=== dmem_arbiter ===
Figure 1. Metal 3 (dmem_arbiter).
(10 px per um)
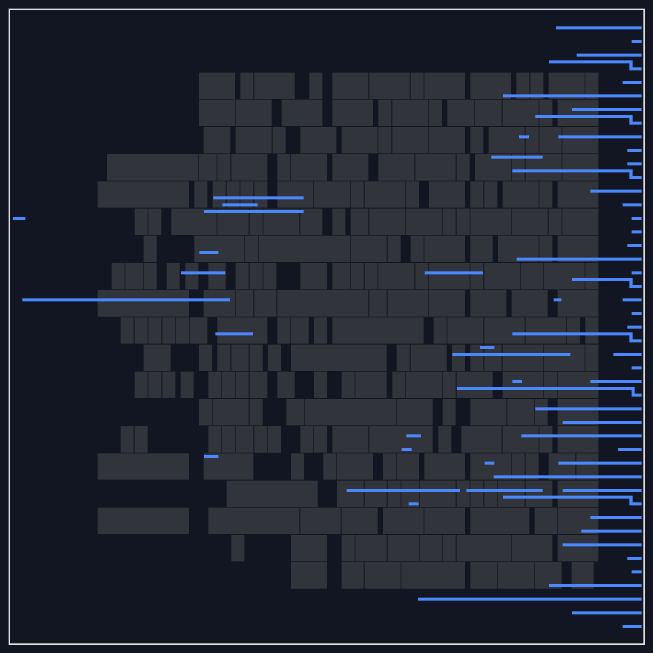
Figure 2. Congestion heat map (dmem_arbiter).
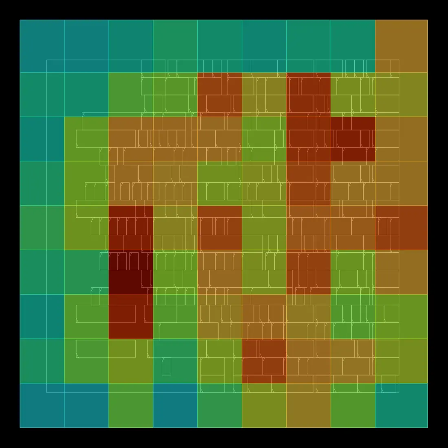
==> src/rtl/dmem_pkg.sv <==
// dmem_pkg: shared definitions for the data-memory arbiter slice.
//   state_t   - arbiter FSM states (ARB: normal arbitration, CLEAR: memory wipe)
//   PORT_*    - bit positions of each requester in the req/gnt vectors
//   DEF_AW/DW - default address and data widths (256 x 8 memory)
package dmem_pkg;

  localparam int DEF_AW = 8;
  localparam int DEF_DW = 8;

  localparam int PORT_CPU = 0;
  localparam int PORT_DBG = 1;

  typedef enum logic {
    ARB   = 1'b0,
    CLEAR = 1'b1
  } state_t;

endpackage

==> src/rtl/dmem_arbiter_rr_arb2.sv <==
// rr_arb2: two-way round-robin arbiter with a zero-latency combinational grant.
//   clk, rst  - clock and asynchronous active-high reset
//   req[1:0]  - requests, indexed by PORT_CPU / PORT_DBG
//   en        - arbitration enable; when low no grant is issued and the
//               round-robin history is frozen
//   gnt[1:0]  - one-hot (or zero) grant
// The history bit only moves on a contended grant, so an uncontended access
// never changes who wins the next collision.
module rr_arb2
  import dmem_pkg::*;
(
  input  logic       clk,
  input  logic       rst,
  input  logic [1:0] req,
  input  logic       en,
  output logic [1:0] gnt
);

  // 1 = debug port won the most recent contention, so the CPU wins the next.
  logic last_dbg_reg;

  always_comb begin
    gnt = 2'b00;
    if (en) begin
      if (req == 2'b11) begin
        gnt[PORT_CPU] = last_dbg_reg;
        gnt[PORT_DBG] = ~last_dbg_reg;
      end else begin
        gnt = req;
      end
    end
  end

  always_ff @(posedge clk or posedge rst) begin
    if (rst) begin
      last_dbg_reg <= 1'b1;
    end else if (en && req == 2'b11) begin
      last_dbg_reg <= gnt[PORT_DBG];
    end
  end

endmodule

==> src/rtl/dmem_arbiter.sv <==
// dmem_arbiter: shares a single-port data memory between the CPU and the
// debug/loader port, and provides a hardware clear engine.
//   clk, rst                    - clock, asynchronous active-high reset
//   cpu_req/we/addr/wdata       - CPU access request (held until cpu_gnt)
//   cpu_gnt, cpu_rdata          - combinational grant and read data
//   dbg_*                       - identical requester port for debug/loader
//   clr_start                   - pulse: wipe the whole memory to zero
//   clr_busy, clr_done          - clear in progress / one-cycle completion
//   mem_addr/wdata/we, mem_rdata - memory pins (write on rising clk,
//                                  combinational read)
// During a clear both requesters are locked out and every address is written
// with zero, one per cycle, from 0 up to 2^AW-1.
module dmem_arbiter
  import dmem_pkg::*;
#(
  parameter int AW = DEF_AW,
  parameter int DW = DEF_DW
) (
  input  logic          clk,
  input  logic          rst,
  input  logic          cpu_req,
  input  logic          cpu_we,
  input  logic [AW-1:0] cpu_addr,
  input  logic [DW-1:0] cpu_wdata,
  output logic          cpu_gnt,
  output logic [DW-1:0] cpu_rdata,
  input  logic          dbg_req,
  input  logic          dbg_we,
  input  logic [AW-1:0] dbg_addr,
  input  logic [DW-1:0] dbg_wdata,
  output logic          dbg_gnt,
  output logic [DW-1:0] dbg_rdata,
  input  logic          clr_start,
  output logic          clr_busy,
  output logic          clr_done,
  output logic [AW-1:0] mem_addr,
  output logic [DW-1:0] mem_wdata,
  output logic          mem_we,
  input  logic [DW-1:0] mem_rdata
);

  // Counter carries one spare bit; the clear ends on the last address, so
  // the top bit never actually gets set.
  localparam logic [AW:0] CNT_LAST = {1'b0, {AW{1'b1}}};
  localparam logic [AW:0] CNT_ONE  = {{AW{1'b0}}, 1'b1};

  state_t      state_reg;
  logic [AW:0] count_reg;
  logic        done_reg;

  logic        arb_en;
  logic [1:0]  req;
  logic [1:0]  gnt;

  // Gating with rst keeps every combinational output at zero during reset.
  assign arb_en        = (state_reg == ARB) && !rst;
  assign req[PORT_CPU] = cpu_req;
  assign req[PORT_DBG] = dbg_req;

  rr_arb2 u_rr_arb2 (
    .clk (clk),
    .rst (rst),
    .req (req),
    .en  (arb_en),
    .gnt (gnt)
  );

  assign cpu_gnt   = gnt[PORT_CPU];
  assign dbg_gnt   = gnt[PORT_DBG];
  assign cpu_rdata = cpu_gnt ? mem_rdata : '0;
  assign dbg_rdata = dbg_gnt ? mem_rdata : '0;
  assign clr_busy  = (state_reg == CLEAR);
  assign clr_done  = done_reg;

  // Memory pin mux: clear engine, then whichever port holds the grant.
  always_comb begin
    mem_addr  = '0;
    mem_wdata = '0;
    mem_we    = 1'b0;
    if (state_reg == CLEAR) begin
      mem_addr  = count_reg[AW-1:0];
      mem_we    = 1'b1;
    end else if (cpu_gnt) begin
      mem_addr  = cpu_addr;
      mem_wdata = cpu_wdata;
      mem_we    = cpu_we;
    end else if (dbg_gnt) begin
      mem_addr  = dbg_addr;
      mem_wdata = dbg_wdata;
      mem_we    = dbg_we;
    end
  end

  // Clear FSM. clr_start is only honoured in ARB, so a re-pulse mid-clear
  // neither restarts nor extends the wipe.
  always_ff @(posedge clk or posedge rst) begin
    if (rst) begin
      state_reg <= ARB;
      count_reg <= '0;
      done_reg  <= 1'b0;
    end else begin
      done_reg <= 1'b0;
      case (state_reg)
        ARB: begin
          if (clr_start) begin
            state_reg <= CLEAR;
            count_reg <= '0;
          end
        end
        CLEAR: begin
          if (count_reg == CNT_LAST) begin
            state_reg <= ARB;
            count_reg <= '0;
            done_reg  <= 1'b1;
          end else begin
            count_reg <= count_reg + CNT_ONE;
          end
        end
        default: state_reg <= ARB;
      endcase
    end
  end

endmodule

==> config.mk <==
export PLATFORM = sky130hd
export DESIGN_NAME = dmem_arbiter
export DESIGN_NICKNAME = d
export VERILOG_FILES = /design/src/rtl/dmem_pkg.sv /design/src/rtl/dmem_arbiter_rr_arb2.sv /design/src/rtl/dmem_arbiter.sv
export SDC_FILE = /design/constraint.sdc
export NUM_CORES = 1
export LEC_CHECK = 0
export ABC_AREA = 1
export CORE_MARGIN = 4
export CORE_UTILIZATION = 34
export CTS_BUF_LIST = sky130_fd_sc_hd__clkbuf_8
export DETAILED_ROUTE_END_ITERATION = 16
export PLACE_DENSITY = 0.9
export REMOVE_ABC_BUFFERS = 1
export SLEW_MARGIN = 20
export SYNTH_ARGS = -nofsm -noshare
export SYNTH_HDL_FRONTEND = slang
export SYNTH_SLANG_ARGS = --single-unit
==> constraint.sdc <==
create_clock -name clk -period 2 [get_ports clk]
set_clock_uncertainty 0.2 [all_clocks]
set_input_delay 0.4 -clock clk [delete_from_list [all_inputs] [get_ports clk]]
set_output_delay 0.4 -clock clk [all_outputs]
set_load 0.03 [all_outputs]
==> results.cfg <==
; physical design summary
[sta]
setup_viol = 22
worst_slack_ns = -0.07451
fin_crit_ns = 2.075
whs_ns = 0.1434

[placed_design]
port_buffers = 83
place_hpwl_mm = 2.892

[final_layout]
lay_top_cells = nand2_1, clkdlybuf4s50_1, buf_6
seq_share = 0.1452
clock_area_frac = 0.02169
flops = 12

[detailed_routing]
viasPerCell = 5.062

[yosys]
ys.flops = 12
synth-main-ff-cell = dfrtp_1

[run_status]
violations = negative setup slack
status = complete, but fails checks

[setup_path]
timing.rr.end = clr_busy

[grt]
antenna_found_initial = 0

[pwr]
peakVddDrop_mv = 0.5445
Notes on Figure 1 above:
wire length on this layer: 389 um
main direction: horizontal
M3 GR Usage: 0.04618
DR vias: 1473
WL final: 4.590 mm

Notes on Figure 2 above:
GRT Resource Usage Total: 0.2069
final core occ: 0.7342
post-DR wirelength/cell: 15.77 um
M1 GR Usage: 0.2437


=== cpu_exec_wb_stage ===
Figure 3. Signal wires on met1 (cpu_exec_wb_stage).
(4 px per um) Supply wires on this layer in grey.
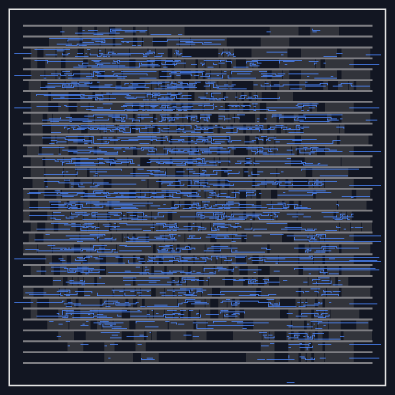
Figure 4. Met2 routing (cpu_exec_wb_stage).
(4 px per um)
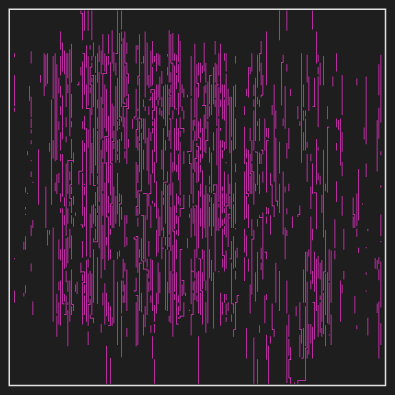
<file path="src/rtl/cpu_exec_wb_stage.sv">
// ---------------------------------------------------------------------------
// cpu_exec_wb_stage
//
// Execute / write-back stage sitting between instruction issue and the
// register file. One ALU operation per cycle is accepted over a valid/ready
// handshake. The two register-file read ports are driven combinationally
// from the issue fields. A 74181-style function of the operands is computed
// and registered, and the registered result drives the register-file write
// port in the following cycle.
//
// A read-after-write hazard against the in-flight write is handled in one
// of two ways, chosen at compile time by the macro EXEC_BYPASS_EN:
//   defined   : the matching operand(s) take the in-flight write data and
//               the stage never stalls.
//   undefined : in_ready drops for one cycle so the write commits first,
//               then the operation is accepted with register-file data.
// ---------------------------------------------------------------------------
module cpu_exec_wb_stage #(
    parameter int DATA_WIDTH = 16,
    parameter int NUM_REGS   = 8,
    parameter int ADDR_WIDTH = $clog2(NUM_REGS)
) (
    input  logic                  clk,
    input  logic                  reset,
    input  logic                  in_valid,
    output logic                  in_ready,
    input  logic [ADDR_WIDTH-1:0] in_rs1,
    input  logic [ADDR_WIDTH-1:0] in_rs2,
    input  logic [ADDR_WIDTH-1:0] in_rd,
    input  logic [3:0]            in_s,
    input  logic                  in_m,
    input  logic                  in_cin,
    input  logic                  in_wb,
    output logic [ADDR_WIDTH-1:0] rf_read_addr1,
    output logic [ADDR_WIDTH-1:0] rf_read_addr2,
    input  logic [DATA_WIDTH-1:0] rf_read_data1,
    input  logic [DATA_WIDTH-1:0] rf_read_data2,
    output logic                  rf_write_enable,
    output logic [ADDR_WIDTH-1:0] rf_write_addr,
    output logic [DATA_WIDTH-1:0] rf_write_data,
    output logic                  result_valid,
    output logic                  flag_cout,
    output logic                  flag_zero,
    output logic                  flag_aeqb
);

    // Occupancy of the write-back register.
    typedef enum logic [0:0] {
        WB_EMPTY = 1'b0,
        WB_FULL  = 1'b1
    } wb_state_t;

    wb_state_t state_r;
    wb_state_t state_next_s;

    logic                  accept_s;
    logic                  ready_s;
    logic                  wb_full_s;
    logic                  hit1_s;
    logic                  hit2_s;
    logic                  hazard_s;
    logic [DATA_WIDTH-1:0] op_a_s;
    logic [DATA_WIDTH-1:0] op_b_s;
    logic [DATA_WIDTH:0]   alu_s;
    logic [DATA_WIDTH-1:0] result_s;
    logic                  cout_s;
    logic                  zero_s;
    logic                  aeqb_s;

    // -----------------------------------------------------------------------
    // 74181 active-high function unit.
    //
    // The part is built from two per-bit terms:
    //   x = A | (B & S0) | (~B & S1)
    //   y = (A & ~B & S2) | (A & B & S3)
    // Arithmetic mode adds them with the carry-in (a term that is all ones
    // supplies the "minus 1" of the data sheet); logic mode is ~(x ^ y).
    // The returned vector is {carry_out, result}; carry_out is 0 in logic
    // mode.
    // -----------------------------------------------------------------------
    function automatic logic [DATA_WIDTH:0] alu_181(
        input logic [DATA_WIDTH-1:0] a,
        input logic [DATA_WIDTH-1:0] b,
        input logic [3:0]            s,
        input logic                  m,
        input logic                  cin
    );
        logic [DATA_WIDTH-1:0] x;
        logic [DATA_WIDTH-1:0] y;
        logic [DATA_WIDTH:0]   sum;
        x = a | (b & {DATA_WIDTH{s[0]}}) | (~b & {DATA_WIDTH{s[1]}});
        y = (a & ~b & {DATA_WIDTH{s[2]}}) | (a & b & {DATA_WIDTH{s[3]}});
        sum = {1'b0, x} + {1'b0, y} + {{DATA_WIDTH{1'b0}}, cin};
        if (m) begin
            alu_181 = {1'b0, ~(x ^ y)};
        end else begin
            alu_181 = sum;
        end
    endfunction

    // Read ports follow the issue fields directly.
    assign rf_read_addr1 = in_rs1;
    assign rf_read_addr2 = in_rs2;

    // Per-operand match against the write that is in flight this cycle.
    always_comb begin
        wb_full_s = (state_r == WB_FULL);
        hit1_s    = wb_full_s & rf_write_enable & (rf_write_addr == in_rs1);
        hit2_s    = wb_full_s & rf_write_enable & (rf_write_addr == in_rs2);
        hazard_s  = hit1_s | hit2_s;
    end

`ifdef EXEC_BYPASS_EN
    // Forward the in-flight write data into whichever operand(s) match.
    always_comb begin
        op_a_s = rf_read_data1;
        op_b_s = rf_read_data2;
        if (hit1_s) begin
            op_a_s = rf_write_data;
        end else begin
            op_a_s = rf_read_data1;
        end
        if (hit2_s) begin
            op_b_s = rf_write_data;
        end else begin
            op_b_s = rf_read_data2;
        end
    end

    // With forwarding in place the stage can always take a new operation.
    always_comb begin
        ready_s = 1'b1;
    end
`else
    // Operands come straight from the register file; hazards stall instead.
    always_comb begin
        op_a_s = rf_read_data1;
        op_b_s = rf_read_data2;
    end

    // Hold off issue for the one cycle in which the dependent write commits.
    always_comb begin
        ready_s = ~hazard_s;
    end
`endif

    // Evaluate the function and the flags on the selected operands.
    always_comb begin
        alu_s    = alu_181(op_a_s, op_b_s, in_s, in_m, in_cin);
        result_s = alu_s[DATA_WIDTH-1:0];
        cout_s   = alu_s[DATA_WIDTH];
        zero_s   = (result_s == {DATA_WIDTH{1'b0}});
        aeqb_s   = (op_a_s == op_b_s);
    end

    // FSM state register: write-back occupancy, cleared by reset.
    always_ff @(posedge clk or posedge reset) begin
        if (reset) begin
            state_r <= WB_EMPTY;
        end else begin
            state_r <= state_next_s;
        end
    end

    // FSM next state: an accept fills the register, otherwise it drains.
    always_comb begin
        state_next_s = state_r;
        case (state_r)
            WB_EMPTY: begin
                if (accept_s) begin
                    state_next_s = WB_FULL;
                end else begin
                    state_next_s = WB_EMPTY;
                end
            end
            WB_FULL: begin
                if (accept_s) begin
                    state_next_s = WB_FULL;
                end else begin
                    state_next_s = WB_EMPTY;
                end
            end
            default: begin
                state_next_s = WB_EMPTY;
            end
        endcase
    end

    // FSM outputs: handshake ready and the resulting accept strobe.
    always_comb begin
        in_ready = ready_s;
        accept_s = in_valid & ready_s;
    end

    // Write-back register: capture on accept, otherwise drop the strobes
    // and hold the last address, data and flags.
    always_ff @(posedge clk or posedge reset) begin
        if (reset) begin
            rf_write_enable <= 1'b0;
            rf_write_addr   <= {ADDR_WIDTH{1'b0}};
            rf_write_data   <= {DATA_WIDTH{1'b0}};
            result_valid    <= 1'b0;
            flag_cout       <= 1'b0;
            flag_zero       <= 1'b0;
            flag_aeqb       <= 1'b0;
        end else if (accept_s) begin
            rf_write_enable <= in_wb;
            rf_write_addr   <= in_rd;
            rf_write_data   <= result_s;
            result_valid    <= 1'b1;
            flag_cout       <= cout_s;
            flag_zero       <= zero_s;
            flag_aeqb       <= aeqb_s;
        end else begin
            rf_write_enable <= 1'b0;
            result_valid    <= 1'b0;
        end
    end

endmodule

</file>
<file path="config.mk">
export PLATFORM = sky130hd
export DESIGN_NAME = cpu_exec_wb_stage
export DESIGN_NICKNAME = d
export VERILOG_FILES = /design/src/rtl/cpu_exec_wb_stage.sv
export SDC_FILE = /design/constraint.sdc
export NUM_CORES = 1
export LEC_CHECK = 0
export ABC_AREA = 1
export CAP_MARGIN = 20
export CORE_MARGIN = 3
export CORE_UTILIZATION = 40
export DETAILED_ROUTE_END_ITERATION = 12
export GPL_ROUTABILITY_DRIVEN = 0
export GPL_TIMING_DRIVEN = 1
export PLACE_DENSITY = 0.68
export SLEW_MARGIN = 25
export SYNTH_ARGS = -nofsm -noshare
export SYNTH_HDL_FRONTEND = slang
export SYNTH_SLANG_ARGS = --single-unit
</file>
<file path="constraint.sdc">
create_clock -name clk -period 1.7 [get_ports clk]
set_clock_uncertainty 0.1 [all_clocks]
set_input_delay 0.34 -clock clk [delete_from_list [all_inputs] [get_ports clk]]
set_output_delay 0.34 -clock clk [all_outputs]
set_load 0.05 [all_outputs]
</file>
==> results.cfg <==
; physical design summary
[run_status]
status = complete, but fails checks
violations = negative setup slack

[clocking]
htreeDepth = 1
post_cts_buffers = 16

[setup_path]
crit_required_ns = 1.80
crit_path_start_kind = primary input
timing.rr.end = rf_write_data[7]
r2r_slack_ns = -0.12
worstSetupEndpointType = register
rr_startpoint = rf_write_addr[2]

[placed_design]
dpl_cell_area_mm2 = 0.004841

[final_layout]
largest_reg_flops = 16
drive_above_1_share = 0.4619

[pwr]
power.total_mw = 3.686
comb_power_share = 0.691

[sta]
max_freq_ghz = 0.3973
worst_pin_slew_ns = 0.3888
worst_slack_ns = -0.8168
setup_tns_ns = -8.503
setup_viol = 21

[die]
tapCellCount = 99
die-area_mm2 = 0.008777
die_width_um = 93.69

[hold_path]
hold_class = in2async

[yosys]
simple_gate_share = 0.3027
top_cell = nand2_1

[detailed_routing]
viasPerCell = 4.967

[grt]
grt_pass1_wl_mm = 15.07

[run]
maxCapViolCount = 0
## Picture notes: Figure 3
wire length on this layer: 4280 um
longest straight run: 29.0 um
main direction: horizontal

## Picture notes: Figure 4
wire length on this layer: 5100 um
main direction: vertical
nets with wire on the layer: 614
longest straight run: 32.3 um
share of all routed wire: 51%
WL final: 10.06 mm
M2 GR Usage: 0.3873
DR vias: 3621


=== rc4_prga_decrypter ===
Figure 5. Signal wires on met1 (rc4_prga_decrypter).
(4 px per um) Supply wires on this layer in grey.
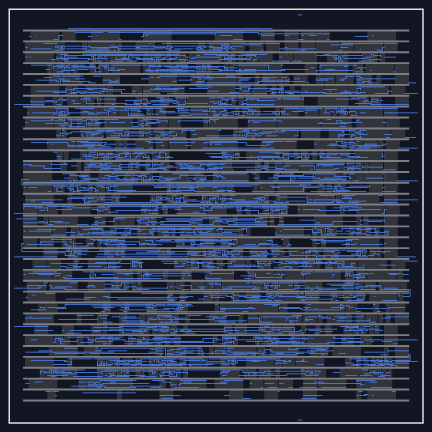
Figure 6. Met2 routing (rc4_prga_decrypter).
(4 px per um)
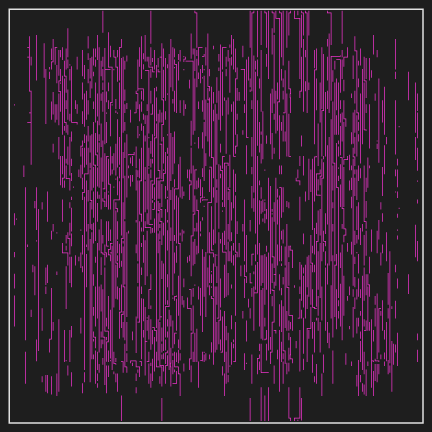
$ cat src/rtl/rc4_prga_decrypter.sv
// RC4 keystream generator (PRGA) with XOR decryption of a ROM message into a result RAM.
// Runs over a pre-shuffled S box, with an optional plaintext character check that aborts early.
module rc4_prga_decrypter #(
    parameter int                    DATA_WIDTH     = 8,
    parameter int                    MSG_ADDR_WIDTH = 5,
    parameter int                    RD_LAT         = 2,
    parameter logic [DATA_WIDTH-1:0] CHAR_LO        = 8'h61,
    parameter logic [DATA_WIDTH-1:0] CHAR_HI        = 8'h7A,
    parameter bit                    ALLOW_SPACE    = 1'b1
) (
    input  logic                      clk,
    input  logic                      rst,
    input  logic                      start,
    input  logic [MSG_ADDR_WIDTH:0]   msg_len,
    input  logic                      check_en,
    output logic                      finish,
    output logic                      valid,
    output logic [MSG_ADDR_WIDTH-1:0] fail_idx,
    output logic [DATA_WIDTH-1:0]     s_addr,
    output logic [DATA_WIDTH-1:0]     s_data,
    output logic                      s_wren,
    input  logic [DATA_WIDTH-1:0]     s_q,
    output logic [MSG_ADDR_WIDTH-1:0] msg_addr,
    input  logic [DATA_WIDTH-1:0]     msg_q,
    output logic [MSG_ADDR_WIDTH-1:0] result_addr,
    output logic [DATA_WIDTH-1:0]     result_data,
    output logic                      result_wren
);

    typedef enum logic [2:0] {
        IDLE,
        RD_I,
        RD_J,
        WR_J,
        WR_I,
        RD_F,
        DONE
    } state_t;

    localparam logic [1:0]                LAT_LAST = 2'(RD_LAT - 1);
    localparam logic [1:0]                LAT_ONE  = 2'd1;
    localparam logic [DATA_WIDTH-1:0]     BYTE_ONE = 1;
    localparam logic [DATA_WIDTH-1:0]     SPACE    = 8'h20;
    localparam logic [MSG_ADDR_WIDTH-1:0] K_ONE    = 1;
    localparam logic [MSG_ADDR_WIDTH:0]   LEN_ONE  = 1;

    state_t                    state;
    logic [1:0]                lat_cnt;
    logic [DATA_WIDTH-1:0]     i;
    logic [DATA_WIDTH-1:0]     j;
    logic [DATA_WIDTH-1:0]     si;
    logic [DATA_WIDTH-1:0]     sj;
    logic [MSG_ADDR_WIDTH-1:0] k;
    logic [MSG_ADDR_WIDTH:0]   len;
    logic                      chk;

    logic                      lat_done;
    logic [DATA_WIDTH-1:0]     p;
    logic                      char_ok;
    logic                      last_byte;

    assign lat_done  = (lat_cnt == LAT_LAST);
    assign p         = s_q ^ msg_q;
    assign char_ok   = ((p >= CHAR_LO) && (p <= CHAR_HI)) || (ALLOW_SPACE && (p == SPACE));
    assign last_byte = (({1'b0, k} + LEN_ONE) == len);

    always_ff @(posedge clk) begin
        if (!rst) begin
            state       <= IDLE;
            lat_cnt     <= '0;
            i           <= '0;
            j           <= '0;
            si          <= '0;
            sj          <= '0;
            k           <= '0;
            len         <= '0;
            chk         <= 1'b0;
            finish      <= 1'b0;
            valid       <= 1'b0;
            fail_idx    <= '0;
            s_addr      <= '0;
            s_data      <= '0;
            s_wren      <= 1'b0;
            msg_addr    <= '0;
            result_addr <= '0;
            result_data <= '0;
            result_wren <= 1'b0;
        end else begin
            // NOTE: the result write is a one-cycle pulse that overlaps the first
            // cycle of the next byte's S[i] read (or the first DONE cycle).
            result_wren <= 1'b0;

            case (state)
                IDLE: begin
                    if (start) begin
                        len      <= msg_len;
                        chk      <= check_en;
                        i        <= BYTE_ONE;
                        j        <= '0;
                        k        <= '0;
                        lat_cnt  <= '0;
                        fail_idx <= '0;
                        if (msg_len == '0) begin
                            valid  <= 1'b1;
                            finish <= 1'b1;
                            state  <= DONE;
                        end else begin
                            valid  <= 1'b0;
                            s_addr <= BYTE_ONE;
                            state  <= RD_I;
                        end
                    end
                end

                RD_I: begin
                    if (lat_done) begin
                        si      <= s_q;
                        j       <= j + s_q;
                        s_addr  <= j + s_q;
                        lat_cnt <= '0;
                        state   <= RD_J;
                    end else begin
                        lat_cnt <= lat_cnt + LAT_ONE;
                    end
                end

                RD_J: begin
                    if (lat_done) begin
                        sj      <= s_q;
                        s_addr  <= j;
                        s_data  <= si;
                        s_wren  <= 1'b1;
                        lat_cnt <= '0;
                        state   <= WR_J;
                    end else begin
                        lat_cnt <= lat_cnt + LAT_ONE;
                    end
                end

                // Writing S[j] before S[i] leaves sj at the shared address when i == j.
                WR_J: begin
                    s_addr <= i;
                    s_data <= sj;
                    state  <= WR_I;
                end

                WR_I: begin
                    s_wren   <= 1'b0;
                    s_addr   <= si + sj;
                    msg_addr <= k;
                    lat_cnt  <= '0;
                    state    <= RD_F;
                end

                RD_F: begin
                    if (lat_done) begin
                        result_addr <= k;
                        result_data <= p;
                        result_wren <= 1'b1;
                        lat_cnt     <= '0;
                        if (chk && !char_ok) begin
                            valid    <= 1'b0;
                            fail_idx <= k;
                            finish   <= 1'b1;
                            state    <= DONE;
                        end else if (last_byte) begin
                            valid    <= 1'b1;
                            fail_idx <= '0;
                            finish   <= 1'b1;
                            state    <= DONE;
                        end else begin
                            k      <= k + K_ONE;
                            i      <= i + BYTE_ONE;
                            s_addr <= i + BYTE_ONE;
                            state  <= RD_I;
                        end
                    end else begin
                        lat_cnt <= lat_cnt + LAT_ONE;
                    end
                end

                DONE: begin
                    if (!start) begin
                        finish <= 1'b0;
                        state  <= IDLE;
                    end
                end

                default: state <= IDLE;
            endcase
        end
    end

endmodule
$ cat config.mk
export PLATFORM = sky130hd
export DESIGN_NAME = rc4_prga_decrypter
export DESIGN_NICKNAME = d
export VERILOG_FILES = /design/src/rtl/rc4_prga_decrypter.sv
export SDC_FILE = /design/constraint.sdc
export NUM_CORES = 1
export LEC_CHECK = 0
export CORE_MARGIN = 3
export CORE_UTILIZATION = 55
export CTS_CLUSTER_DIAMETER = 150
export DETAILED_ROUTE_END_ITERATION = 10
export GPL_ROUTABILITY_DRIVEN = 1
export GPL_TIMING_DRIVEN = 0
export PLACE_DENSITY = 0.8
export SETUP_SLACK_MARGIN = 0.4
export SLEW_MARGIN = 20
export SYNTH_ARGS = -nofsm -noshare
export SYNTH_HDL_FRONTEND = slang
export SYNTH_SLANG_ARGS = --single-unit
$ cat constraint.sdc
create_clock -name clk -period 6.3 [get_ports clk]
set_input_delay 1.26 -clock clk [delete_from_list [all_inputs] [get_ports clk]]
set_output_delay 1.26 -clock clk [all_outputs]
set_load 0.01 [all_outputs]
==> results.cfg <==
; physical design summary
[grt]
grt_pass1_wl_mm = 25.42
top_usage_layer = met2

[clocking]
clk_latency_ns = 0.36
cts_tree = built

[run_status]
status = finished clean

[pwr]
comb_power_share = 0.422

[yosys]
syn_inst = 653
top_cells_by_area = dfxtp_1, nand2_1, a21oi_1, ha_1, nor2_1
synth-main-ff-cell = dfxtp_1
synth_cell_type_count = 70

[die]
rows = 34
die_width_um = 103.0

[setup_path]
timing.rr.end = state[2]
crit_required_ns = 6.58
worstPathCellList = clkdlybuf4s50_1 -> ha_1 -> a211oi_1 -> o21ai_0 -> a2111o_1 -> a31oi_1 -> a211oi_1 -> o22ai_1
startpoint = s_q[1]

[final_layout]
seq_share = 0.2977
clock_area_frac = 0.03155
nonClockInverterCount = 9
fin_cells = 843
utilization = 0.6924

[hold_path]
hp-start = msg_addr[0]

[placed_design]
dpl_cell_area_mm2 = 0.005991
place_ws_ns = 2.441

[detailed_routing]
route.top_layer_used = met5
wl_met1_mm = 6.828
## Picture notes: Figure 5
wire length on this layer: 6830 um
nets with wire on the layer: 729
share of all routed wire: 42%
main direction: horizontal
longest straight run: 51.1 um
WL final: 16.11 mm
M1 GR Usage: 0.4201
DR vias: 5249

## Picture notes: Figure 6
wire length on this layer: 7360 um
main direction: vertical
nets with wire on the layer: 654
share of all routed wire: 46%


=== sea_iter_core_flat ===
Figure 7. Signal wires on met1 (sea_iter_core_flat).
(1.5 px per um) Supply wires on this layer in grey.
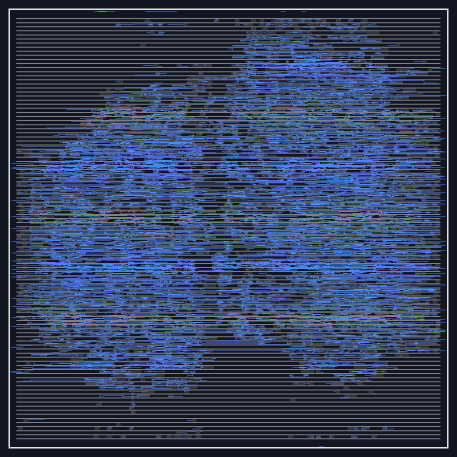
File: src/rtl/sea_pkg.sv
// Shared types and primitive functions for the iterative SEA-style Feistel core.
// Functions work on a fixed maximum-width vector and take the word size/count as arguments.
package sea_pkg;

    localparam int HMAX = 256;

    typedef logic [HMAX-1:0] hvec_t;

    typedef enum logic [1:0] {
        IDLE   = 2'd0,
        KEYFWD = 2'd1,
        ROUND  = 2'd2,
        DONE   = 2'd3
    } state_t;

    localparam logic [2:0] SBOX [8] = '{3'd0, 3'd5, 3'd6, 3'd7, 3'd4, 3'd3, 3'd1, 3'd2};

    function automatic logic get_bit(input hvec_t x, input int pos);
        hvec_t t;
        t = x >> pos;
        return t[0];
    endfunction

    // Bitsliced S-box: bit k of words 3g, 3g+1, 3g+2 forms one 3-bit input (3g is the LSB)
    function automatic hvec_t sbox_slice(input hvec_t x, input int b, input int nb);
        hvec_t      y;
        logic [2:0] idx;
        logic [2:0] o;
        y = '0;
        for (int g = 0; g < nb / 3; g++) begin
            for (int k = 0; k < b; k++) begin
                idx = {get_bit(x, (3*g+2)*b + k), get_bit(x, (3*g+1)*b + k), get_bit(x, 3*g*b + k)};
                o   = SBOX[idx];
                y   = y | (hvec_t'(o[0]) << (3*g*b + k))
                        | (hvec_t'(o[1]) << ((3*g+1)*b + k))
                        | (hvec_t'(o[2]) << ((3*g+2)*b + k));
            end
        end
        return y;
    endfunction

    function automatic hvec_t rot_bits(input hvec_t x, input int b, input int nb);
        hvec_t y;
        y = '0;
        for (int g = 0; g < nb / 3; g++) begin
            for (int k = 0; k < b; k++) begin
                y = y | (hvec_t'(get_bit(x, 3*g*b + (k + 1) % b)) << (3*g*b + k))
                      | (hvec_t'(get_bit(x, (3*g+1)*b + k)) << ((3*g+1)*b + k))
                      | (hvec_t'(get_bit(x, (3*g+2)*b + (k + b - 1) % b)) << ((3*g+2)*b + k));
            end
        end
        return y;
    endfunction

    function automatic hvec_t rot_words(input hvec_t x, input int b, input int nb);
        hvec_t y;
        y = '0;
        for (int j = 0; j < nb; j++) begin
            for (int k = 0; k < b; k++) begin
                y = y | (hvec_t'(get_bit(x, ((j + nb - 1) % nb)*b + k)) << (j*b + k));
            end
        end
        return y;
    endfunction

    function automatic hvec_t rot_words_inv(input hvec_t x, input int b, input int nb);
        hvec_t y;
        y = '0;
        for (int j = 0; j < nb; j++) begin
            for (int k = 0; k < b; k++) begin
                y = y | (hvec_t'(get_bit(x, ((j + 1) % nb)*b + k)) << (j*b + k));
            end
        end
        return y;
    endfunction

    // Per-word modular addition; each word is masked so carries never propagate across words
    function automatic hvec_t wadd(input hvec_t x, input hvec_t k, input int b, input int nb);
        hvec_t y;
        hvec_t mask;
        hvec_t a;
        hvec_t c;
        y    = '0;
        mask = (hvec_t'(1) << b) - hvec_t'(1);
        for (int j = 0; j < nb; j++) begin
            a = (x >> (j*b)) & mask;
            c = (k >> (j*b)) & mask;
            y = y | (((a + c) & mask) << (j*b));
        end
        return y;
    endfunction

endpackage

File: src/rtl/sea_iter_core_if.sv
// Block/key input and result output handshake bundle for sea_iter_core.
interface sea_iter_core_if #(parameter int W = 96);
    logic         in_valid;
    logic         in_ready;
    logic         mode;
    logic [W-1:0] key_in;
    logic [W-1:0] din;
    logic         out_valid;
    logic         out_ready;
    logic [W-1:0] dout;
    logic         busy;

    modport master (
        output in_valid, mode, key_in, din, out_ready,
        input  in_ready, out_valid, dout, busy
    );

    modport slave (
        input  in_valid, mode, key_in, din, out_ready,
        output in_ready, out_valid, dout, busy
    );
endinterface

File: src/rtl/sea_round_f.sv
// Combinational SEA round function f(x,k) = r(S(x + k)) on one half-block.
module sea_round_f
    import sea_pkg::*;
#(
    parameter int B  = 8,
    parameter int NB = 6
)
(
    input  logic [NB*B-1:0] x,
    input  logic [NB*B-1:0] k,
    output logic [NB*B-1:0] y
);
    localparam int H = NB * B;

    assign y = H'(rot_bits(sbox_slice(wadd(hvec_t'(x), hvec_t'(k), B, NB), B, NB), B, NB));

endmodule

File: src/rtl/sea_iter_core.sv
// Iterative SEA-style encrypt/decrypt core: one round per cycle, key schedule stepped
// forward or backward on the fly, decrypt first winds the key forward to the last round.
module sea_iter_core
    import sea_pkg::*;
#(
    parameter int B  = 8,
    parameter int NB = 6,
    parameter int NR = 92
)
(
    input  logic          clk,
    input  logic          rst,
    sea_iter_core_if.slave bus
);
    localparam int H  = NB * B;
    localparam int W  = 2 * H;
    localparam int CW = (NR > 1) ? $clog2(NR) : 1;

    state_t          state_r;
    state_t          state_n;
    logic [W-1:0]    data_r;
    logic [H-1:0]    kl_r;
    logic [H-1:0]    kr_r;
    logic [CW-1:0]   cnt_r;
    logic            dec_r;
    logic            in_ready_r;
    logic            out_valid_r;
    logic            busy_r;
    logic [W-1:0]    dout_r;

    logic [H-1:0]    l_s;
    logic [H-1:0]    r_s;
    logic            kbwd_s;
    logic [CW-1:0]   kcnt_s;
    logic [H-1:0]    kconst_s;
    logic [H-1:0]    fx_s;
    logic [H-1:0]    kx_s;
    logic [H-1:0]    fd_s;
    logic [H-1:0]    fk_s;
    logic [H-1:0]    kmix_s;
    logic [W-1:0]    round_s;
    logic            last_s;

    assign l_s    = data_r[W-1:H];
    assign r_s    = data_r[H-1:0];
    assign kbwd_s = (state_r == ROUND) && dec_r;
    assign fx_s   = dec_r ? l_s : r_s;
    assign kx_s   = kbwd_s ? kl_r : kr_r;

    // Stepping back from key i+1 to key i needs C(i), i.e. one below the current counter
    always_comb begin
        kcnt_s   = kbwd_s ? (cnt_r - CW'(1)) : cnt_r;
        kconst_s = {H{1'b0}};
        kconst_s[B-1:0] = B'(kcnt_s);
    end

    sea_round_f #(.B(B), .NB(NB)) u_data_f (.x(fx_s), .k(kr_r),     .y(fd_s));
    sea_round_f #(.B(B), .NB(NB)) u_key_f  (.x(kx_s), .k(kconst_s), .y(fk_s));

    assign kmix_s = (kbwd_s ? kr_r : kl_r) ^ H'(rot_words(hvec_t'(fk_s), B, NB));

    // Next data state for one encrypt or decrypt round
    always_comb begin
        if (dec_r) begin
            round_s = {H'(rot_words_inv(hvec_t'(r_s ^ fd_s), B, NB)), l_s};
            last_s  = (cnt_r == {CW{1'b0}});
        end else begin
            round_s = {r_s, H'(rot_words(hvec_t'(l_s), B, NB)) ^ fd_s};
            last_s  = (cnt_r == CW'(NR - 1));
        end
    end

    // FSM state register
    always_ff @(posedge clk or posedge rst) begin
        if (rst) begin
            state_r <= IDLE;
        end else begin
            state_r <= state_n;
        end
    end

    // FSM next-state logic
    always_comb begin
        state_n = state_r;
        case (state_r)
            IDLE: begin
                if (bus.in_valid) begin
                    state_n = bus.mode ? KEYFWD : ROUND;
                end else begin
                    state_n = IDLE;
                end
            end
            KEYFWD: begin
                if (cnt_r == CW'(NR - 2)) begin
                    state_n = ROUND;
                end else begin
                    state_n = KEYFWD;
                end
            end
            ROUND: begin
                if (last_s) begin
                    state_n = DONE;
                end else begin
                    state_n = ROUND;
                end
            end
            DONE: begin
                if (bus.out_ready) begin
                    state_n = IDLE;
                end else begin
                    state_n = DONE;
                end
            end
            default: state_n = IDLE;
        endcase
    end

    // Data, key and round-counter registers
    always_ff @(posedge clk or posedge rst) begin
        if (rst) begin
            data_r <= {W{1'b0}};
            kl_r   <= {H{1'b0}};
            kr_r   <= {H{1'b0}};
            cnt_r  <= {CW{1'b0}};
            dec_r  <= 1'b0;
        end else begin
            case (state_r)
                IDLE: begin
                    if (bus.in_valid) begin
                        data_r <= bus.din;
                        kl_r   <= bus.key_in[W-1:H];
                        kr_r   <= bus.key_in[H-1:0];
                        dec_r  <= bus.mode;
                        cnt_r  <= {CW{1'b0}};
                    end
                end
                KEYFWD: begin
                    kl_r  <= kr_r;
                    kr_r  <= kmix_s;
                    cnt_r <= cnt_r + CW'(1);
                end
                ROUND: begin
                    data_r <= round_s;
                    if (dec_r) begin
                        kl_r  <= kmix_s;
                        kr_r  <= kl_r;
                        cnt_r <= cnt_r - CW'(1);
                    end else begin
                        kl_r  <= kr_r;
                        kr_r  <= kmix_s;
                        cnt_r <= cnt_r + CW'(1);
                    end
                end
                DONE:    cnt_r <= cnt_r;
                default: cnt_r <= {CW{1'b0}};
            endcase
        end
    end

    // Registered handshake/status outputs; dout captures the final round and then holds
    always_ff @(posedge clk or posedge rst) begin
        if (rst) begin
            in_ready_r  <= 1'b1;
            out_valid_r <= 1'b0;
            busy_r      <= 1'b0;
            dout_r      <= {W{1'b0}};
        end else begin
            in_ready_r  <= (state_n == IDLE);
            out_valid_r <= (state_n == DONE);
            busy_r      <= (state_n == KEYFWD) || (state_n == ROUND);
            if ((state_r == ROUND) && last_s) begin
                dout_r <= round_s;
            end
        end
    end

    assign bus.in_ready  = in_ready_r;
    assign bus.out_valid = out_valid_r;
    assign bus.busy      = busy_r;
    assign bus.dout      = dout_r;

endmodule

File: src/flat_wrapper.sv
// flat-port wrapper written by rule: the top's interface ports become plain ports
module sea_iter_core_flat import sea_pkg::*;
#(
    parameter int B  = 8,
    parameter int NB = 6,
    parameter int NR = 92
)
  (clk, rst, bus_in_valid, bus_mode, bus_key_in, bus_din, bus_out_ready, bus_in_ready, bus_out_valid, bus_dout, bus_busy);
  sea_iter_core_if #(.W(96)) bus_i ();
  input  logic clk;
  input  logic rst;
  input wire logic [$bits(bus_i.in_valid)-1:0] bus_in_valid;
  input wire logic [$bits(bus_i.mode)-1:0] bus_mode;
  input wire logic [$bits(bus_i.key_in)-1:0] bus_key_in;
  input wire logic [$bits(bus_i.din)-1:0] bus_din;
  input wire logic [$bits(bus_i.out_ready)-1:0] bus_out_ready;
  output wire logic [$bits(bus_i.in_ready)-1:0] bus_in_ready;
  output wire logic [$bits(bus_i.out_valid)-1:0] bus_out_valid;
  output wire logic [$bits(bus_i.dout)-1:0] bus_dout;
  output wire logic [$bits(bus_i.busy)-1:0] bus_busy;
  assign bus_i.in_valid = bus_in_valid;
  assign bus_i.mode = bus_mode;
  assign bus_i.key_in = bus_key_in;
  assign bus_i.din = bus_din;
  assign bus_i.out_ready = bus_out_ready;
  assign bus_in_ready = bus_i.in_ready;
  assign bus_out_valid = bus_i.out_valid;
  assign bus_dout = bus_i.dout;
  assign bus_busy = bus_i.busy;
  sea_iter_core #(.B(B), .NB(NB), .NR(NR)) u_core (.clk(clk), .rst(rst), .bus(bus_i));
endmodule
File: config.mk
export PLATFORM = sky130hd
export DESIGN_NAME = sea_iter_core_flat
export DESIGN_NICKNAME = d
export VERILOG_FILES = /design/src/rtl/sea_pkg.sv /design/src/rtl/sea_iter_core_if.sv /design/src/rtl/sea_round_f.sv /design/src/rtl/sea_iter_core.sv /design/src/flat_wrapper.sv
export SDC_FILE = /design/constraint.sdc
export NUM_CORES = 1
export LEC_CHECK = 0
export ABC_CLOCK_PERIOD_IN_PS = 13700
export CORE_MARGIN = 4
export CORE_UTILIZATION = 29
export DETAILED_ROUTE_END_ITERATION = 16
export GPL_TIMING_DRIVEN = 0
export PLACE_DENSITY = 0.53
export SLEW_MARGIN = 10
export SYNTH_ARGS = -nofsm -noshare
export SYNTH_HDL_FRONTEND = slang
export SYNTH_SLANG_ARGS = --single-unit
File: constraint.sdc
create_clock -name clk -period 13.7 [get_ports clk]
set_clock_uncertainty 0.2 [all_clocks]
set_input_delay 2.74 -clock clk [delete_from_list [all_inputs] [get_ports clk]]
set_output_delay 2.74 -clock clk [all_outputs]
set_load 0.02 [all_outputs]
==> results.cfg <==
; physical design summary
[grt]
antenna_found_initial = 4
top_usage_layer = met2

[clocking]
cts_resized = 0
clock_sink_count = 301
ctsHoldBuffers = 0

[run_status]
status = finished clean

[sta]
rsz0062_at_grt = false
slew_headroom = 0.2450
setup_viol = 0

[yosys]
ys.flops = 301
synth_cell_type_count = 92

[die]
die-area_mm2 = 0.08488

[setup_path]
r2r_slack_ns = 6.62
arrival_ns = 7.33
crit_required_ns = 13.94
r2r_cells = 17

[final_layout]
diodes = 1

[hold_path]
hp-start = u_core.bus.dout[57]
## Picture notes: Figure 7
wire length on this layer: 48.2 mm
longest straight run: 68.5 um
WL final: 117.7 mm
DR vias: 24851
M1 GR Usage: 0.3546


=== zhilo_capture ===
**config.mk**
```make
export PLATFORM = sky130hd
export DESIGN_NAME = zhilo_capture
export DESIGN_NICKNAME = d
export VERILOG_FILES = /design/src/rtl/zhilo_capture_pkg.sv /design/src/rtl/zhilo_bus_mux.sv /design/src/rtl/zhilo_capture.sv
export SDC_FILE = /design/constraint.sdc
export NUM_CORES = 1
export LEC_CHECK = 0
export ABC_AREA = 0
export CORE_UTILIZATION = 43
export CTS_CLUSTER_SIZE = 10
export DETAILED_ROUTE_END_ITERATION = 10
export PLACE_DENSITY_LB_ADDON = 0.3
export SLEW_MARGIN = 20
export SYNTH_ARGS = -nofsm -noshare
export SYNTH_HDL_FRONTEND = slang
export SYNTH_HIERARCHICAL = 1
export SYNTH_SLANG_ARGS = --single-unit
```
**constraint.sdc**
```tcl
create_clock -name clk -period 4.4 [get_ports clk]
set_input_delay 0.44 -clock clk [delete_from_list [all_inputs] [get_ports clk]]
set_output_delay 0.44 -clock clk [all_outputs]
set_load 0.01 [all_outputs]
```
**src/rtl/zhilo_capture_pkg.sv**
```systemverilog
// Shared constants for the Z capture / HI-LO write-back stage:
// ALU opcode map, FSM state encoding and the default datapath width.
package zhilo_capture_pkg;

    localparam int WORD_SIZE = 32;

    // ALU opcodes (5-bit)
    localparam logic [4:0] OPC_NOP  = 5'b00000;
    localparam logic [4:0] OPC_ADD  = 5'b00001;
    localparam logic [4:0] OPC_SUB  = 5'b00010;
    localparam logic [4:0] OPC_MUL  = 5'b00011;
    localparam logic [4:0] OPC_DIV  = 5'b00100;
    localparam logic [4:0] OPC_SHR  = 5'b00101;
    localparam logic [4:0] OPC_SHL  = 5'b00110;
    localparam logic [4:0] OPC_SHRA = 5'b00111;
    localparam logic [4:0] OPC_ROR  = 5'b01000;
    localparam logic [4:0] OPC_ROL  = 5'b01001;
    localparam logic [4:0] OPC_AND  = 5'b01010;
    localparam logic [4:0] OPC_OR   = 5'b01011;
    localparam logic [4:0] OPC_NEG  = 5'b01100;
    localparam logic [4:0] OPC_XOR  = 5'b01101;
    localparam logic [4:0] OPC_NOR  = 5'b01110;
    localparam logic [4:0] OPC_NOT  = 5'b01111;

    // Capture / write-back FSM encoding
    localparam logic [1:0] ST_IDLE  = 2'b00;
    localparam logic [1:0] ST_CAP   = 2'b01;
    localparam logic [1:0] ST_WB_LO = 2'b10;
    localparam logic [1:0] ST_WB_HI = 2'b11;

endpackage

```
**src/rtl/zhilo_bus_mux.sv**
```systemverilog
// ZLo/ZHi priority mux onto the datapath bus. Low word wins when both
// selects are asserted; nothing selected drives zero.
module zhilo_bus_mux #(
    parameter int WORD = 32
) (
    input  logic [2*WORD-1:0] z,
    input  logic              lo_sel,
    input  logic              hi_sel,
    output logic [WORD-1:0]   bus_out
);

    // Combinational priority select
    always_comb begin
        bus_out = '0;
        if (lo_sel)
            bus_out = z[WORD-1:0];
        else if (hi_sel)
            bus_out = z[2*WORD-1:WORD];
    end

endmodule

```
**src/rtl/zhilo_capture.sv**
```systemverilog
// Result-capture stage behind the ALU: latches C into Z on Zin, drives
// Z halves onto the bus, and sequences LO-then-HI write-back for mul/div.
module zhilo_capture
    import zhilo_capture_pkg::*;
#(
    parameter int         wordSize = WORD_SIZE,
    parameter logic [4:0] OP_MUL   = OPC_MUL,
    parameter logic [4:0] OP_DIV   = OPC_DIV
) (
    input  logic                  clk,
    input  logic                  clr,
    input  logic                  Zin,
    input  logic [2*wordSize-1:0] C,
    input  logic [4:0]            opcode,
    input  logic                  ZLo_out,
    input  logic                  ZHi_out,
    output logic [2*wordSize-1:0] z_q,
    output logic [wordSize-1:0]   bus_out,
    output logic                  lo_we,
    output logic                  hi_we,
    output logic [wordSize-1:0]   hilo_data,
    output logic                  busy,
    output logic                  done,
    output logic                  z_drop
);

    logic [1:0]            state;
    logic [1:0]            state_n;
    logic [2*wordSize-1:0] z_n;
    logic                  accept;
    logic                  is_hilo;

    // Next-state and next-Z decode; a capture is only accepted from IDLE
    always_comb begin
        accept  = Zin && (state == ST_IDLE);
        is_hilo = (opcode == OP_MUL) || (opcode == OP_DIV);
        z_n     = accept ? C : z_q;
        state_n = state;
        case (state)
            ST_IDLE:  if (accept) state_n = is_hilo ? ST_WB_LO : ST_CAP;
            ST_CAP:   state_n = ST_IDLE;
            ST_WB_LO: state_n = ST_WB_HI;
            ST_WB_HI: state_n = ST_IDLE;
            default:  state_n = ST_IDLE;
        endcase
    end

    // State, Z register and status outputs. The Moore outputs are
    // registered from state_n so they coincide with the state they
    // belong to while staying glitch-free.
    always_ff @(posedge clk or posedge clr) begin
        if (clr) begin
            state     <= ST_IDLE;
            z_q       <= '0;
            lo_we     <= 1'b0;
            hi_we     <= 1'b0;
            hilo_data <= '0;
            done      <= 1'b0;
            busy      <= 1'b0;
            z_drop    <= 1'b0;
        end else begin
            state  <= state_n;
            z_q    <= z_n;
            lo_we  <= (state_n == ST_WB_LO);
            hi_we  <= (state_n == ST_WB_HI);
            done   <= (state_n == ST_CAP) || (state_n == ST_WB_HI);
            busy   <= (state_n != ST_IDLE);
            z_drop <= Zin && (state != ST_IDLE);
            case (state_n)
                ST_WB_LO: hilo_data <= z_n[wordSize-1:0];
                ST_WB_HI: hilo_data <= z_n[2*wordSize-1:wordSize];
                default:  hilo_data <= '0;
            endcase
        end
    end

    zhilo_bus_mux #(
        .WORD(wordSize)
    ) u_bus_mux (
        .z       (z_q),
        .lo_sel  (ZLo_out),
        .hi_sel  (ZHi_out),
        .bus_out (bus_out)
    );

endmodule
```
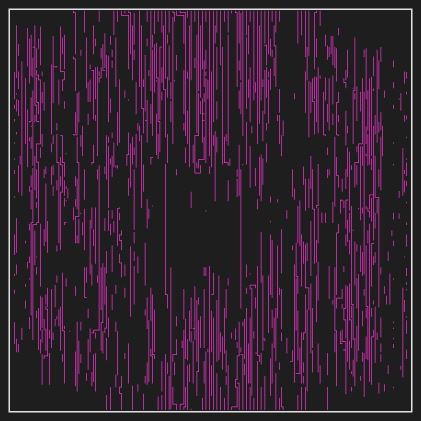
Figure 8: zhilo_capture, met2 routing.
(4 px per um)
longest straight run: 45.6 um
nets with wire on the layer: 518
main direction: vertical
wire length on this layer: 5760 um
share of all routed wire: 51%

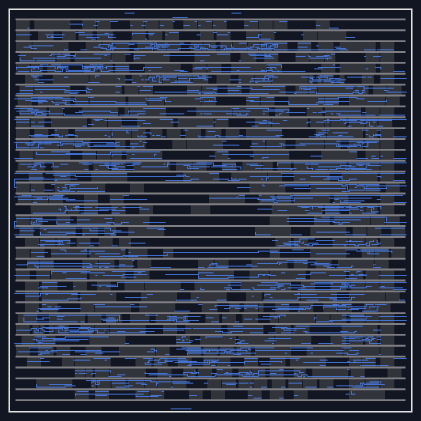
Figure 9: zhilo_capture, signal wires on met1.
(4 px per um) Supply wires on this layer in grey.
share of all routed wire: 40%
nets with wire on the layer: 456
wire length on this layer: 4600 um
main direction: horizontal

==> results.cfg <==
; physical design summary
[run_status]
status = finished clean

[pwr]
p_comb_mw = 0.831
comb_power_share = 0.323
seq_power_mw = 1.21
intPower_mw = 1.823

[grt]
grt_overflow_total = 0
grt_use_met3 = 0.06894

[sta]
setup_viol = 0
worst_slack_ns = 1.501
slew_headroom = 0.4075
setup_tns_ns = 0

[die]
tapCellCount = 129
core-area_mm2 = 0.009284

[setup_path]
slowest_delay_ns = 0.71
crit_required_ns = 3.96

[yosys]
ys_sh_adder = 0

=== ni_packet_tx ===
### src/rtl/noc_flit_pkg.sv
// Shared NoC flit definitions: type codes, field layout and the flit assembler used by NI TX and RX.
// NI_TX_PARITY_EN selects even parity in bit 0 (7-bit packet id, 27-bit payload).
package noc_flit_pkg;

  localparam int NOC_DATA_WIDTH = 32;

  typedef enum logic [2:0] {
    FLIT_HDR  = 3'b001,
    FLIT_BODY = 3'b010,
    FLIT_TAIL = 3'b100
  } flit_type_e;

  // Field offsets are absolute flit bit positions; FIELD_* spans everything below the type.
  localparam int TYPE_LSB  = 29;
  localparam int TYPE_W    = 3;
  localparam int FIELD_LSB = 1;
  localparam int FIELD_W   = 28;
  localparam int LEN_LSB   = 17;
  localparam int LEN_W     = 12;
  localparam int DST_LSB   = 13;
  localparam int DST_W     = 4;
  localparam int SRC_LSB   = 9;
  localparam int SRC_W     = 4;
  localparam int ID_LSB    = 1;
  localparam int ID_W      = 8;

`ifdef NI_TX_PARITY_EN
  localparam logic              PAR_EN  = 1'b1;
  localparam logic [ID_W-1:0]   ID_MASK = 8'h7F;
  localparam logic [FIELD_W-1:0] PL_MASK = 28'hFFF_FFFE;
`else
  localparam logic              PAR_EN  = 1'b0;
  localparam logic [ID_W-1:0]   ID_MASK = 8'hFF;
  localparam logic [FIELD_W-1:0] PL_MASK = 28'hFFF_FFFF;
`endif

  // Without parity, bit 0 mirrors the field LSB so the flit stays fully defined.
  function automatic logic [NOC_DATA_WIDTH-1:0] flit_assemble(
    input flit_type_e         ftype,
    input logic [FIELD_W-1:0] field,
    input logic               parity_en
  );
    logic [NOC_DATA_WIDTH-1:0] f;
    f = '0;
    f[TYPE_LSB +: TYPE_W]   = ftype;
    f[FIELD_LSB +: FIELD_W] = field;
    f[0]                    = parity_en ? ^f[NOC_DATA_WIDTH-1:1] : field[0];
    return f;
  endfunction

endpackage

### src/rtl/ni_flit_fmt.sv
// Combinational header/body/tail flit assembly for the NI transmitter.
// NI_TX_PARITY_EN (via noc_flit_pkg) masks pkt_id to 7 bits, drops pl_data[0] and adds parity.
module ni_flit_fmt
  import noc_flit_pkg::*;
#(
  parameter logic [3:0] SRC_ADDR = 4'd3
) (
  input  logic [LEN_W-1:0]          pkt_len,
  input  logic [DST_W-1:0]          dst,
  input  logic [ID_W-1:0]           pkt_id,
  input  logic [FIELD_W-1:0]        pl_data,
  output logic [NOC_DATA_WIDTH-1:0] hdr_flit,
  output logic [NOC_DATA_WIDTH-1:0] body_flit,
  output logic [NOC_DATA_WIDTH-1:0] tail_flit
);

  logic [FIELD_W-1:0] hdr_field;
  logic [FIELD_W-1:0] pl_field;

  always_comb begin
    hdr_field = '0;
    hdr_field[LEN_LSB-FIELD_LSB +: LEN_W] = pkt_len;
    hdr_field[DST_LSB-FIELD_LSB +: DST_W] = dst;
    hdr_field[SRC_LSB-FIELD_LSB +: SRC_W] = SRC_ADDR;
    hdr_field[ID_LSB-FIELD_LSB +: ID_W]   = pkt_id & ID_MASK;
    pl_field = pl_data & PL_MASK;
  end

  assign hdr_flit  = flit_assemble(FLIT_HDR,  hdr_field, PAR_EN);
  assign body_flit = flit_assemble(FLIT_BODY, pl_field,  PAR_EN);
  assign tail_flit = flit_assemble(FLIT_TAIL, pl_field,  PAR_EN);

endmodule

### src/rtl/ni_packet_tx.sv
// NI transmitter: turns PE packet requests into header/body/tail flits for a router input port.
// Build option NI_TX_PARITY_EN adds even parity in flit bit 0 and narrows pkt_id to 7 bits.
module ni_packet_tx
  import noc_flit_pkg::*;
#(
  parameter int         DATA_WIDTH  = 32,
  parameter int         MAX_PAYLOAD = 64,
  parameter logic [3:0] SRC_ADDR    = 4'd3
) (
  input  logic                  clk,
  input  logic                  rst,
  input  logic                  req_valid,
  output logic                  req_ready,
  input  logic [3:0]            req_dst,
  input  logic [11:0]           req_len,
  input  logic                  pl_valid,
  output logic                  pl_ready,
  input  logic [27:0]           pl_data,
  output logic [DATA_WIDTH-1:0] TX,
  output logic                  RTS,
  input  logic                  DCTS,
  output logic                  busy,
  output logic                  pkt_done,
  output logic                  req_err
);

  typedef enum logic [1:0] {
    S_IDLE,
    S_HDR,
    S_BODY,
    S_TAIL
  } state_e;

  localparam logic [11:0] MAX_LEN = 12'(MAX_PAYLOAD);

  state_e                state_q, state_d;
  logic                  armed_q, armed_d;
  logic [3:0]            dst_q, dst_d;
  logic [11:0]           len_q, len_d;
  logic [11:0]           rem_q, rem_d;
  logic [7:0]            pkt_id_q, pkt_id_d;
  logic [DATA_WIDTH-1:0] tx_q, tx_d;
  logic                  rts_q, rts_d;
  logic                  done_q, done_d;
  logic                  err_q, err_d;

  logic                  len_ok;
  logic [11:0]           hdr_len;
  logic [31:0]           hdr_flit, body_flit, tail_flit;

  ni_flit_fmt #(
    .SRC_ADDR (SRC_ADDR)
  ) u_fmt (
    .pkt_len   (hdr_len),
    .dst       (dst_q),
    .pkt_id    (pkt_id_q),
    .pl_data   (pl_data),
    .hdr_flit  (hdr_flit),
    .body_flit (body_flit),
    .tail_flit (tail_flit)
  );

  // Header length field counts the header itself.
  assign hdr_len   = len_q + 12'd1;
  assign len_ok    = (req_len != 12'd0) && (req_len <= MAX_LEN);
  assign req_ready = armed_q && (state_q == S_IDLE);
  assign busy      = (state_q != S_IDLE);
  assign TX        = tx_q;
  assign RTS       = rts_q;
  assign pkt_done  = done_q;
  assign req_err   = err_q;

  always_comb begin
    state_d  = state_q;
    armed_d  = 1'b1;
    dst_d    = dst_q;
    len_d    = len_q;
    rem_d    = rem_q;
    pkt_id_d = pkt_id_q;
    tx_d     = tx_q;
    rts_d    = 1'b0;
    done_d   = 1'b0;
    err_d    = 1'b0;
    pl_ready = 1'b0;

    case (state_q)
      S_IDLE: begin
        if (req_valid && req_ready) begin
          if (len_ok) begin
            state_d = S_HDR;
            dst_d   = req_dst;
            len_d   = req_len;
            rem_d   = req_len;
          end else begin
            err_d = 1'b1;
          end
        end
      end

      S_HDR: begin
        if (DCTS) begin
          tx_d    = hdr_flit;
          rts_d   = 1'b1;
          state_d = (len_q == 12'd1) ? S_TAIL : S_BODY;
        end
      end

      S_BODY: begin
        if (DCTS && pl_valid) begin
          pl_ready = 1'b1;
          tx_d     = body_flit;
          rts_d    = 1'b1;
          if (rem_q != 12'd0) begin
            rem_d = rem_q - 12'd1;
          end
          if (rem_q <= 12'd2) begin
            state_d = S_TAIL;
          end
        end
      end

      S_TAIL: begin
        if (DCTS && pl_valid) begin
          pl_ready = 1'b1;
          tx_d     = tail_flit;
          rts_d    = 1'b1;
          done_d   = 1'b1;
          if (rem_q != 12'd0) begin
            rem_d = rem_q - 12'd1;
          end
          pkt_id_d = (pkt_id_q + 8'd1) & ID_MASK;
          state_d  = S_IDLE;
        end
      end

      default: state_d = S_IDLE;
    endcase
  end

  always_ff @(posedge clk or posedge rst) begin
    if (rst) begin
      state_q  <= S_IDLE;
      armed_q  <= 1'b0;
      dst_q    <= '0;
      len_q    <= '0;
      rem_q    <= '0;
      pkt_id_q <= '0;
      tx_q     <= '0;
      rts_q    <= 1'b0;
      done_q   <= 1'b0;
      err_q    <= 1'b0;
    end else begin
      state_q  <= state_d;
      armed_q  <= armed_d;
      dst_q    <= dst_d;
      len_q    <= len_d;
      rem_q    <= rem_d;
      pkt_id_q <= pkt_id_d;
      tx_q     <= tx_d;
      rts_q    <= rts_d;
      done_q   <= done_d;
      err_q    <= err_d;
    end
  end

endmodule
### config.mk
export PLATFORM = sky130hd
export DESIGN_NAME = ni_packet_tx
export DESIGN_NICKNAME = d
export VERILOG_FILES = /design/src/rtl/noc_flit_pkg.sv /design/src/rtl/ni_flit_fmt.sv /design/src/rtl/ni_packet_tx.sv
export SDC_FILE = /design/constraint.sdc
export NUM_CORES = 1
export LEC_CHECK = 0
export CAP_MARGIN = 15
export CORE_MARGIN = 4
export CORE_UTILIZATION = 50
export CTS_CLUSTER_SIZE = 10
export DETAILED_ROUTE_END_ITERATION = 6
export MAX_ROUTING_LAYER = met4
export PLACE_DENSITY = 0.84
export SLEW_MARGIN = 20
export SYNTH_ARGS = -nofsm -noshare
export SYNTH_HDL_FRONTEND = slang
export SYNTH_HIERARCHICAL = 1
export SYNTH_SLANG_ARGS = --single-unit
### constraint.sdc
create_clock -name clk -period 5.9 [get_ports clk]
set_clock_uncertainty 0.05 [all_clocks]
set_input_delay 1.475 -clock clk [delete_from_list [all_inputs] [get_ports clk]]
set_output_delay 1.475 -clock clk [all_outputs]
set_load 0.05 [all_outputs]
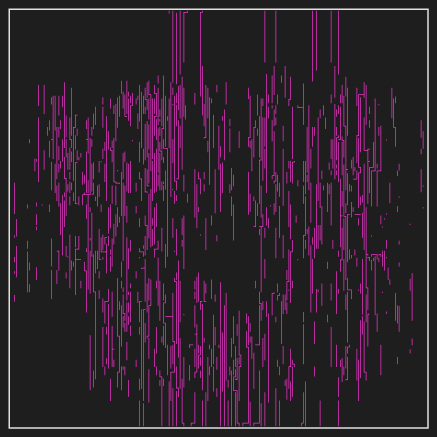
Figure 10: ni_packet_tx, met2 routing.
(4 px per um)
main direction: vertical
share of all routed wire: 47%
longest straight run: 35.9 um
wire length on this layer: 4570 um

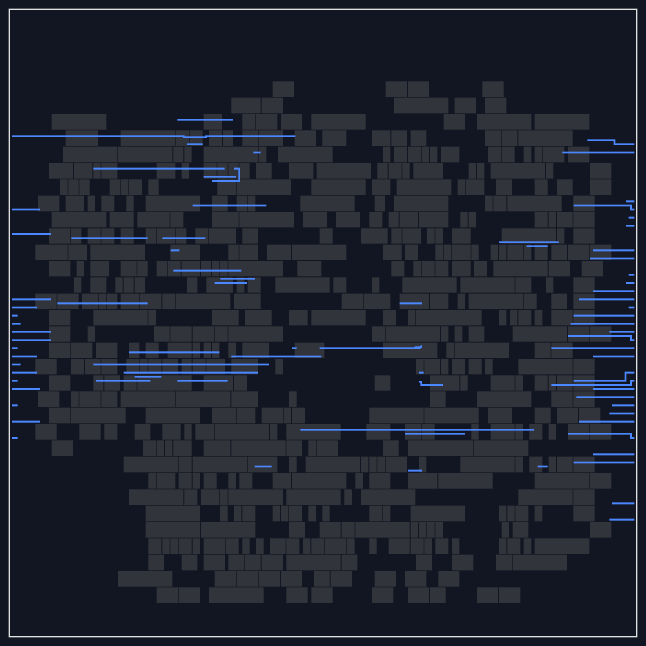
Figure 11: ni_packet_tx, metal 3.
(6 px per um)
nets with wire on the layer: 69
longest straight run: 38.6 um
main direction: horizontal

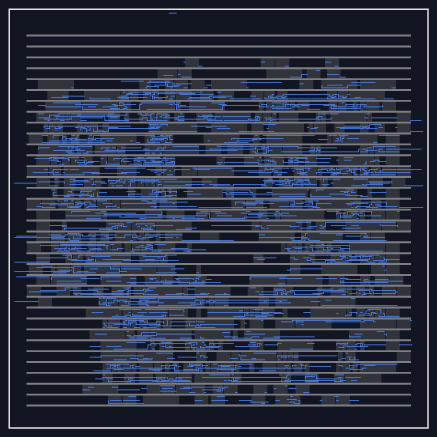
Figure 12: ni_packet_tx, signal wires on met1.
(4 px per um) Supply wires on this layer in grey.
main direction: horizontal
nets with wire on the layer: 484
share of all routed wire: 45%
longest straight run: 33.1 um
wire length on this layer: 4320 um

==> results.cfg <==
; physical design summary
[run_status]
status = finished clean

[yosys]
synthXorXnorAreaFrac = 0.03965
yosys_warnings = 6
syn_inst = 505

[grt]
track_usage = 0.1844
grtUsageMet1 = 0.2366
grt_max_degree = 50
antenna_found_initial = 0

[detailed_routing]
vias = 3340
route.top_layer_used = met4
routed_wl_mm = 9.634
wl_met1_mm = 4.317

[pwr]
p_comb_mw = 1.72
seq_power_mw = 0.845
power_frac_seq = 0.281
comb_power_share = 0.573

[sta]
whs_ns = 0.4266
max_freq_ghz = 0.2203
slew_headroom = 0.3338

[clocking]
post_cts_buffers = 0
htreeDepth = 3

[hold_path]
hold_class = reg2reg

[setup_path]
slowest_delay_ns = 0.81
timing.rr.end = rem_q[5]
crit_type = in2out
endpoint = pl_ready

[run]
maxCapViolCount = 0

[final_layout]
comb_area_share = 0.3858
lay_top_cells = clkdlybuf4s50_1, dfrtp_1, nand2_1

=== four_input_stimulus_gen ===
Figure 13. Signal wires on met1 (four_input_stimulus_gen).
(8 px per um) Supply wires on this layer in grey.
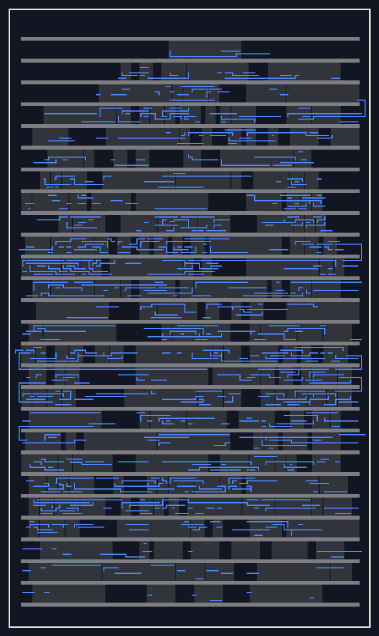
===== src/rtl/four_input_stimulus_gen.sv =====
// Stimulus sequencer for a four-input gate: sweeps binary, Gray or walking-one
// patterns onto out_a..out_d, holding each for HOLD_CYCLES clocks.
module four_input_stimulus_gen #(
   parameter int unsigned HOLD_CYCLES = 2,
   parameter int unsigned LOOPS       = 1
) (
   input  logic       clk,
   input  logic       reset_n,
   input  logic       start,
   input  logic       stop,
   input  logic [1:0] mode,
   output logic       out_a,
   output logic       out_b,
   output logic       out_c,
   output logic       out_d,
   output logic       valid,
   output logic       busy,
   output logic       done,
   output logic [3:0] pattern_idx
);

   localparam int unsigned IDX_W  = 4;
   localparam int unsigned PAT_W  = 4;
   localparam int unsigned CNT_W  = 8;
   localparam int unsigned LCMP_W = CNT_W + 1;

   localparam logic [CNT_W-1:0]  HOLD_LAST  = CNT_W'(HOLD_CYCLES - 1);
   localparam logic [LCMP_W-1:0] LOOPS_V    = LCMP_W'(LOOPS);
   localparam logic              LOOPS_INF  = (LOOPS == 0);
   localparam logic [IDX_W-1:0]  LAST_FULL  = IDX_W'(15);
   localparam logic [IDX_W-1:0]  LAST_WALK  = IDX_W'(3);
   localparam logic [1:0]        MODE_GRAY  = 2'b01;
   localparam logic [1:0]        MODE_WALK  = 2'b10;

   typedef enum logic [1:0] {
      IDLE = 2'd0,
      RUN  = 2'd1,
      DONE = 2'd2
   } state_t;

   state_t             state, state_nxt;
   logic [1:0]         mode_r, mode_nxt;
   logic [IDX_W-1:0]   idx, idx_nxt;
   logic [CNT_W-1:0]   hold_cnt, hold_nxt;
   logic [CNT_W-1:0]   loop_cnt, loop_nxt;
   logic [PAT_W-1:0]   pat_r, pat_nxt;
   logic               valid_nxt, busy_nxt, done_nxt;
   logic [IDX_W-1:0]   last_idx_c;
   logic               final_sweep_c;

   // Pattern for a given sweep mode and index; mode 11 falls back to binary.
   function automatic logic [PAT_W-1:0] pat_of(input logic [1:0] m, input logic [IDX_W-1:0] i);
      logic [PAT_W-1:0] walk;
      walk = 4'b1000;
      case (m)
         MODE_GRAY: pat_of = i ^ (i >> 1);
         MODE_WALK: pat_of = walk >> i[1:0];
         default:   pat_of = i;
      endcase
   endfunction

   assign last_idx_c    = (mode_r == MODE_WALK) ? LAST_WALK : LAST_FULL;
   assign final_sweep_c = !LOOPS_INF && (({1'b0, loop_cnt} + LCMP_W'(1)) == LOOPS_V);

   // State and datapath registers.
   always_ff @(posedge clk or negedge reset_n) begin
      if (!reset_n) begin
         state    <= IDLE;
         mode_r   <= 2'b00;
         idx      <= '0;
         hold_cnt <= '0;
         loop_cnt <= '0;
         pat_r    <= '0;
         valid    <= 1'b0;
         busy     <= 1'b0;
         done     <= 1'b0;
      end else begin
         state    <= state_nxt;
         mode_r   <= mode_nxt;
         idx      <= idx_nxt;
         hold_cnt <= hold_nxt;
         loop_cnt <= loop_nxt;
         pat_r    <= pat_nxt;
         valid    <= valid_nxt;
         busy     <= busy_nxt;
         done     <= done_nxt;
      end
   end

   // Next-state and next-output logic.
   always_comb begin
      state_nxt = state;
      mode_nxt  = mode_r;
      idx_nxt   = idx;
      hold_nxt  = hold_cnt;
      loop_nxt  = loop_cnt;
      pat_nxt   = pat_r;
      valid_nxt = valid;
      busy_nxt  = busy;
      done_nxt  = 1'b0;

      case (state)
         IDLE: begin
            pat_nxt   = '0;
            valid_nxt = 1'b0;
            busy_nxt  = 1'b0;
            if (start) begin
               state_nxt = RUN;
               mode_nxt  = mode;
               idx_nxt   = '0;
               hold_nxt  = '0;
               loop_nxt  = '0;
               pat_nxt   = pat_of(mode, '0);
               valid_nxt = 1'b1;
               busy_nxt  = 1'b1;
            end
         end

         RUN: begin
            if (stop) begin
               // Abort takes priority over end-of-sweep, so no done pulse.
               state_nxt = IDLE;
               idx_nxt   = '0;
               hold_nxt  = '0;
               pat_nxt   = '0;
               valid_nxt = 1'b0;
               busy_nxt  = 1'b0;
            end else if (hold_cnt == HOLD_LAST) begin
               hold_nxt = '0;
               if (idx == last_idx_c) begin
                  loop_nxt = loop_cnt + CNT_W'(1);
                  idx_nxt  = '0;
                  if (final_sweep_c) begin
                     state_nxt = DONE;
                     pat_nxt   = '0;
                     valid_nxt = 1'b0;
                     done_nxt  = 1'b1;
                  end else begin
                     pat_nxt = pat_of(mode_r, '0);
                  end
               end else begin
                  idx_nxt = idx + IDX_W'(1);
                  pat_nxt = pat_of(mode_r, idx + IDX_W'(1));
               end
            end else begin
               hold_nxt = hold_cnt + CNT_W'(1);
            end
         end

         DONE: begin
            state_nxt = IDLE;
            pat_nxt   = '0;
            valid_nxt = 1'b0;
            busy_nxt  = 1'b0;
         end

         default: begin
            state_nxt = IDLE;
            idx_nxt   = '0;
            hold_nxt  = '0;
            pat_nxt   = '0;
            valid_nxt = 1'b0;
            busy_nxt  = 1'b0;
         end
      endcase
   end

   assign out_a       = pat_r[3];
   assign out_b       = pat_r[2];
   assign out_c       = pat_r[1];
   assign out_d       = pat_r[0];
   assign pattern_idx = idx;

endmodule

===== config.mk =====
export PLATFORM = sky130hd
export DESIGN_NAME = four_input_stimulus_gen
export DESIGN_NICKNAME = d
export VERILOG_FILES = /design/src/rtl/four_input_stimulus_gen.sv
export SDC_FILE = /design/constraint.sdc
export NUM_CORES = 1
export LEC_CHECK = 0
export CORE_ASPECT_RATIO = 1.75
export CORE_UTILIZATION = 62
export DETAILED_ROUTE_END_ITERATION = 8
export HOLD_SLACK_MARGIN = 0.15
export PLACE_DENSITY_LB_ADDON = 0.1
export SLEW_MARGIN = 40
export SYNTH_ARGS = -nofsm -noshare
export SYNTH_HDL_FRONTEND = slang
export SYNTH_SLANG_ARGS = --single-unit

===== constraint.sdc =====
create_clock -name clk -period 3.34 [get_ports clk]
set_input_delay 0.668 -clock clk [delete_from_list [all_inputs] [get_ports clk]]
set_output_delay 0.668 -clock clk [all_outputs]
set_load 0.02 [all_outputs]

==> results.cfg <==
; physical design summary
[placed_design]
place_ws_ns = 0.7813
dpl_cell_area_mm2 = 0.002142

[detailed_routing]
drtPass1Iterations = 4
route.top_layer_used = met4

[final_layout]
fin_cells = 270
seq_share = 0.3489
comb_area_share = 0.4952
layout.cells.most_common = dfrtp_1
fill_cells = 238
drive_above_1_share = 0.1272
clock_area_frac = 0.03658

[sta]
drv_slew = 0
finalHoldViolCount = 0
whs_ns = 0.4954
slew_headroom = 0.6733

[run_status]
status = finished clean

[clocking]
clkSlewWorstSetupHoldPaths_ns = 0.06
ctsHoldBuffers = 0

[grt]
grt_overflow_total = 0

[pwr]
powerClk_mw = 0.277
power.total_mw = 0.8679

[yosys]
synthXorXnorAreaFrac = 0.03511
async_reset_ff_frac = 1.000
top_area_frac = 0.3887
syn-cell-area_mm2 = 0.001996
synth_cell_type_count = 50
edf_count = 0

[die]
tapCellCount = 42

[setup_path]
cp_slowest_cell = clkdlybuf4s50_1
slowest_delay_ns = 0.46
About Figure 13:
longest straight run: 23.5 um
wire length on this layer: 1550 um
share of all routed wire: 36%
main direction: horizontal


=== decode_stage_flat ===
[config.mk]
export PLATFORM = sky130hd
export DESIGN_NAME = decode_stage_flat
export DESIGN_NICKNAME = d
export VERILOG_FILES = /design/src/rtl/decode_stage_pkg.sv /design/src/rtl/decode_stage_if.sv /design/src/rtl/decode_stage_instr_decoder.sv /design/src/rtl/decode_stage.sv /design/src/flat_wrapper.sv
export SDC_FILE = /design/constraint.sdc
export NUM_CORES = 1
export LEC_CHECK = 0
export CORE_MARGIN = 2
export CORE_UTILIZATION = 48
export DETAILED_ROUTE_END_ITERATION = 12
export GPL_TIMING_DRIVEN = 0
export PLACE_DENSITY = 0.76
export SYNTH_ARGS = -nofsm -noshare
export SYNTH_HDL_FRONTEND = slang
export SYNTH_HIERARCHICAL = 1
export SYNTH_SLANG_ARGS = --single-unit
[constraint.sdc]
create_clock -name clk_pi -period 1.5 [get_ports clk_pi]
set_input_delay 0.375 -clock clk_pi [delete_from_list [all_inputs] [get_ports clk_pi]]
set_output_delay 0.375 -clock clk_pi [all_outputs]
set_load 0.01 [all_outputs]
[src/rtl/decode_stage_pkg.sv]
// Shared decode/ALU definitions: opcode map, ALU function codes, CONTROL sub-codes
// and the decoded bundle that travels from decode to execute.
package decode_stage_pkg;

  localparam logic [3:0] OP_NOP       = 4'h0;
  localparam logic [3:0] OP_ARITH_2OP = 4'h1;
  localparam logic [3:0] OP_ARITH_1OP = 4'h2;
  localparam logic [3:0] OP_MOVI      = 4'h3;
  localparam logic [3:0] OP_ADDI      = 4'h4;
  localparam logic [3:0] OP_SUBI      = 4'h5;
  localparam logic [3:0] OP_LOAD      = 4'h6;
  localparam logic [3:0] OP_STOR      = 4'h7;
  localparam logic [3:0] OP_BEQ       = 4'h8;
  localparam logic [3:0] OP_BGE       = 4'h9;
  localparam logic [3:0] OP_BLE       = 4'hA;
  localparam logic [3:0] OP_BC        = 4'hB;
  localparam logic [3:0] OP_JUMP      = 4'hC;
  localparam logic [3:0] OP_ILL0      = 4'hD;
  localparam logic [3:0] OP_ILL1      = 4'hE;
  localparam logic [3:0] OP_CONTROL   = 4'hF;

  // Two-operand ALU function field
  localparam logic [2:0] F2_ADD  = 3'd0;
  localparam logic [2:0] F2_ADC  = 3'd1;
  localparam logic [2:0] F2_SUB  = 3'd2;
  localparam logic [2:0] F2_SBB  = 3'd3;
  localparam logic [2:0] F2_AND  = 3'd4;
  localparam logic [2:0] F2_OR   = 3'd5;
  localparam logic [2:0] F2_XOR  = 3'd6;
  localparam logic [2:0] F2_NAND = 3'd7;

  // One-operand ALU function field
  localparam logic [2:0] F1_NOT = 3'd0;
  localparam logic [2:0] F1_SHL = 3'd1;
  localparam logic [2:0] F1_SHR = 3'd2;
  localparam logic [2:0] F1_ROL = 3'd3;
  localparam logic [2:0] F1_ROR = 3'd4;
  localparam logic [2:0] F1_INC = 3'd5;
  localparam logic [2:0] F1_DEC = 3'd6;
  localparam logic [2:0] F1_NEG = 3'd7;

  localparam logic [11:0] CTL_STC   = 12'h001;
  localparam logic [11:0] CTL_STB   = 12'h002;
  localparam logic [11:0] CTL_RESET = 12'hAAA;
  localparam logic [11:0] CTL_HALT  = 12'hFFF;

  localparam logic [1:0] BR_NONE = 2'b00;
  localparam logic [1:0] BR_EQ   = 2'b01;
  localparam logic [1:0] BR_GE   = 2'b10;
  localparam logic [1:0] BR_LE   = 2'b11;

  typedef enum logic [0:0] {
    ST_RUN  = 1'b0,
    ST_HALT = 1'b1
  } state_e;

  typedef struct packed {
    logic       arith_1op;
    logic       arith_2op;
    logic       addi;
    logic       subi;
    logic       load_or_store;
    logic       stc_cmd;
    logic       stb_cmd;
    logic [2:0] alu_func;
    logic [5:0] immediate;
    logic       movi;
    logic [8:0] movi_data;
    logic [2:0] rd_addr;
    logic [2:0] rs1_addr;
    logic [2:0] rs2_addr;
    logic       reg_write;
    logic       mem_write;
    logic [1:0] branch;
    logic       bc;
    logic       jump;
  } bundle_t;

  function automatic logic is_undefined_op(input logic [3:0] op);
    return (op == OP_ILL0) || (op == OP_ILL1);
  endfunction

endpackage

[src/rtl/decode_stage_if.sv]
// Fetch/execute/flag signals of the decode stage; slave is the decode side.
interface decode_stage_if;
  logic        instr_valid_pi;
  logic [15:0] instr_pi;
  logic        instr_ready_po;
  logic        ex_valid_po;
  logic        ex_ready_pi;
  logic        arith_1op_po;
  logic        arith_2op_po;
  logic        addi_po;
  logic        subi_po;
  logic        load_or_store_po;
  logic        stc_cmd_po;
  logic        stb_cmd_po;
  logic [2:0]  alu_func_po;
  logic [5:0]  immediate_po;
  logic        movi_po;
  logic [8:0]  movi_data_po;
  logic [2:0]  rd_addr_po;
  logic [2:0]  rs1_addr_po;
  logic [2:0]  rs2_addr_po;
  logic        reg_write_po;
  logic        mem_write_po;
  logic [1:0]  branch_po;
  logic        bc_po;
  logic        jump_po;
  logic        flag_wr_pi;
  logic        carry_in_pi;
  logic        borrow_in_pi;
  logic        carry_flag_po;
  logic        borrow_flag_po;
  logic        halted_po;
  logic        illegal_po;

  modport slave (
    input  instr_valid_pi, instr_pi, ex_ready_pi, flag_wr_pi, carry_in_pi, borrow_in_pi,
    output instr_ready_po, ex_valid_po, arith_1op_po, arith_2op_po, addi_po, subi_po,
           load_or_store_po, stc_cmd_po, stb_cmd_po, alu_func_po, immediate_po, movi_po,
           movi_data_po, rd_addr_po, rs1_addr_po, rs2_addr_po, reg_write_po, mem_write_po,
           branch_po, bc_po, jump_po, carry_flag_po, borrow_flag_po, halted_po, illegal_po
  );

  modport master (
    output instr_valid_pi, instr_pi, ex_ready_pi, flag_wr_pi, carry_in_pi, borrow_in_pi,
    input  instr_ready_po, ex_valid_po, arith_1op_po, arith_2op_po, addi_po, subi_po,
           load_or_store_po, stc_cmd_po, stb_cmd_po, alu_func_po, immediate_po, movi_po,
           movi_data_po, rd_addr_po, rs1_addr_po, rs2_addr_po, reg_write_po, mem_write_po,
           branch_po, bc_po, jump_po, carry_flag_po, borrow_flag_po, halted_po, illegal_po
  );
endinterface

[src/rtl/decode_stage_instr_decoder.sv]
// Purely combinational instruction-to-bundle decoder; HALT/RESET/undefined
// opcodes are reported on side outputs and decode to an all-zero bundle.
module instr_decoder
  import decode_stage_pkg::*;
(
  input  logic [15:0] instr_i,
  output bundle_t     bundle_o,
  output logic        halt_o,
  output logic        reset_o,
  output logic        illegal_o
);

  logic [3:0]  opcode_s;
  logic [11:0] ctl_code_s;
  logic        uses_regs_s;

  assign opcode_s   = instr_i[15:12];
  assign ctl_code_s = instr_i[11:0];

  // Class decode; register fields only carry meaning for opcodes 0001..1100
  always_comb begin
    bundle_o    = '0;
    halt_o      = 1'b0;
    reset_o     = 1'b0;
    illegal_o   = is_undefined_op(opcode_s);
    uses_regs_s = 1'b1;
    case (opcode_s)
      OP_ARITH_2OP: begin
        bundle_o.arith_2op = 1'b1;
        bundle_o.alu_func  = instr_i[2:0];
        bundle_o.reg_write = 1'b1;
      end
      OP_ARITH_1OP: begin
        bundle_o.arith_1op = 1'b1;
        bundle_o.alu_func  = instr_i[2:0];
        bundle_o.reg_write = 1'b1;
      end
      OP_MOVI: begin
        bundle_o.movi      = 1'b1;
        bundle_o.movi_data = instr_i[8:0];
        bundle_o.reg_write = 1'b1;
      end
      OP_ADDI: begin
        bundle_o.addi      = 1'b1;
        bundle_o.immediate = instr_i[5:0];
        bundle_o.reg_write = 1'b1;
      end
      OP_SUBI: begin
        bundle_o.subi      = 1'b1;
        bundle_o.immediate = instr_i[5:0];
        bundle_o.reg_write = 1'b1;
      end
      OP_LOAD: begin
        bundle_o.load_or_store = 1'b1;
        bundle_o.immediate     = instr_i[5:0];
        bundle_o.reg_write     = 1'b1;
      end
      OP_STOR: begin
        bundle_o.load_or_store = 1'b1;
        bundle_o.immediate     = instr_i[5:0];
        bundle_o.mem_write     = 1'b1;
      end
      OP_BEQ:  bundle_o.branch = BR_EQ;
      OP_BGE:  bundle_o.branch = BR_GE;
      OP_BLE:  bundle_o.branch = BR_LE;
      OP_BC:   bundle_o.bc     = 1'b1;
      OP_JUMP: bundle_o.jump   = 1'b1;
      OP_CONTROL: begin
        uses_regs_s = 1'b0;
        case (ctl_code_s)
          CTL_STC:   bundle_o.stc_cmd = 1'b1;
          CTL_STB:   bundle_o.stb_cmd = 1'b1;
          CTL_HALT:  halt_o  = 1'b1;
          CTL_RESET: reset_o = 1'b1;
          default:   bundle_o.stc_cmd = 1'b0;
        endcase
      end
      default: uses_regs_s = 1'b0;
    endcase

    if (uses_regs_s) begin
      bundle_o.rd_addr  = instr_i[11:9];
      bundle_o.rs1_addr = instr_i[8:6];
      bundle_o.rs2_addr = instr_i[5:3];
    end else begin
      bundle_o.rd_addr  = 3'd0;
      bundle_o.rs1_addr = 3'd0;
      bundle_o.rs2_addr = 3'd0;
    end
  end

endmodule

[src/rtl/decode_stage.sv]
// Decode stage: one-deep registered bundle toward execute, RUN/HALT control
// and the architectural carry/borrow flags.
module decode_stage
  import decode_stage_pkg::*;
(
  input  logic           clk_pi,
  input  logic           rst_n_pi,
  decode_stage_if.slave  bus
);

  bundle_t dec_s;
  bundle_t bundle_d;
  bundle_t bundle_q;
  logic    halt_s;
  logic    reset_s;
  logic    illegal_s;
  logic    instr_ready_s;
  logic    xfer_s;
  logic    flag_clr_s;
  logic    ex_valid_d;
  logic    ex_valid_q;
  logic    illegal_q;
  logic    halted_q;
  logic    carry_q;
  logic    borrow_q;
  state_e  state_q;

  instr_decoder u_instr_decoder (
    .instr_i   (bus.instr_pi),
    .bundle_o  (dec_s),
    .halt_o    (halt_s),
    .reset_o   (reset_s),
    .illegal_o (illegal_s)
  );

  assign instr_ready_s = (!ex_valid_q || bus.ex_ready_pi) && !halted_q;
  assign xfer_s        = bus.instr_valid_pi && instr_ready_s;
  assign flag_clr_s    = xfer_s && reset_s;

  // Load on transfer, drain to zero when consumed with nothing behind, else hold
  always_comb begin
    if (xfer_s) begin
      bundle_d   = dec_s;
      ex_valid_d = 1'b1;
    end else if (bus.ex_ready_pi) begin
      bundle_d   = '0;
      ex_valid_d = 1'b0;
    end else begin
      bundle_d   = bundle_q;
      ex_valid_d = ex_valid_q;
    end
  end

  // Pipeline register; illegal is a single-cycle pulse, not part of the held bundle
  always_ff @(posedge clk_pi or negedge rst_n_pi) begin
    if (!rst_n_pi) begin
      bundle_q   <= '0;
      ex_valid_q <= 1'b0;
      illegal_q  <= 1'b0;
    end else begin
      bundle_q   <= bundle_d;
      ex_valid_q <= ex_valid_d;
      illegal_q  <= xfer_s && illegal_s;
    end
  end

  // RUN/HALT state machine; HALT is left only through rst_n_pi
  always_ff @(posedge clk_pi or negedge rst_n_pi) begin
    if (!rst_n_pi) begin
      state_q  <= ST_RUN;
      halted_q <= 1'b0;
    end else begin
      case (state_q)
        ST_RUN: begin
          if (xfer_s && halt_s) begin
            state_q  <= ST_HALT;
            halted_q <= 1'b1;
          end else begin
            state_q  <= ST_RUN;
            halted_q <= 1'b0;
          end
        end
        ST_HALT: begin
          state_q  <= ST_HALT;
          halted_q <= 1'b1;
        end
        default: begin
          state_q  <= ST_RUN;
          halted_q <= 1'b0;
        end
      endcase
    end
  end

  // Architectural flags; an accepted CONTROL RESET beats a same-cycle ALU commit
  always_ff @(posedge clk_pi or negedge rst_n_pi) begin
    if (!rst_n_pi) begin
      carry_q  <= 1'b0;
      borrow_q <= 1'b0;
    end else if (flag_clr_s) begin
      carry_q  <= 1'b0;
      borrow_q <= 1'b0;
    end else if (bus.flag_wr_pi) begin
      carry_q  <= bus.carry_in_pi;
      borrow_q <= bus.borrow_in_pi;
    end else begin
      carry_q  <= carry_q;
      borrow_q <= borrow_q;
    end
  end

  assign bus.instr_ready_po   = instr_ready_s;
  assign bus.ex_valid_po      = ex_valid_q;
  assign bus.arith_1op_po     = bundle_q.arith_1op;
  assign bus.arith_2op_po     = bundle_q.arith_2op;
  assign bus.addi_po          = bundle_q.addi;
  assign bus.subi_po          = bundle_q.subi;
  assign bus.load_or_store_po = bundle_q.load_or_store;
  assign bus.stc_cmd_po       = bundle_q.stc_cmd;
  assign bus.stb_cmd_po       = bundle_q.stb_cmd;
  assign bus.alu_func_po      = bundle_q.alu_func;
  assign bus.immediate_po     = bundle_q.immediate;
  assign bus.movi_po          = bundle_q.movi;
  assign bus.movi_data_po     = bundle_q.movi_data;
  assign bus.rd_addr_po       = bundle_q.rd_addr;
  assign bus.rs1_addr_po      = bundle_q.rs1_addr;
  assign bus.rs2_addr_po      = bundle_q.rs2_addr;
  assign bus.reg_write_po     = bundle_q.reg_write;
  assign bus.mem_write_po     = bundle_q.mem_write;
  assign bus.branch_po        = bundle_q.branch;
  assign bus.bc_po            = bundle_q.bc;
  assign bus.jump_po          = bundle_q.jump;
  assign bus.carry_flag_po    = carry_q;
  assign bus.borrow_flag_po   = borrow_q;
  assign bus.halted_po        = halted_q;
  assign bus.illegal_po       = illegal_q;

endmodule

[src/flat_wrapper.sv]
// flat-port wrapper written by rule: the top's interface ports become plain ports
module decode_stage_flat import decode_stage_pkg::*;
  (clk_pi, rst_n_pi, bus_instr_valid_pi, bus_instr_pi, bus_ex_ready_pi, bus_flag_wr_pi, bus_carry_in_pi, bus_borrow_in_pi, bus_instr_ready_po, bus_ex_valid_po, bus_arith_1op_po, bus_arith_2op_po, bus_addi_po, bus_subi_po, bus_load_or_store_po, bus_stc_cmd_po, bus_stb_cmd_po, bus_alu_func_po, bus_immediate_po, bus_movi_po, bus_movi_data_po, bus_rd_addr_po, bus_rs1_addr_po, bus_rs2_addr_po, bus_reg_write_po, bus_mem_write_po, bus_branch_po, bus_bc_po, bus_jump_po, bus_carry_flag_po, bus_borrow_flag_po, bus_halted_po, bus_illegal_po);
  decode_stage_if bus_i ();
  input  logic clk_pi;
  input  logic rst_n_pi;
  input wire logic [$bits(bus_i.instr_valid_pi)-1:0] bus_instr_valid_pi;
  input wire logic [$bits(bus_i.instr_pi)-1:0] bus_instr_pi;
  input wire logic [$bits(bus_i.ex_ready_pi)-1:0] bus_ex_ready_pi;
  input wire logic [$bits(bus_i.flag_wr_pi)-1:0] bus_flag_wr_pi;
  input wire logic [$bits(bus_i.carry_in_pi)-1:0] bus_carry_in_pi;
  input wire logic [$bits(bus_i.borrow_in_pi)-1:0] bus_borrow_in_pi;
  output wire logic [$bits(bus_i.instr_ready_po)-1:0] bus_instr_ready_po;
  output wire logic [$bits(bus_i.ex_valid_po)-1:0] bus_ex_valid_po;
  output wire logic [$bits(bus_i.arith_1op_po)-1:0] bus_arith_1op_po;
  output wire logic [$bits(bus_i.arith_2op_po)-1:0] bus_arith_2op_po;
  output wire logic [$bits(bus_i.addi_po)-1:0] bus_addi_po;
  output wire logic [$bits(bus_i.subi_po)-1:0] bus_subi_po;
  output wire logic [$bits(bus_i.load_or_store_po)-1:0] bus_load_or_store_po;
  output wire logic [$bits(bus_i.stc_cmd_po)-1:0] bus_stc_cmd_po;
  output wire logic [$bits(bus_i.stb_cmd_po)-1:0] bus_stb_cmd_po;
  output wire logic [$bits(bus_i.alu_func_po)-1:0] bus_alu_func_po;
  output wire logic [$bits(bus_i.immediate_po)-1:0] bus_immediate_po;
  output wire logic [$bits(bus_i.movi_po)-1:0] bus_movi_po;
  output wire logic [$bits(bus_i.movi_data_po)-1:0] bus_movi_data_po;
  output wire logic [$bits(bus_i.rd_addr_po)-1:0] bus_rd_addr_po;
  output wire logic [$bits(bus_i.rs1_addr_po)-1:0] bus_rs1_addr_po;
  output wire logic [$bits(bus_i.rs2_addr_po)-1:0] bus_rs2_addr_po;
  output wire logic [$bits(bus_i.reg_write_po)-1:0] bus_reg_write_po;
  output wire logic [$bits(bus_i.mem_write_po)-1:0] bus_mem_write_po;
  output wire logic [$bits(bus_i.branch_po)-1:0] bus_branch_po;
  output wire logic [$bits(bus_i.bc_po)-1:0] bus_bc_po;
  output wire logic [$bits(bus_i.jump_po)-1:0] bus_jump_po;
  output wire logic [$bits(bus_i.carry_flag_po)-1:0] bus_carry_flag_po;
  output wire logic [$bits(bus_i.borrow_flag_po)-1:0] bus_borrow_flag_po;
  output wire logic [$bits(bus_i.halted_po)-1:0] bus_halted_po;
  output wire logic [$bits(bus_i.illegal_po)-1:0] bus_illegal_po;
  assign bus_i.instr_valid_pi = bus_instr_valid_pi;
  assign bus_i.instr_pi = bus_instr_pi;
  assign bus_i.ex_ready_pi = bus_ex_ready_pi;
  assign bus_i.flag_wr_pi = bus_flag_wr_pi;
  assign bus_i.carry_in_pi = bus_carry_in_pi;
  assign bus_i.borrow_in_pi = bus_borrow_in_pi;
  assign bus_instr_ready_po = bus_i.instr_ready_po;
  assign bus_ex_valid_po = bus_i.ex_valid_po;
  assign bus_arith_1op_po = bus_i.arith_1op_po;
  assign bus_arith_2op_po = bus_i.arith_2op_po;
  assign bus_addi_po = bus_i.addi_po;
  assign bus_subi_po = bus_i.subi_po;
  assign bus_load_or_store_po = bus_i.load_or_store_po;
  assign bus_stc_cmd_po = bus_i.stc_cmd_po;
  assign bus_stb_cmd_po = bus_i.stb_cmd_po;
  assign bus_alu_func_po = bus_i.alu_func_po;
  assign bus_immediate_po = bus_i.immediate_po;
  assign bus_movi_po = bus_i.movi_po;
  assign bus_movi_data_po = bus_i.movi_data_po;
  assign bus_rd_addr_po = bus_i.rd_addr_po;
  assign bus_rs1_addr_po = bus_i.rs1_addr_po;
  assign bus_rs2_addr_po = bus_i.rs2_addr_po;
  assign bus_reg_write_po = bus_i.reg_write_po;
  assign bus_mem_write_po = bus_i.mem_write_po;
  assign bus_branch_po = bus_i.branch_po;
  assign bus_bc_po = bus_i.bc_po;
  assign bus_jump_po = bus_i.jump_po;
  assign bus_carry_flag_po = bus_i.carry_flag_po;
  assign bus_borrow_flag_po = bus_i.borrow_flag_po;
  assign bus_halted_po = bus_i.halted_po;
  assign bus_illegal_po = bus_i.illegal_po;
  decode_stage u_core (.clk_pi(clk_pi), .rst_n_pi(rst_n_pi), .bus(bus_i));
endmodule
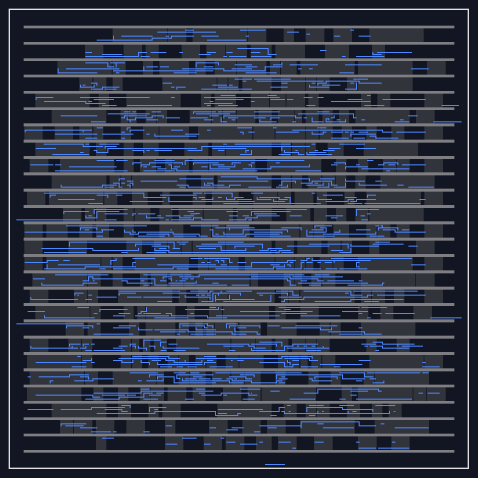
Figure 14: decode_stage_flat, signal wires on met1.
(6 px per um) Supply wires on this layer in grey.
longest straight run: 22.5 um
nets with wire on the layer: 329
share of all routed wire: 44%
main direction: horizontal
wire length on this layer: 2920 um
WL final: 6.665 mm
DR vias: 2281
M1 GR Usage: 0.3140

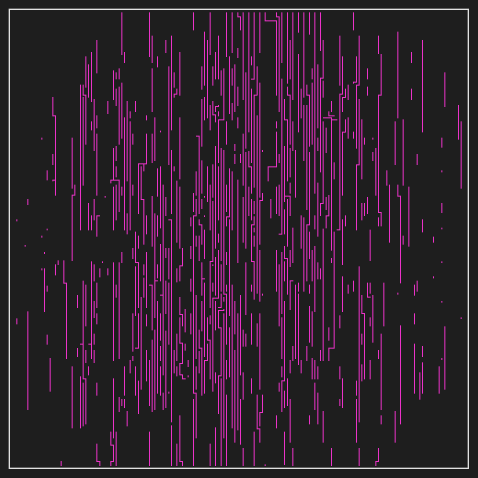
Figure 15: decode_stage_flat, met2 routing.
(6 px per um)
main direction: vertical
nets with wire on the layer: 312
share of all routed wire: 49%
longest straight run: 33.7 um
wire length on this layer: 3260 um
M2 GR Usage: 0.3903

==> results.cfg <==
; physical design summary
[yosys]
syn_nets = 293
topCombFamilyByArea = simple AND/OR/NAND/NOR gates
ys_top_cells_by_count = dfrtp_1, nand2b_1, nand3_1, o21ai_1
simple_gate_share = 0.3787

[grt]
top_usage_layer = met2
grt_pass1_wl_mm = 11.01

[sta]
rsz0062_at_grt = false

[setup_path]
crit_path_start_kind = primary input
timing.rr.end = u_core/bus.arith_1op_po

[final_layout]
logic_gate_count = 199

[pwr]
seq_power_mw = 1.32
switching_share = 0.2685

[detailed_routing]
drtAntennaViolNets = 0
drtPass1Iterations = 4
drc = 0

[run_status]
status = finished clean

[placed_design]
dp_cells = 410
dpl_cell_area_mm2 = 0.003301

[clocking]
clkSlewWorstSetupHoldPaths_ns = 0.08

=== seq_alu ===
--- config.mk ---
export PLATFORM = sky130hd
export DESIGN_NAME = seq_alu
export DESIGN_NICKNAME = d
export VERILOG_FILES = /design/src/rtl/alu_pkg.sv /design/src/rtl/alu_core.sv /design/src/rtl/seq_alu.sv
export SDC_FILE = /design/constraint.sdc
export NUM_CORES = 1
export LEC_CHECK = 0
export CORE_ASPECT_RATIO = 0.9
export CORE_MARGIN = 2
export CORE_UTILIZATION = 45
export CTS_CLUSTER_SIZE = 40
export DETAILED_ROUTE_END_ITERATION = 10
export SLEW_MARGIN = 10
export SYNTH_ARGS = -nofsm -noshare
export SYNTH_HDL_FRONTEND = slang
export SYNTH_HIERARCHICAL = 1
export SYNTH_SLANG_ARGS = --single-unit
--- constraint.sdc ---
create_clock -name CLK -period 3.4 [get_ports CLK]
set_input_delay 1.02 -clock CLK [delete_from_list [all_inputs] [get_ports CLK]]
set_output_delay 1.02 -clock CLK [all_outputs]
set_load 0.03 [all_outputs]
--- src/rtl/alu_pkg.sv ---
// Shared definitions for the sequential ALU: opcodes, FSM states, opcode classifiers.
// No timing of its own; types and pure functions only.
// No flow control here; users of the package handle the handshake.
package alu_pkg;

    localparam logic [3:0] OP_FWD = 4'b0000;
    localparam logic [3:0] OP_ADD = 4'b0001;
    localparam logic [3:0] OP_AND = 4'b0010;
    localparam logic [3:0] OP_OR  = 4'b0011;
    localparam logic [3:0] OP_SUB = 4'b0100;
    localparam logic [3:0] OP_SLL = 4'b0101;
    localparam logic [3:0] OP_SRL = 4'b0110;
    localparam logic [3:0] OP_SRA = 4'b0111;
    localparam logic [3:0] OP_ROR = 4'b1000;
    localparam logic [3:0] OP_MUL = 4'b1001;

    typedef enum logic {
        ST_IDLE = 1'b0,
        ST_EXEC = 1'b1
    } state_t;

    // Opcodes above MUL are undefined and finish as a single-cycle op.
    function automatic logic is_legal_op(input logic [3:0] op);
        return (op <= OP_MUL);
    endfunction

    // Shifts and rotate iterate once per bit of the shift amount.
    function automatic logic is_shift_op(input logic [3:0] op);
        return (op >= OP_SLL) && (op <= OP_ROR);
    endfunction

endpackage

--- src/rtl/alu_core.sv ---
// Combinational single-cycle unit: FWD/ADD/AND/OR/SUB with carry out.
// Zero latency; purely combinational.
// No backpressure; the enclosing FSM decides when the output is captured.
module alu_core
    import alu_pkg::*;
#(
    parameter int W = 8
) (
    input  logic [3:0]   op,
    input  logic [W-1:0] a,
    input  logic [W-1:0] b,
    output logic [W-1:0] res,
    output logic         carry
);

    logic [W:0] sum;

    // W+1 bit adder; SUB is A + ~B + 1 so the MSB reads as "no borrow".
    always_comb begin
        sum   = '0;
        res   = '0;
        carry = 1'b0;
        case (op)
            OP_FWD: res = b;
            OP_ADD: begin
                sum   = {1'b0, a} + {1'b0, b};
                res   = sum[W-1:0];
                carry = sum[W];
            end
            OP_AND: res = a & b;
            OP_OR:  res = a | b;
            OP_SUB: begin
                sum   = {1'b0, a} + {1'b0, ~b} + {{W{1'b0}}, 1'b1};
                res   = sum[W-1:0];
                carry = sum[W];
            end
            default: begin
                res   = '0;
                carry = 1'b0;
            end
        endcase
    end

endmodule

--- src/rtl/seq_alu.sv ---
// Multi-cycle ALU: single-cycle ops, bit-serial shifts/rotate and shift-add multiply.
// Latency from accepting edge to done: 1 (single-cycle), k+1 (shift by k), W+1 (MUL).
// start is ignored while busy; no queuing, caller stalls on busy.
module seq_alu
    import alu_pkg::*;
#(
    parameter int W = 8
) (
    input  logic         CLK,
    input  logic         RESET,
    input  logic         start,
    input  logic [3:0]   operation,
    input  logic [W-1:0] data1,
    input  logic [W-1:0] data2,
    output logic         busy,
    output logic         done,
    output logic [W-1:0] result,
    output logic         ZERO,
    output logic         CARRY,
    output logic         ILLEGAL
);

    localparam int SHW = $clog2(W);

    state_t       state;
    logic [3:0]   op_q;
    logic [W-1:0] opa;      // operand A / shift register / multiplicand
    logic [W-1:0] opb;      // operand B / multiplier
    logic [W-1:0] acc;      // multiply accumulator, overflow dropped
    logic [SHW:0] cnt;      // one extra bit so it can hold W for MUL

    logic [SHW:0] cnt_init;
    logic [W-1:0] core_res;
    logic         core_carry;
    logic [W-1:0] fin_res;
    logic         fin_carry;

    alu_core #(.W(W)) u_core (
        .op    (op_q),
        .a     (opa),
        .b     (opb),
        .res   (core_res),
        .carry (core_carry)
    );

    // Step count chosen at acceptance from the incoming opcode and shift amount.
    always_comb begin
        cnt_init = '0;
        if (is_shift_op(operation))
            cnt_init = {1'b0, data2[SHW-1:0]};
        else if (operation == OP_MUL)
            cnt_init = (SHW + 1)'(W);
    end

    // Final value selection once the iteration has run out.
    always_comb begin
        fin_res   = core_res;
        fin_carry = 1'b0;
        if (!is_legal_op(op_q))
            fin_res = '0;
        else if (is_shift_op(op_q))
            fin_res = opa;
        else if (op_q == OP_MUL)
            fin_res = acc;
        else if ((op_q == OP_ADD) || (op_q == OP_SUB))
            fin_carry = core_carry;
    end

    // FSM, iteration datapath and registered outputs.
    always_ff @(posedge CLK or posedge RESET) begin
        if (RESET) begin
            state   <= ST_IDLE;
            op_q    <= '0;
            opa     <= '0;
            opb     <= '0;
            acc     <= '0;
            cnt     <= '0;
            busy    <= 1'b0;
            done    <= 1'b0;
            result  <= '0;
            ZERO    <= 1'b0;
            CARRY   <= 1'b0;
            ILLEGAL <= 1'b0;
        end else begin
            done <= 1'b0;
            case (state)
                ST_IDLE: begin
                    if (start) begin
                        op_q  <= operation;
                        opa   <= data1;
                        opb   <= data2;
                        acc   <= '0;
                        cnt   <= cnt_init;
                        busy  <= 1'b1;
                        state <= ST_EXEC;
                    end
                end
                ST_EXEC: begin
                    if (cnt != '0) begin
                        cnt <= cnt - (SHW + 1)'(1);
                        case (op_q)
                            OP_SLL: opa <= {opa[W-2:0], 1'b0};
                            OP_SRL: opa <= {1'b0, opa[W-1:1]};
                            OP_SRA: opa <= {opa[W-1], opa[W-1:1]};
                            OP_ROR: opa <= {opa[0], opa[W-1:1]};
                            OP_MUL: begin
                                if (opb[0])
                                    acc <= acc + opa;
                                opa <= {opa[W-2:0], 1'b0};
                                opb <= {1'b0, opb[W-1:1]};
                            end
                            default: opa <= opa;
                        endcase
                    end else begin
                        result  <= fin_res;
                        ZERO    <= (fin_res == '0);
                        CARRY   <= fin_carry;
                        ILLEGAL <= !is_legal_op(op_q);
                        done    <= 1'b1;
                        busy    <= 1'b0;
                        state   <= ST_IDLE;
                    end
                end
                default: state <= ST_IDLE;
            endcase
        end
    end

endmodule

==> results.cfg <==
; physical design summary
[final_layout]
buf_share = 0.1092
nonClockInverterCount = 31
drive_above_1_share = 0.09221

[pwr]
seq_power_mw = 1.10
peakVddDrop_mv = 0.4756
power.total_mw = 4.990

[run_status]
status = finished clean

[clocking]
cts_resized = 0
htreeDepth = 2
clock_sink_count = 46

[yosys]
synth-main-ff-cell = dfrtp_1

[sta]
finalHoldViolCount = 0
fin_crit_ns = 3.110
skew_ns = 0.007472

[setup_path]
worstPathCellList = ha_1 -> fa_1 -> a21o_1 -> a21oi_1 -> nor2_1 -> a21oi_1 -> o221ai_1 -> or4_1 -> nor4_1 -> a31oi_1 -> o211a_1 -> o21ai_0

[placed_design]
place_hpwl_mm = 7.891

[grt]
grt_pass1_wl_mm = 17.74
track_usage = 0.2415

[run]
log.warning_count = 42
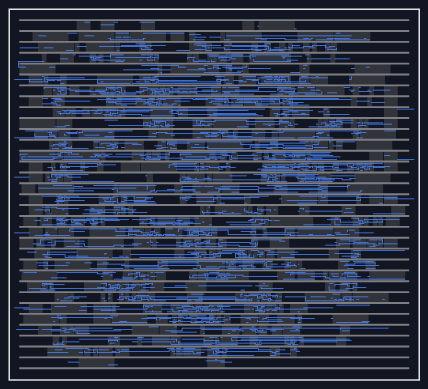
Figure 16: seq_alu, signal wires on met1.
(4 px per um) Supply wires on this layer in grey.
wire length on this layer: 5030 um
share of all routed wire: 48%
longest straight run: 36.8 um
nets with wire on the layer: 477

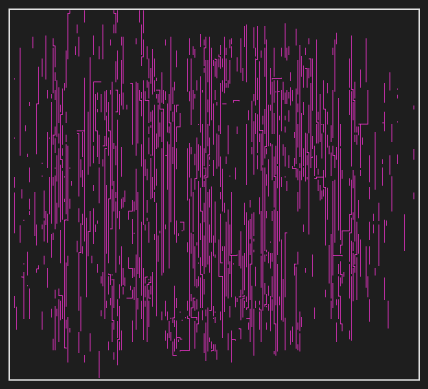
Figure 17: seq_alu, met2 routing.
(4 px per um)
wire length on this layer: 4940 um
main direction: vertical
DR vias: 3468
M2 GR Usage: 0.3849
WL final: 10.57 mm

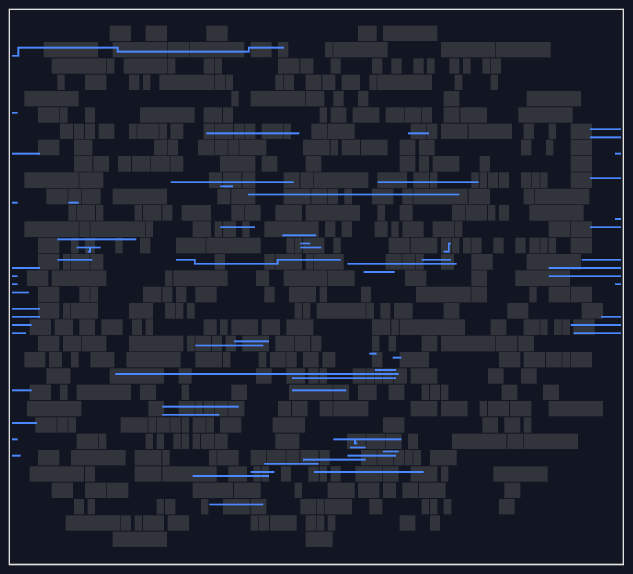
Figure 18: seq_alu, metal 3.
(6 px per um)
wire length on this layer: 546 um
main direction: horizontal
share of all routed wire: 5.2%
longest straight run: 46.9 um
nets with wire on the layer: 63
M3 GR Usage: 0.03925


=== decode_ex_stage_reg ===
==> config.mk <==
export PLATFORM = sky130hd
export DESIGN_NAME = decode_ex_stage_reg
export DESIGN_NICKNAME = d
export VERILOG_FILES = /design/src/rtl/decode_ex_stage_reg.sv
export SDC_FILE = /design/constraint.sdc
export NUM_CORES = 1
export LEC_CHECK = 0
export ABC_CLOCK_PERIOD_IN_PS = 4240
export CORE_AREA = 2 2 143 145
export DETAILED_ROUTE_END_ITERATION = 6
export DIE_AREA = 0 0 145 147
export PLACE_DENSITY_LB_ADDON = 0.12
export SLEW_MARGIN = 20
export SYNTH_ARGS = -nofsm -noshare
export SYNTH_HDL_FRONTEND = slang
export SYNTH_SLANG_ARGS = --single-unit
export TNS_END_PERCENT = 5
==> constraint.sdc <==
create_clock -name clk -period 4.24 [get_ports clk]
set_input_delay 0.424 -clock clk [delete_from_list [all_inputs] [get_ports clk]]
set_output_delay 0.424 -clock clk [all_outputs]
set_load 0.005 [all_outputs]
==> src/rtl/decode_ex_stage_reg.sv <==
// ID/EX pipeline stage register for the RV32I core.
// Sits between decode (register file read) and execute. Registers operands and
// decoded control, forwards the write-back result across the register file's
// write-then-read gap, inserts one bubble on a load-use hazard, supports
// valid/ready back-pressure (refreshing held operands from write-back), flush,
// and counts inserted interlock bubbles with a saturating counter.
//
// Ports:
//   clk, n_rst                      clock, async active-low reset
//   id_valid / id_ready             decode handshake (id_ready combinational)
//   id_pc, id_rs1/2, id_rd,
//   id_rd1/2, id_imm, id_alu_op,
//   id_alu_src, id_mem_read,
//   id_mem_write, id_reg_wr,
//   id_mem_to_reg                   decoded instruction fields
//   wb_reg_wr, wb_rd, wb_data       write-back port (bypass source)
//   ex_ready                        execute stage consumes ex_* this cycle
//   flush                           kill contents on redirect
//   ex_*                            registered instruction presented to execute
//   load_use_stall                  interlock active (combinational)
//   bubble_cnt                      saturating count of interlock bubbles
`timescale 1ns/1ps

module decode_ex_stage_reg #(
  parameter int unsigned XLEN  = 32,
  parameter int unsigned CNT_W = 16
) (
  input  logic             clk,
  input  logic             n_rst,
  input  logic             id_valid,
  output logic             id_ready,
  input  logic [XLEN-1:0]  id_pc,
  input  logic [4:0]       id_rs1,
  input  logic [4:0]       id_rs2,
  input  logic [4:0]       id_rd,
  input  logic [XLEN-1:0]  id_rd1,
  input  logic [XLEN-1:0]  id_rd2,
  input  logic [XLEN-1:0]  id_imm,
  input  logic [3:0]       id_alu_op,
  input  logic             id_alu_src,
  input  logic             id_mem_read,
  input  logic             id_mem_write,
  input  logic             id_reg_wr,
  input  logic             id_mem_to_reg,
  input  logic             wb_reg_wr,
  input  logic [4:0]       wb_rd,
  input  logic [XLEN-1:0]  wb_data,
  input  logic             ex_ready,
  input  logic             flush,
  output logic             ex_valid,
  output logic [XLEN-1:0]  ex_pc,
  output logic [XLEN-1:0]  ex_op_a,
  output logic [XLEN-1:0]  ex_op_b,
  output logic [XLEN-1:0]  ex_imm,
  output logic [4:0]       ex_rs1,
  output logic [4:0]       ex_rs2,
  output logic [4:0]       ex_rd,
  output logic [3:0]       ex_alu_op,
  output logic             ex_alu_src,
  output logic             ex_mem_read,
  output logic             ex_mem_write,
  output logic             ex_reg_wr,
  output logic             ex_mem_to_reg,
  output logic             load_use_stall,
  output logic [CNT_W-1:0] bubble_cnt
);

  localparam int unsigned RW = 5;
  localparam int unsigned OW = 4;

  logic             valid_q, valid_d;
  logic [XLEN-1:0]  pc_q, pc_d, op_a_q, op_a_d, op_b_q, op_b_d, imm_q, imm_d;
  logic [RW-1:0]    rs1_q, rs1_d, rs2_q, rs2_d, rd_q, rd_d;
  logic [OW-1:0]    alu_op_q, alu_op_d;
  logic             alu_src_q, alu_src_d, mem_read_q, mem_read_d;
  logic             mem_write_q, mem_write_d, reg_wr_q, reg_wr_d;
  logic             mem_to_reg_q, mem_to_reg_d;
  logic [CNT_W-1:0] cnt_q, cnt_d;

  logic             advance;
  logic [XLEN-1:0]  fwd_a, fwd_b;

  // Handshake and load-use hazard detection against the instruction in EX.
  always_comb begin
    advance        = !valid_q || ex_ready;
    load_use_stall = valid_q && mem_read_q && (rd_q != RW'(0)) && id_valid &&
                     ((id_rs1 == rd_q) || (id_rs2 == rd_q));
    id_ready       = advance && !load_use_stall;
  end

  // Operand bypass: x0 is hard zero, then write-back result, then register file.
  always_comb begin
    if (id_rs1 == RW'(0))                   fwd_a = '0;
    else if (wb_reg_wr && (wb_rd == id_rs1)) fwd_a = wb_data;
    else                                     fwd_a = id_rd1;
    if (id_rs2 == RW'(0))                   fwd_b = '0;
    else if (wb_reg_wr && (wb_rd == id_rs2)) fwd_b = wb_data;
    else                                     fwd_b = id_rd2;
  end

  // Next-state selection: flush > bubble > load > drain > hold-with-refresh.
  always_comb begin
    valid_d      = valid_q;
    pc_d         = pc_q;
    op_a_d       = op_a_q;
    op_b_d       = op_b_q;
    imm_d        = imm_q;
    rs1_d        = rs1_q;
    rs2_d        = rs2_q;
    rd_d         = rd_q;
    alu_op_d     = alu_op_q;
    alu_src_d    = alu_src_q;
    mem_read_d   = mem_read_q;
    mem_write_d  = mem_write_q;
    reg_wr_d     = reg_wr_q;
    mem_to_reg_d = mem_to_reg_q;
    cnt_d        = cnt_q;

    if (flush || (advance && (load_use_stall || !id_valid))) begin
      valid_d      = 1'b0;
      mem_read_d   = 1'b0;
      mem_write_d  = 1'b0;
      reg_wr_d     = 1'b0;
      mem_to_reg_d = 1'b0;
      if (!flush && load_use_stall && (cnt_q != {CNT_W{1'b1}})) begin
        cnt_d = cnt_q + CNT_W'(1);
      end
    end else if (advance) begin
      valid_d      = 1'b1;
      pc_d         = id_pc;
      op_a_d       = fwd_a;
      op_b_d       = fwd_b;
      imm_d        = id_imm;
      rs1_d        = id_rs1;
      rs2_d        = id_rs2;
      rd_d         = id_rd;
      alu_op_d     = id_alu_op;
      alu_src_d    = id_alu_src;
      mem_read_d   = id_mem_read;
      mem_write_d  = id_mem_write;
      reg_wr_d     = id_reg_wr;
      mem_to_reg_d = id_mem_to_reg;
    end else begin
      // Held in EX: pick up a write-back that lands on a held source register.
      if (wb_reg_wr && (wb_rd != RW'(0)) && (wb_rd == rs1_q)) op_a_d = wb_data;
      if (wb_reg_wr && (wb_rd != RW'(0)) && (wb_rd == rs2_q)) op_b_d = wb_data;
    end
  end

  // Stage state register.
  always_ff @(posedge clk or negedge n_rst) begin
    if (!n_rst) begin
      valid_q      <= 1'b0;
      pc_q         <= '0;
      op_a_q       <= '0;
      op_b_q       <= '0;
      imm_q        <= '0;
      rs1_q        <= '0;
      rs2_q        <= '0;
      rd_q         <= '0;
      alu_op_q     <= '0;
      alu_src_q    <= 1'b0;
      mem_read_q   <= 1'b0;
      mem_write_q  <= 1'b0;
      reg_wr_q     <= 1'b0;
      mem_to_reg_q <= 1'b0;
      cnt_q        <= '0;
    end else begin
      valid_q      <= valid_d;
      pc_q         <= pc_d;
      op_a_q       <= op_a_d;
      op_b_q       <= op_b_d;
      imm_q        <= imm_d;
      rs1_q        <= rs1_d;
      rs2_q        <= rs2_d;
      rd_q         <= rd_d;
      alu_op_q     <= alu_op_d;
      alu_src_q    <= alu_src_d;
      mem_read_q   <= mem_read_d;
      mem_write_q  <= mem_write_d;
      reg_wr_q     <= reg_wr_d;
      mem_to_reg_q <= mem_to_reg_d;
      cnt_q        <= cnt_d;
    end
  end

  assign ex_valid      = valid_q;
  assign ex_pc         = pc_q;
  assign ex_op_a       = op_a_q;
  assign ex_op_b       = op_b_q;
  assign ex_imm        = imm_q;
  assign ex_rs1        = rs1_q;
  assign ex_rs2        = rs2_q;
  assign ex_rd         = rd_q;
  assign ex_alu_op     = alu_op_q;
  assign ex_alu_src    = alu_src_q;
  assign ex_mem_read   = mem_read_q;
  assign ex_mem_write  = mem_write_q;
  assign ex_reg_wr     = reg_wr_q;
  assign ex_mem_to_reg = mem_to_reg_q;
  assign bubble_cnt    = cnt_q;

endmodule

==> results.cfg <==
; physical design summary
[final_layout]
fill_cells = 1655
nonClockInverterCount = 6
logic_area_mm2 = 0.003158
synthToLayoutAreaGrowth_pct = 58.67

[pwr]
switchingPower_mw = 1.319
switching_share = 0.2652
seq_power_mw = 2.04
power_frac_clock = 0.321

[detailed_routing]
wl_per_cell_um = 19.39
drtAntennaViolNets = 0

[setup_path]
endpoint = id_ready
crit_path_start_kind = register
cp.buffers_inverters = 2

[grt]
track_usage = 0.2282

[yosys]
yosys.area.top_type = dfrtp_1

[run_status]
status = finished clean

[sta]
skew_ns = 0.01247

[clocking]
ctsHoldBuffers = 0
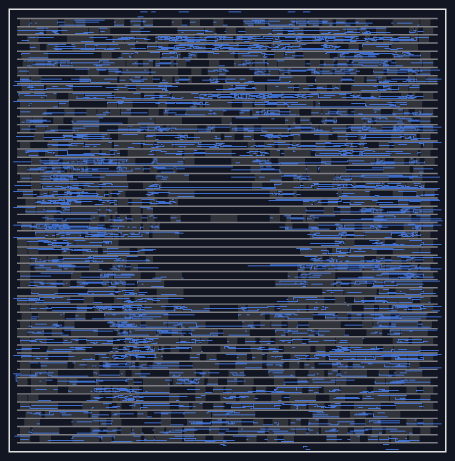
Figure 19: decode_ex_stage_reg, signal wires on met1.
(3 px per um) Supply wires on this layer in grey.
main direction: horizontal
longest straight run: 38.6 um
share of all routed wire: 40%

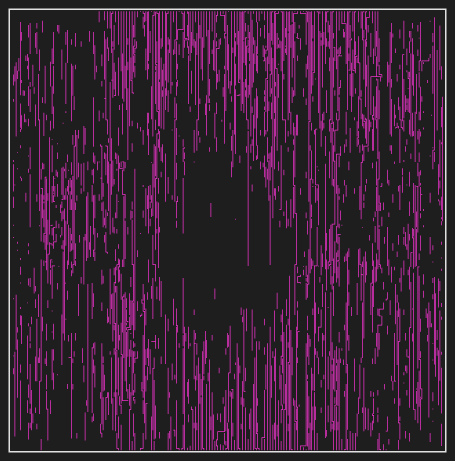
Figure 20: decode_ex_stage_reg, met2 routing.
(3 px per um)
longest straight run: 53.7 um
nets with wire on the layer: 1020
share of all routed wire: 49%
main direction: vertical
wire length on this layer: 12000 um
M2 GR Usage: 0.3769
DR vias: 6256
WL final: 24.43 mm


=== cirno_exec_core ===
Figure 21. Signal wires on met1 (cirno_exec_core).
(3 px per um) Supply wires on this layer in grey.
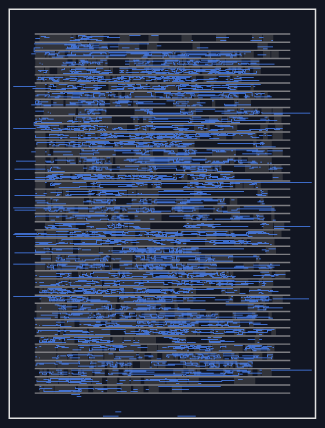
Figure 22. Met2 routing (cirno_exec_core).
(3 px per um)
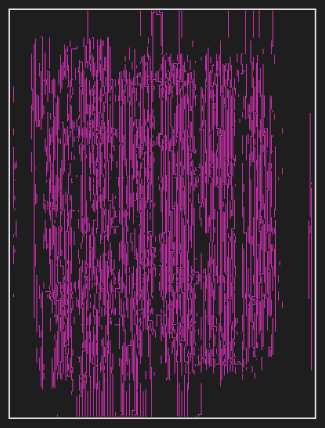
## config.mk

```make
export PLATFORM = sky130hd
export DESIGN_NAME = cirno_exec_core
export DESIGN_NICKNAME = d
export VERILOG_FILES = /design/src/rtl/cirno_exec_core.sv
export SDC_FILE = /design/constraint.sdc
export NUM_CORES = 1
export LEC_CHECK = 0
export CORE_ASPECT_RATIO = 1.4
export CORE_MARGIN = 8
export CORE_UTILIZATION = 55
export CTS_CLUSTER_SIZE = 30
export DETAILED_ROUTE_END_ITERATION = 8
export GPL_TIMING_DRIVEN = 1
export PLACE_DENSITY = 0.81
export SETUP_SLACK_MARGIN = 0.1
export SLEW_MARGIN = 40
export SYNTH_ARGS = -nofsm -noshare
export SYNTH_HDL_FRONTEND = slang
export SYNTH_SLANG_ARGS = --single-unit
```

## constraint.sdc

```tcl
create_clock -name clk -period 8 [get_ports clk]
set_input_delay 2 -clock clk [delete_from_list [all_inputs] [get_ports clk]]
set_output_delay 2 -clock clk [all_outputs]
set_load 0.02 [all_outputs]
```

## src/rtl/cirno_exec_core.sv

```systemverilog
// Cirno CPU fetch/decode/execute datapath.
// PC, instruction register, decoder, 8-bit ALU and compare flag.
module cirno_exec_core (
  input  logic       clk,
  input  logic       init,
  input  logic [7:0] start_address,
  input  logic       fetch_unit_en,
  input  logic       decoder_en,
  input  logic       alu_en,
  input  logic [7:0] x,
  input  logic [7:0] y,
  input  logic [8:0] imem_data,
  output logic [7:0] imem_addr,
  output logic [8:0] inst,
  output logic [2:0] inst_type,
  output logic [3:0] funct,
  output logic [5:0] immediate,
  output logic [1:0] r1,
  output logic [1:0] r2,
  output logic       y_is_imm,
  output logic       is_cmp,
  output logic       eq,
  output logic       cmp,
  output logic       jump,
  output logic       branch,
  output logic       branchi,
  output logic [7:0] result,
  output logic       done
);

  logic [7:0] pc_q, result_q, alu_d;
  logic [8:0] inst_q;
  logic [2:0] type_q, type_d;
  logic [3:0] funct_q, funct_d;
  logic [5:0] imm_q;
  logic [1:0] r1_q, r1_d, r2_q, r2_d;
  logic [1:0] mvsel_q, mvsel_d;
  logic       yimm_q, yimm_d, iscmp_q, iscmp_d;
  logic       jump_q, jump_d, branch_q, branch_d;
  logic       jmpi_q, jmpi_d, beqi_q, beqi_d;
  logic       halt_d, cmp_q, done_q;

  // Fetch target: register jump, relative jump, or sequential PC.
  always_comb begin
    imem_addr = pc_q;
    if (jump_q || (branch_q && cmp_q))
      imem_addr = x;
    else if (jmpi_q || (beqi_q && cmp_q))
      imem_addr = pc_q - 8'd1 + {{2{imm_q[5]}}, imm_q};
  end

  // Decode the held instruction into its control fields.
  always_comb begin
    type_d   = 3'd0;
    funct_d  = 4'd0;
    r1_d     = 2'd0;
    r2_d     = 2'd0;
    mvsel_d  = 2'd0;
    yimm_d   = 1'b0;
    iscmp_d  = 1'b0;
    jump_d   = 1'b0;
    branch_d = 1'b0;
    jmpi_d   = 1'b0;
    beqi_d   = 1'b0;
    halt_d   = 1'b0;
    if (inst_q[8]) begin
      funct_d = inst_q[7:4];
      r1_d    = inst_q[3:2];
      r2_d    = inst_q[1:0];
      yimm_d  = (funct_d >= 4'd8) && (funct_d <= 4'd10);
      iscmp_d = (funct_d == 4'd6);
      case (funct_d)
        4'd11: type_d = 3'd4;
        4'd12: begin type_d = 3'd3; jump_d = 1'b1; end
        4'd13: begin type_d = 3'd3; branch_d = 1'b1; end
        4'd14: type_d = 3'd5;
        4'd15: type_d = 3'd6;
        default: type_d = 3'd1;
      endcase
    end else begin
      case (inst_q[7:6])
        2'b00: begin type_d = 3'd4; mvsel_d = 2'd1; end
        2'b01: begin type_d = 3'd4; mvsel_d = 2'd2; end
        2'b10: begin
          type_d = 3'd2;
          halt_d = (inst_q[5:0] == 6'd0);
          jmpi_d = ~halt_d;
        end
        default: begin
          type_d = 3'd2;
          beqi_d = (inst_q[5:0] != 6'd0);
        end
      endcase
    end
  end

  // Execute: ALU and move results for the decoded instruction.
  always_comb begin
    alu_d = result_q;
    if (type_q == 3'd1) begin
      case (funct_q)
        4'd0:  alu_d = x + y;
        4'd1:  alu_d = x - y;
        4'd2:  alu_d = x & y;
        4'd3:  alu_d = x | y;
        4'd4:  alu_d = x ^ y;
        4'd5:  alu_d = y[7] ? (x >> y[2:0]) : (x << y[2:0]);
        4'd6:  alu_d = 8'd0;
        4'd7:  alu_d = x + {7'd0, cmp_q};
        4'd8:  alu_d = x & ((8'd2 << r2_q) - 8'd1);
        4'd9:  alu_d = x << ({1'b0, r2_q} + 3'd1);
        4'd10: alu_d = x >> ({1'b0, r2_q} + 3'd1);
        default: alu_d = result_q;
      endcase
    end else if (type_q == 3'd4) begin
      case (mvsel_q)
        2'd1:    alu_d = {2'b00, imm_q};
        2'd2:    alu_d = {imm_q[1:0], x[5:0]};
        default: alu_d = y;
      endcase
    end
  end

  // State update; init wins over all strobes.
  always_ff @(posedge clk) begin
    if (init) begin
      pc_q     <= start_address;
      inst_q   <= 9'd0;
      type_q   <= 3'd0;
      funct_q  <= 4'd0;
      imm_q    <= 6'd0;
      r1_q     <= 2'd0;
      r2_q     <= 2'd0;
      mvsel_q  <= 2'd0;
      yimm_q   <= 1'b0;
      iscmp_q  <= 1'b0;
      jump_q   <= 1'b0;
      branch_q <= 1'b0;
      jmpi_q   <= 1'b0;
      beqi_q   <= 1'b0;
      result_q <= 8'd0;
      cmp_q    <= 1'b0;
      done_q   <= 1'b0;
    end else begin
      if (fetch_unit_en) begin
        inst_q <= imem_data;
        pc_q   <= imem_addr + 8'd1;
      end
      if (decoder_en) begin
        type_q   <= type_d;
        funct_q  <= funct_d;
        imm_q    <= inst_q[5:0];
        r1_q     <= r1_d;
        r2_q     <= r2_d;
        mvsel_q  <= mvsel_d;
        yimm_q   <= yimm_d;
        iscmp_q  <= iscmp_d;
        jump_q   <= jump_d;
        branch_q <= branch_d;
        jmpi_q   <= jmpi_d;
        beqi_q   <= beqi_d;
        if (halt_d) done_q <= 1'b1;
      end
      if (alu_en) begin
        result_q <= alu_d;
        if (iscmp_q) cmp_q <= (x == y);
      end
    end
  end

  assign inst      = inst_q;
  assign inst_type = type_q;
  assign funct     = funct_q;
  assign immediate = imm_q;
  assign r1        = r1_q;
  assign r2        = r2_q;
  assign y_is_imm  = yimm_q;
  assign is_cmp    = iscmp_q;
  assign eq        = (x == y);
  assign cmp       = cmp_q;
  assign jump      = jump_q;
  assign branch    = branch_q;
  assign branchi   = jmpi_q | beqi_q;
  assign result    = result_q;
  assign done      = done_q;

endmodule

```

==> results.cfg <==
; physical design summary
[run_status]
status = finished clean

[detailed_routing]
route.top_layer_used = met4

[final_layout]
buf_share = 0.1461
synthToLayoutAreaGrowth_pct = 18.04
comb_area_share = 0.5974
drive_above_1_share = 0.08216
num-nonclk-buffers = 101

[pwr]
peakVddDrop_mv = 0.1885
power_frac_clock = 0.258

[yosys]
edf_count = 8
topCombFamilyByArea = AND-OR/OR-AND gates

[setup_path]
crit_required_ns = 6.00
cpMostUsedCell = clkdlybuf4s50_1

[clocking]
cts_buffers = 5
clock_sink_count = 52

[die]
die_height_um = 135.9

[grt]
antenna_found_initial = 0
About Figure 21:
nets with wire on the layer: 788
main direction: horizontal
share of all routed wire: 35%
longest straight run: 34.0 um
WL final: 21.70 mm
DR vias: 5943
M1 GR Usage: 0.3454

About Figure 22:
longest straight run: 91.5 um
main direction: vertical
share of all routed wire: 49%
nets with wire on the layer: 714
wire length on this layer: 10700 um
M2 GR Usage: 0.5410



==> notes/layouts.md <==
Pictures saved along the way, in no particular order.

Metal 4.
shot_01.png
(6 px per um) Supply wires on this layer in grey.
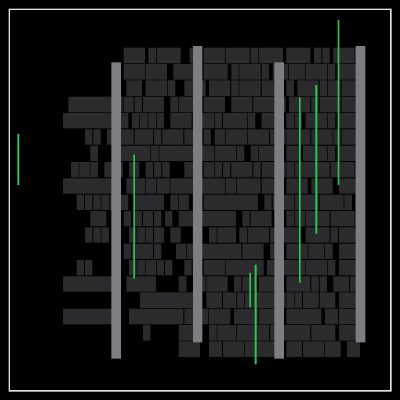
shot_02.png
(4 px per um) Supply wires on this layer in grey.
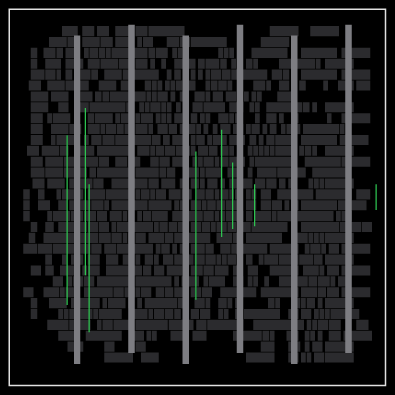
shot_03.png
(2 px per um) Supply wires on this layer in grey.
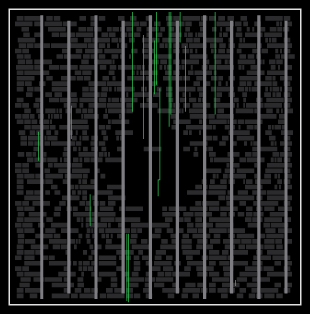
shot_04.png
(1 px per um) Supply wires on this layer in grey.
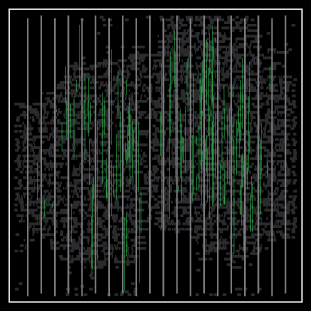
shot_05.png
(6 px per um) Supply wires on this layer in grey.
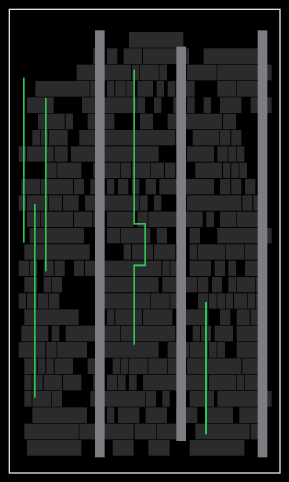
shot_06.png
(4 px per um) Supply wires on this layer in grey.
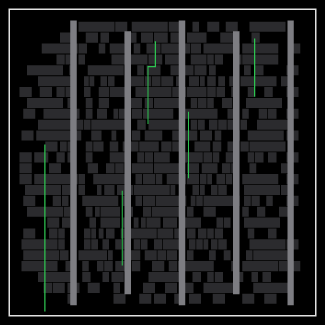
Of these, smallest die: shot_05.png
Of these, largest die: shot_04.png
four_input_stimulus_gen -> shot_05.png
decode_ex_stage_reg -> shot_03.png
dmem_arbiter -> shot_01.png
decode_stage_flat -> shot_06.png
sea_iter_core_flat -> shot_04.png
cpu_exec_wb_stage -> shot_02.png

Key to shot_05.png:
main direction: vertical
wire length on this layer: 159 um
longest straight run: 32.0 um
nets with wire on the layer: 5
share of all routed wire: 3.7%


==> layout pictures side by side <==
Met2 routing.
Plate I
(8 px per um)
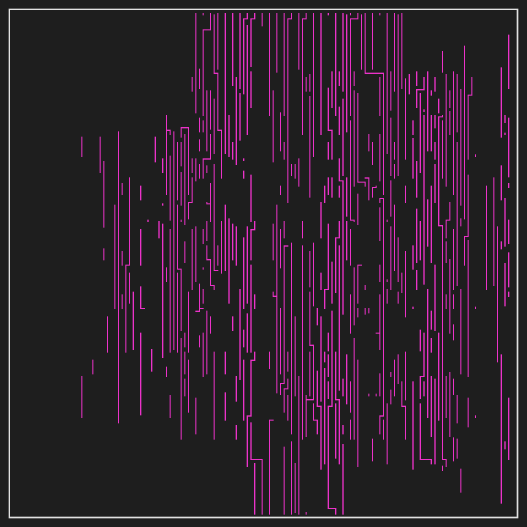
Plate II
(1.5 px per um)
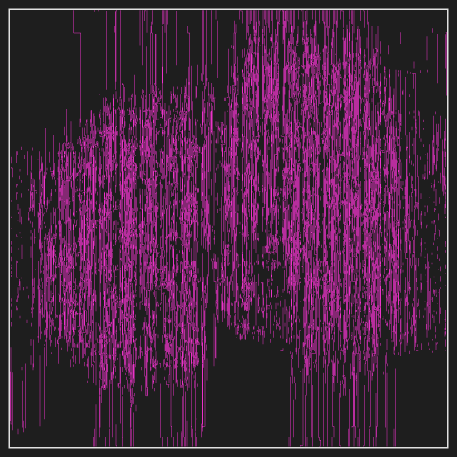
Plate III
(8 px per um)
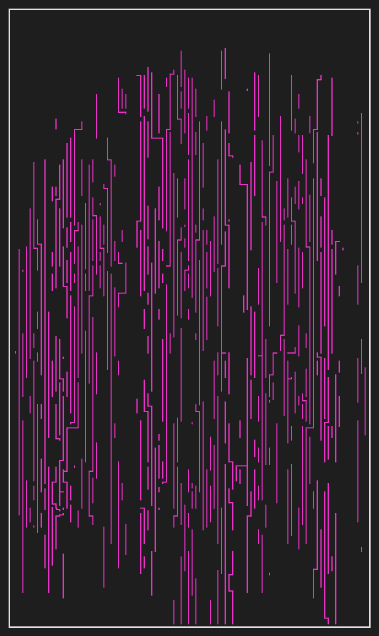
- four_input_stimulus_gen = Plate III
- sea_iter_core_flat = Plate II
- dmem_arbiter = Plate I
The one with the largest die is Plate II.
The one with the smallest die is Plate III.

Key to Plate I:
wire length on this layer: 2360 um
share of all routed wire: 51%

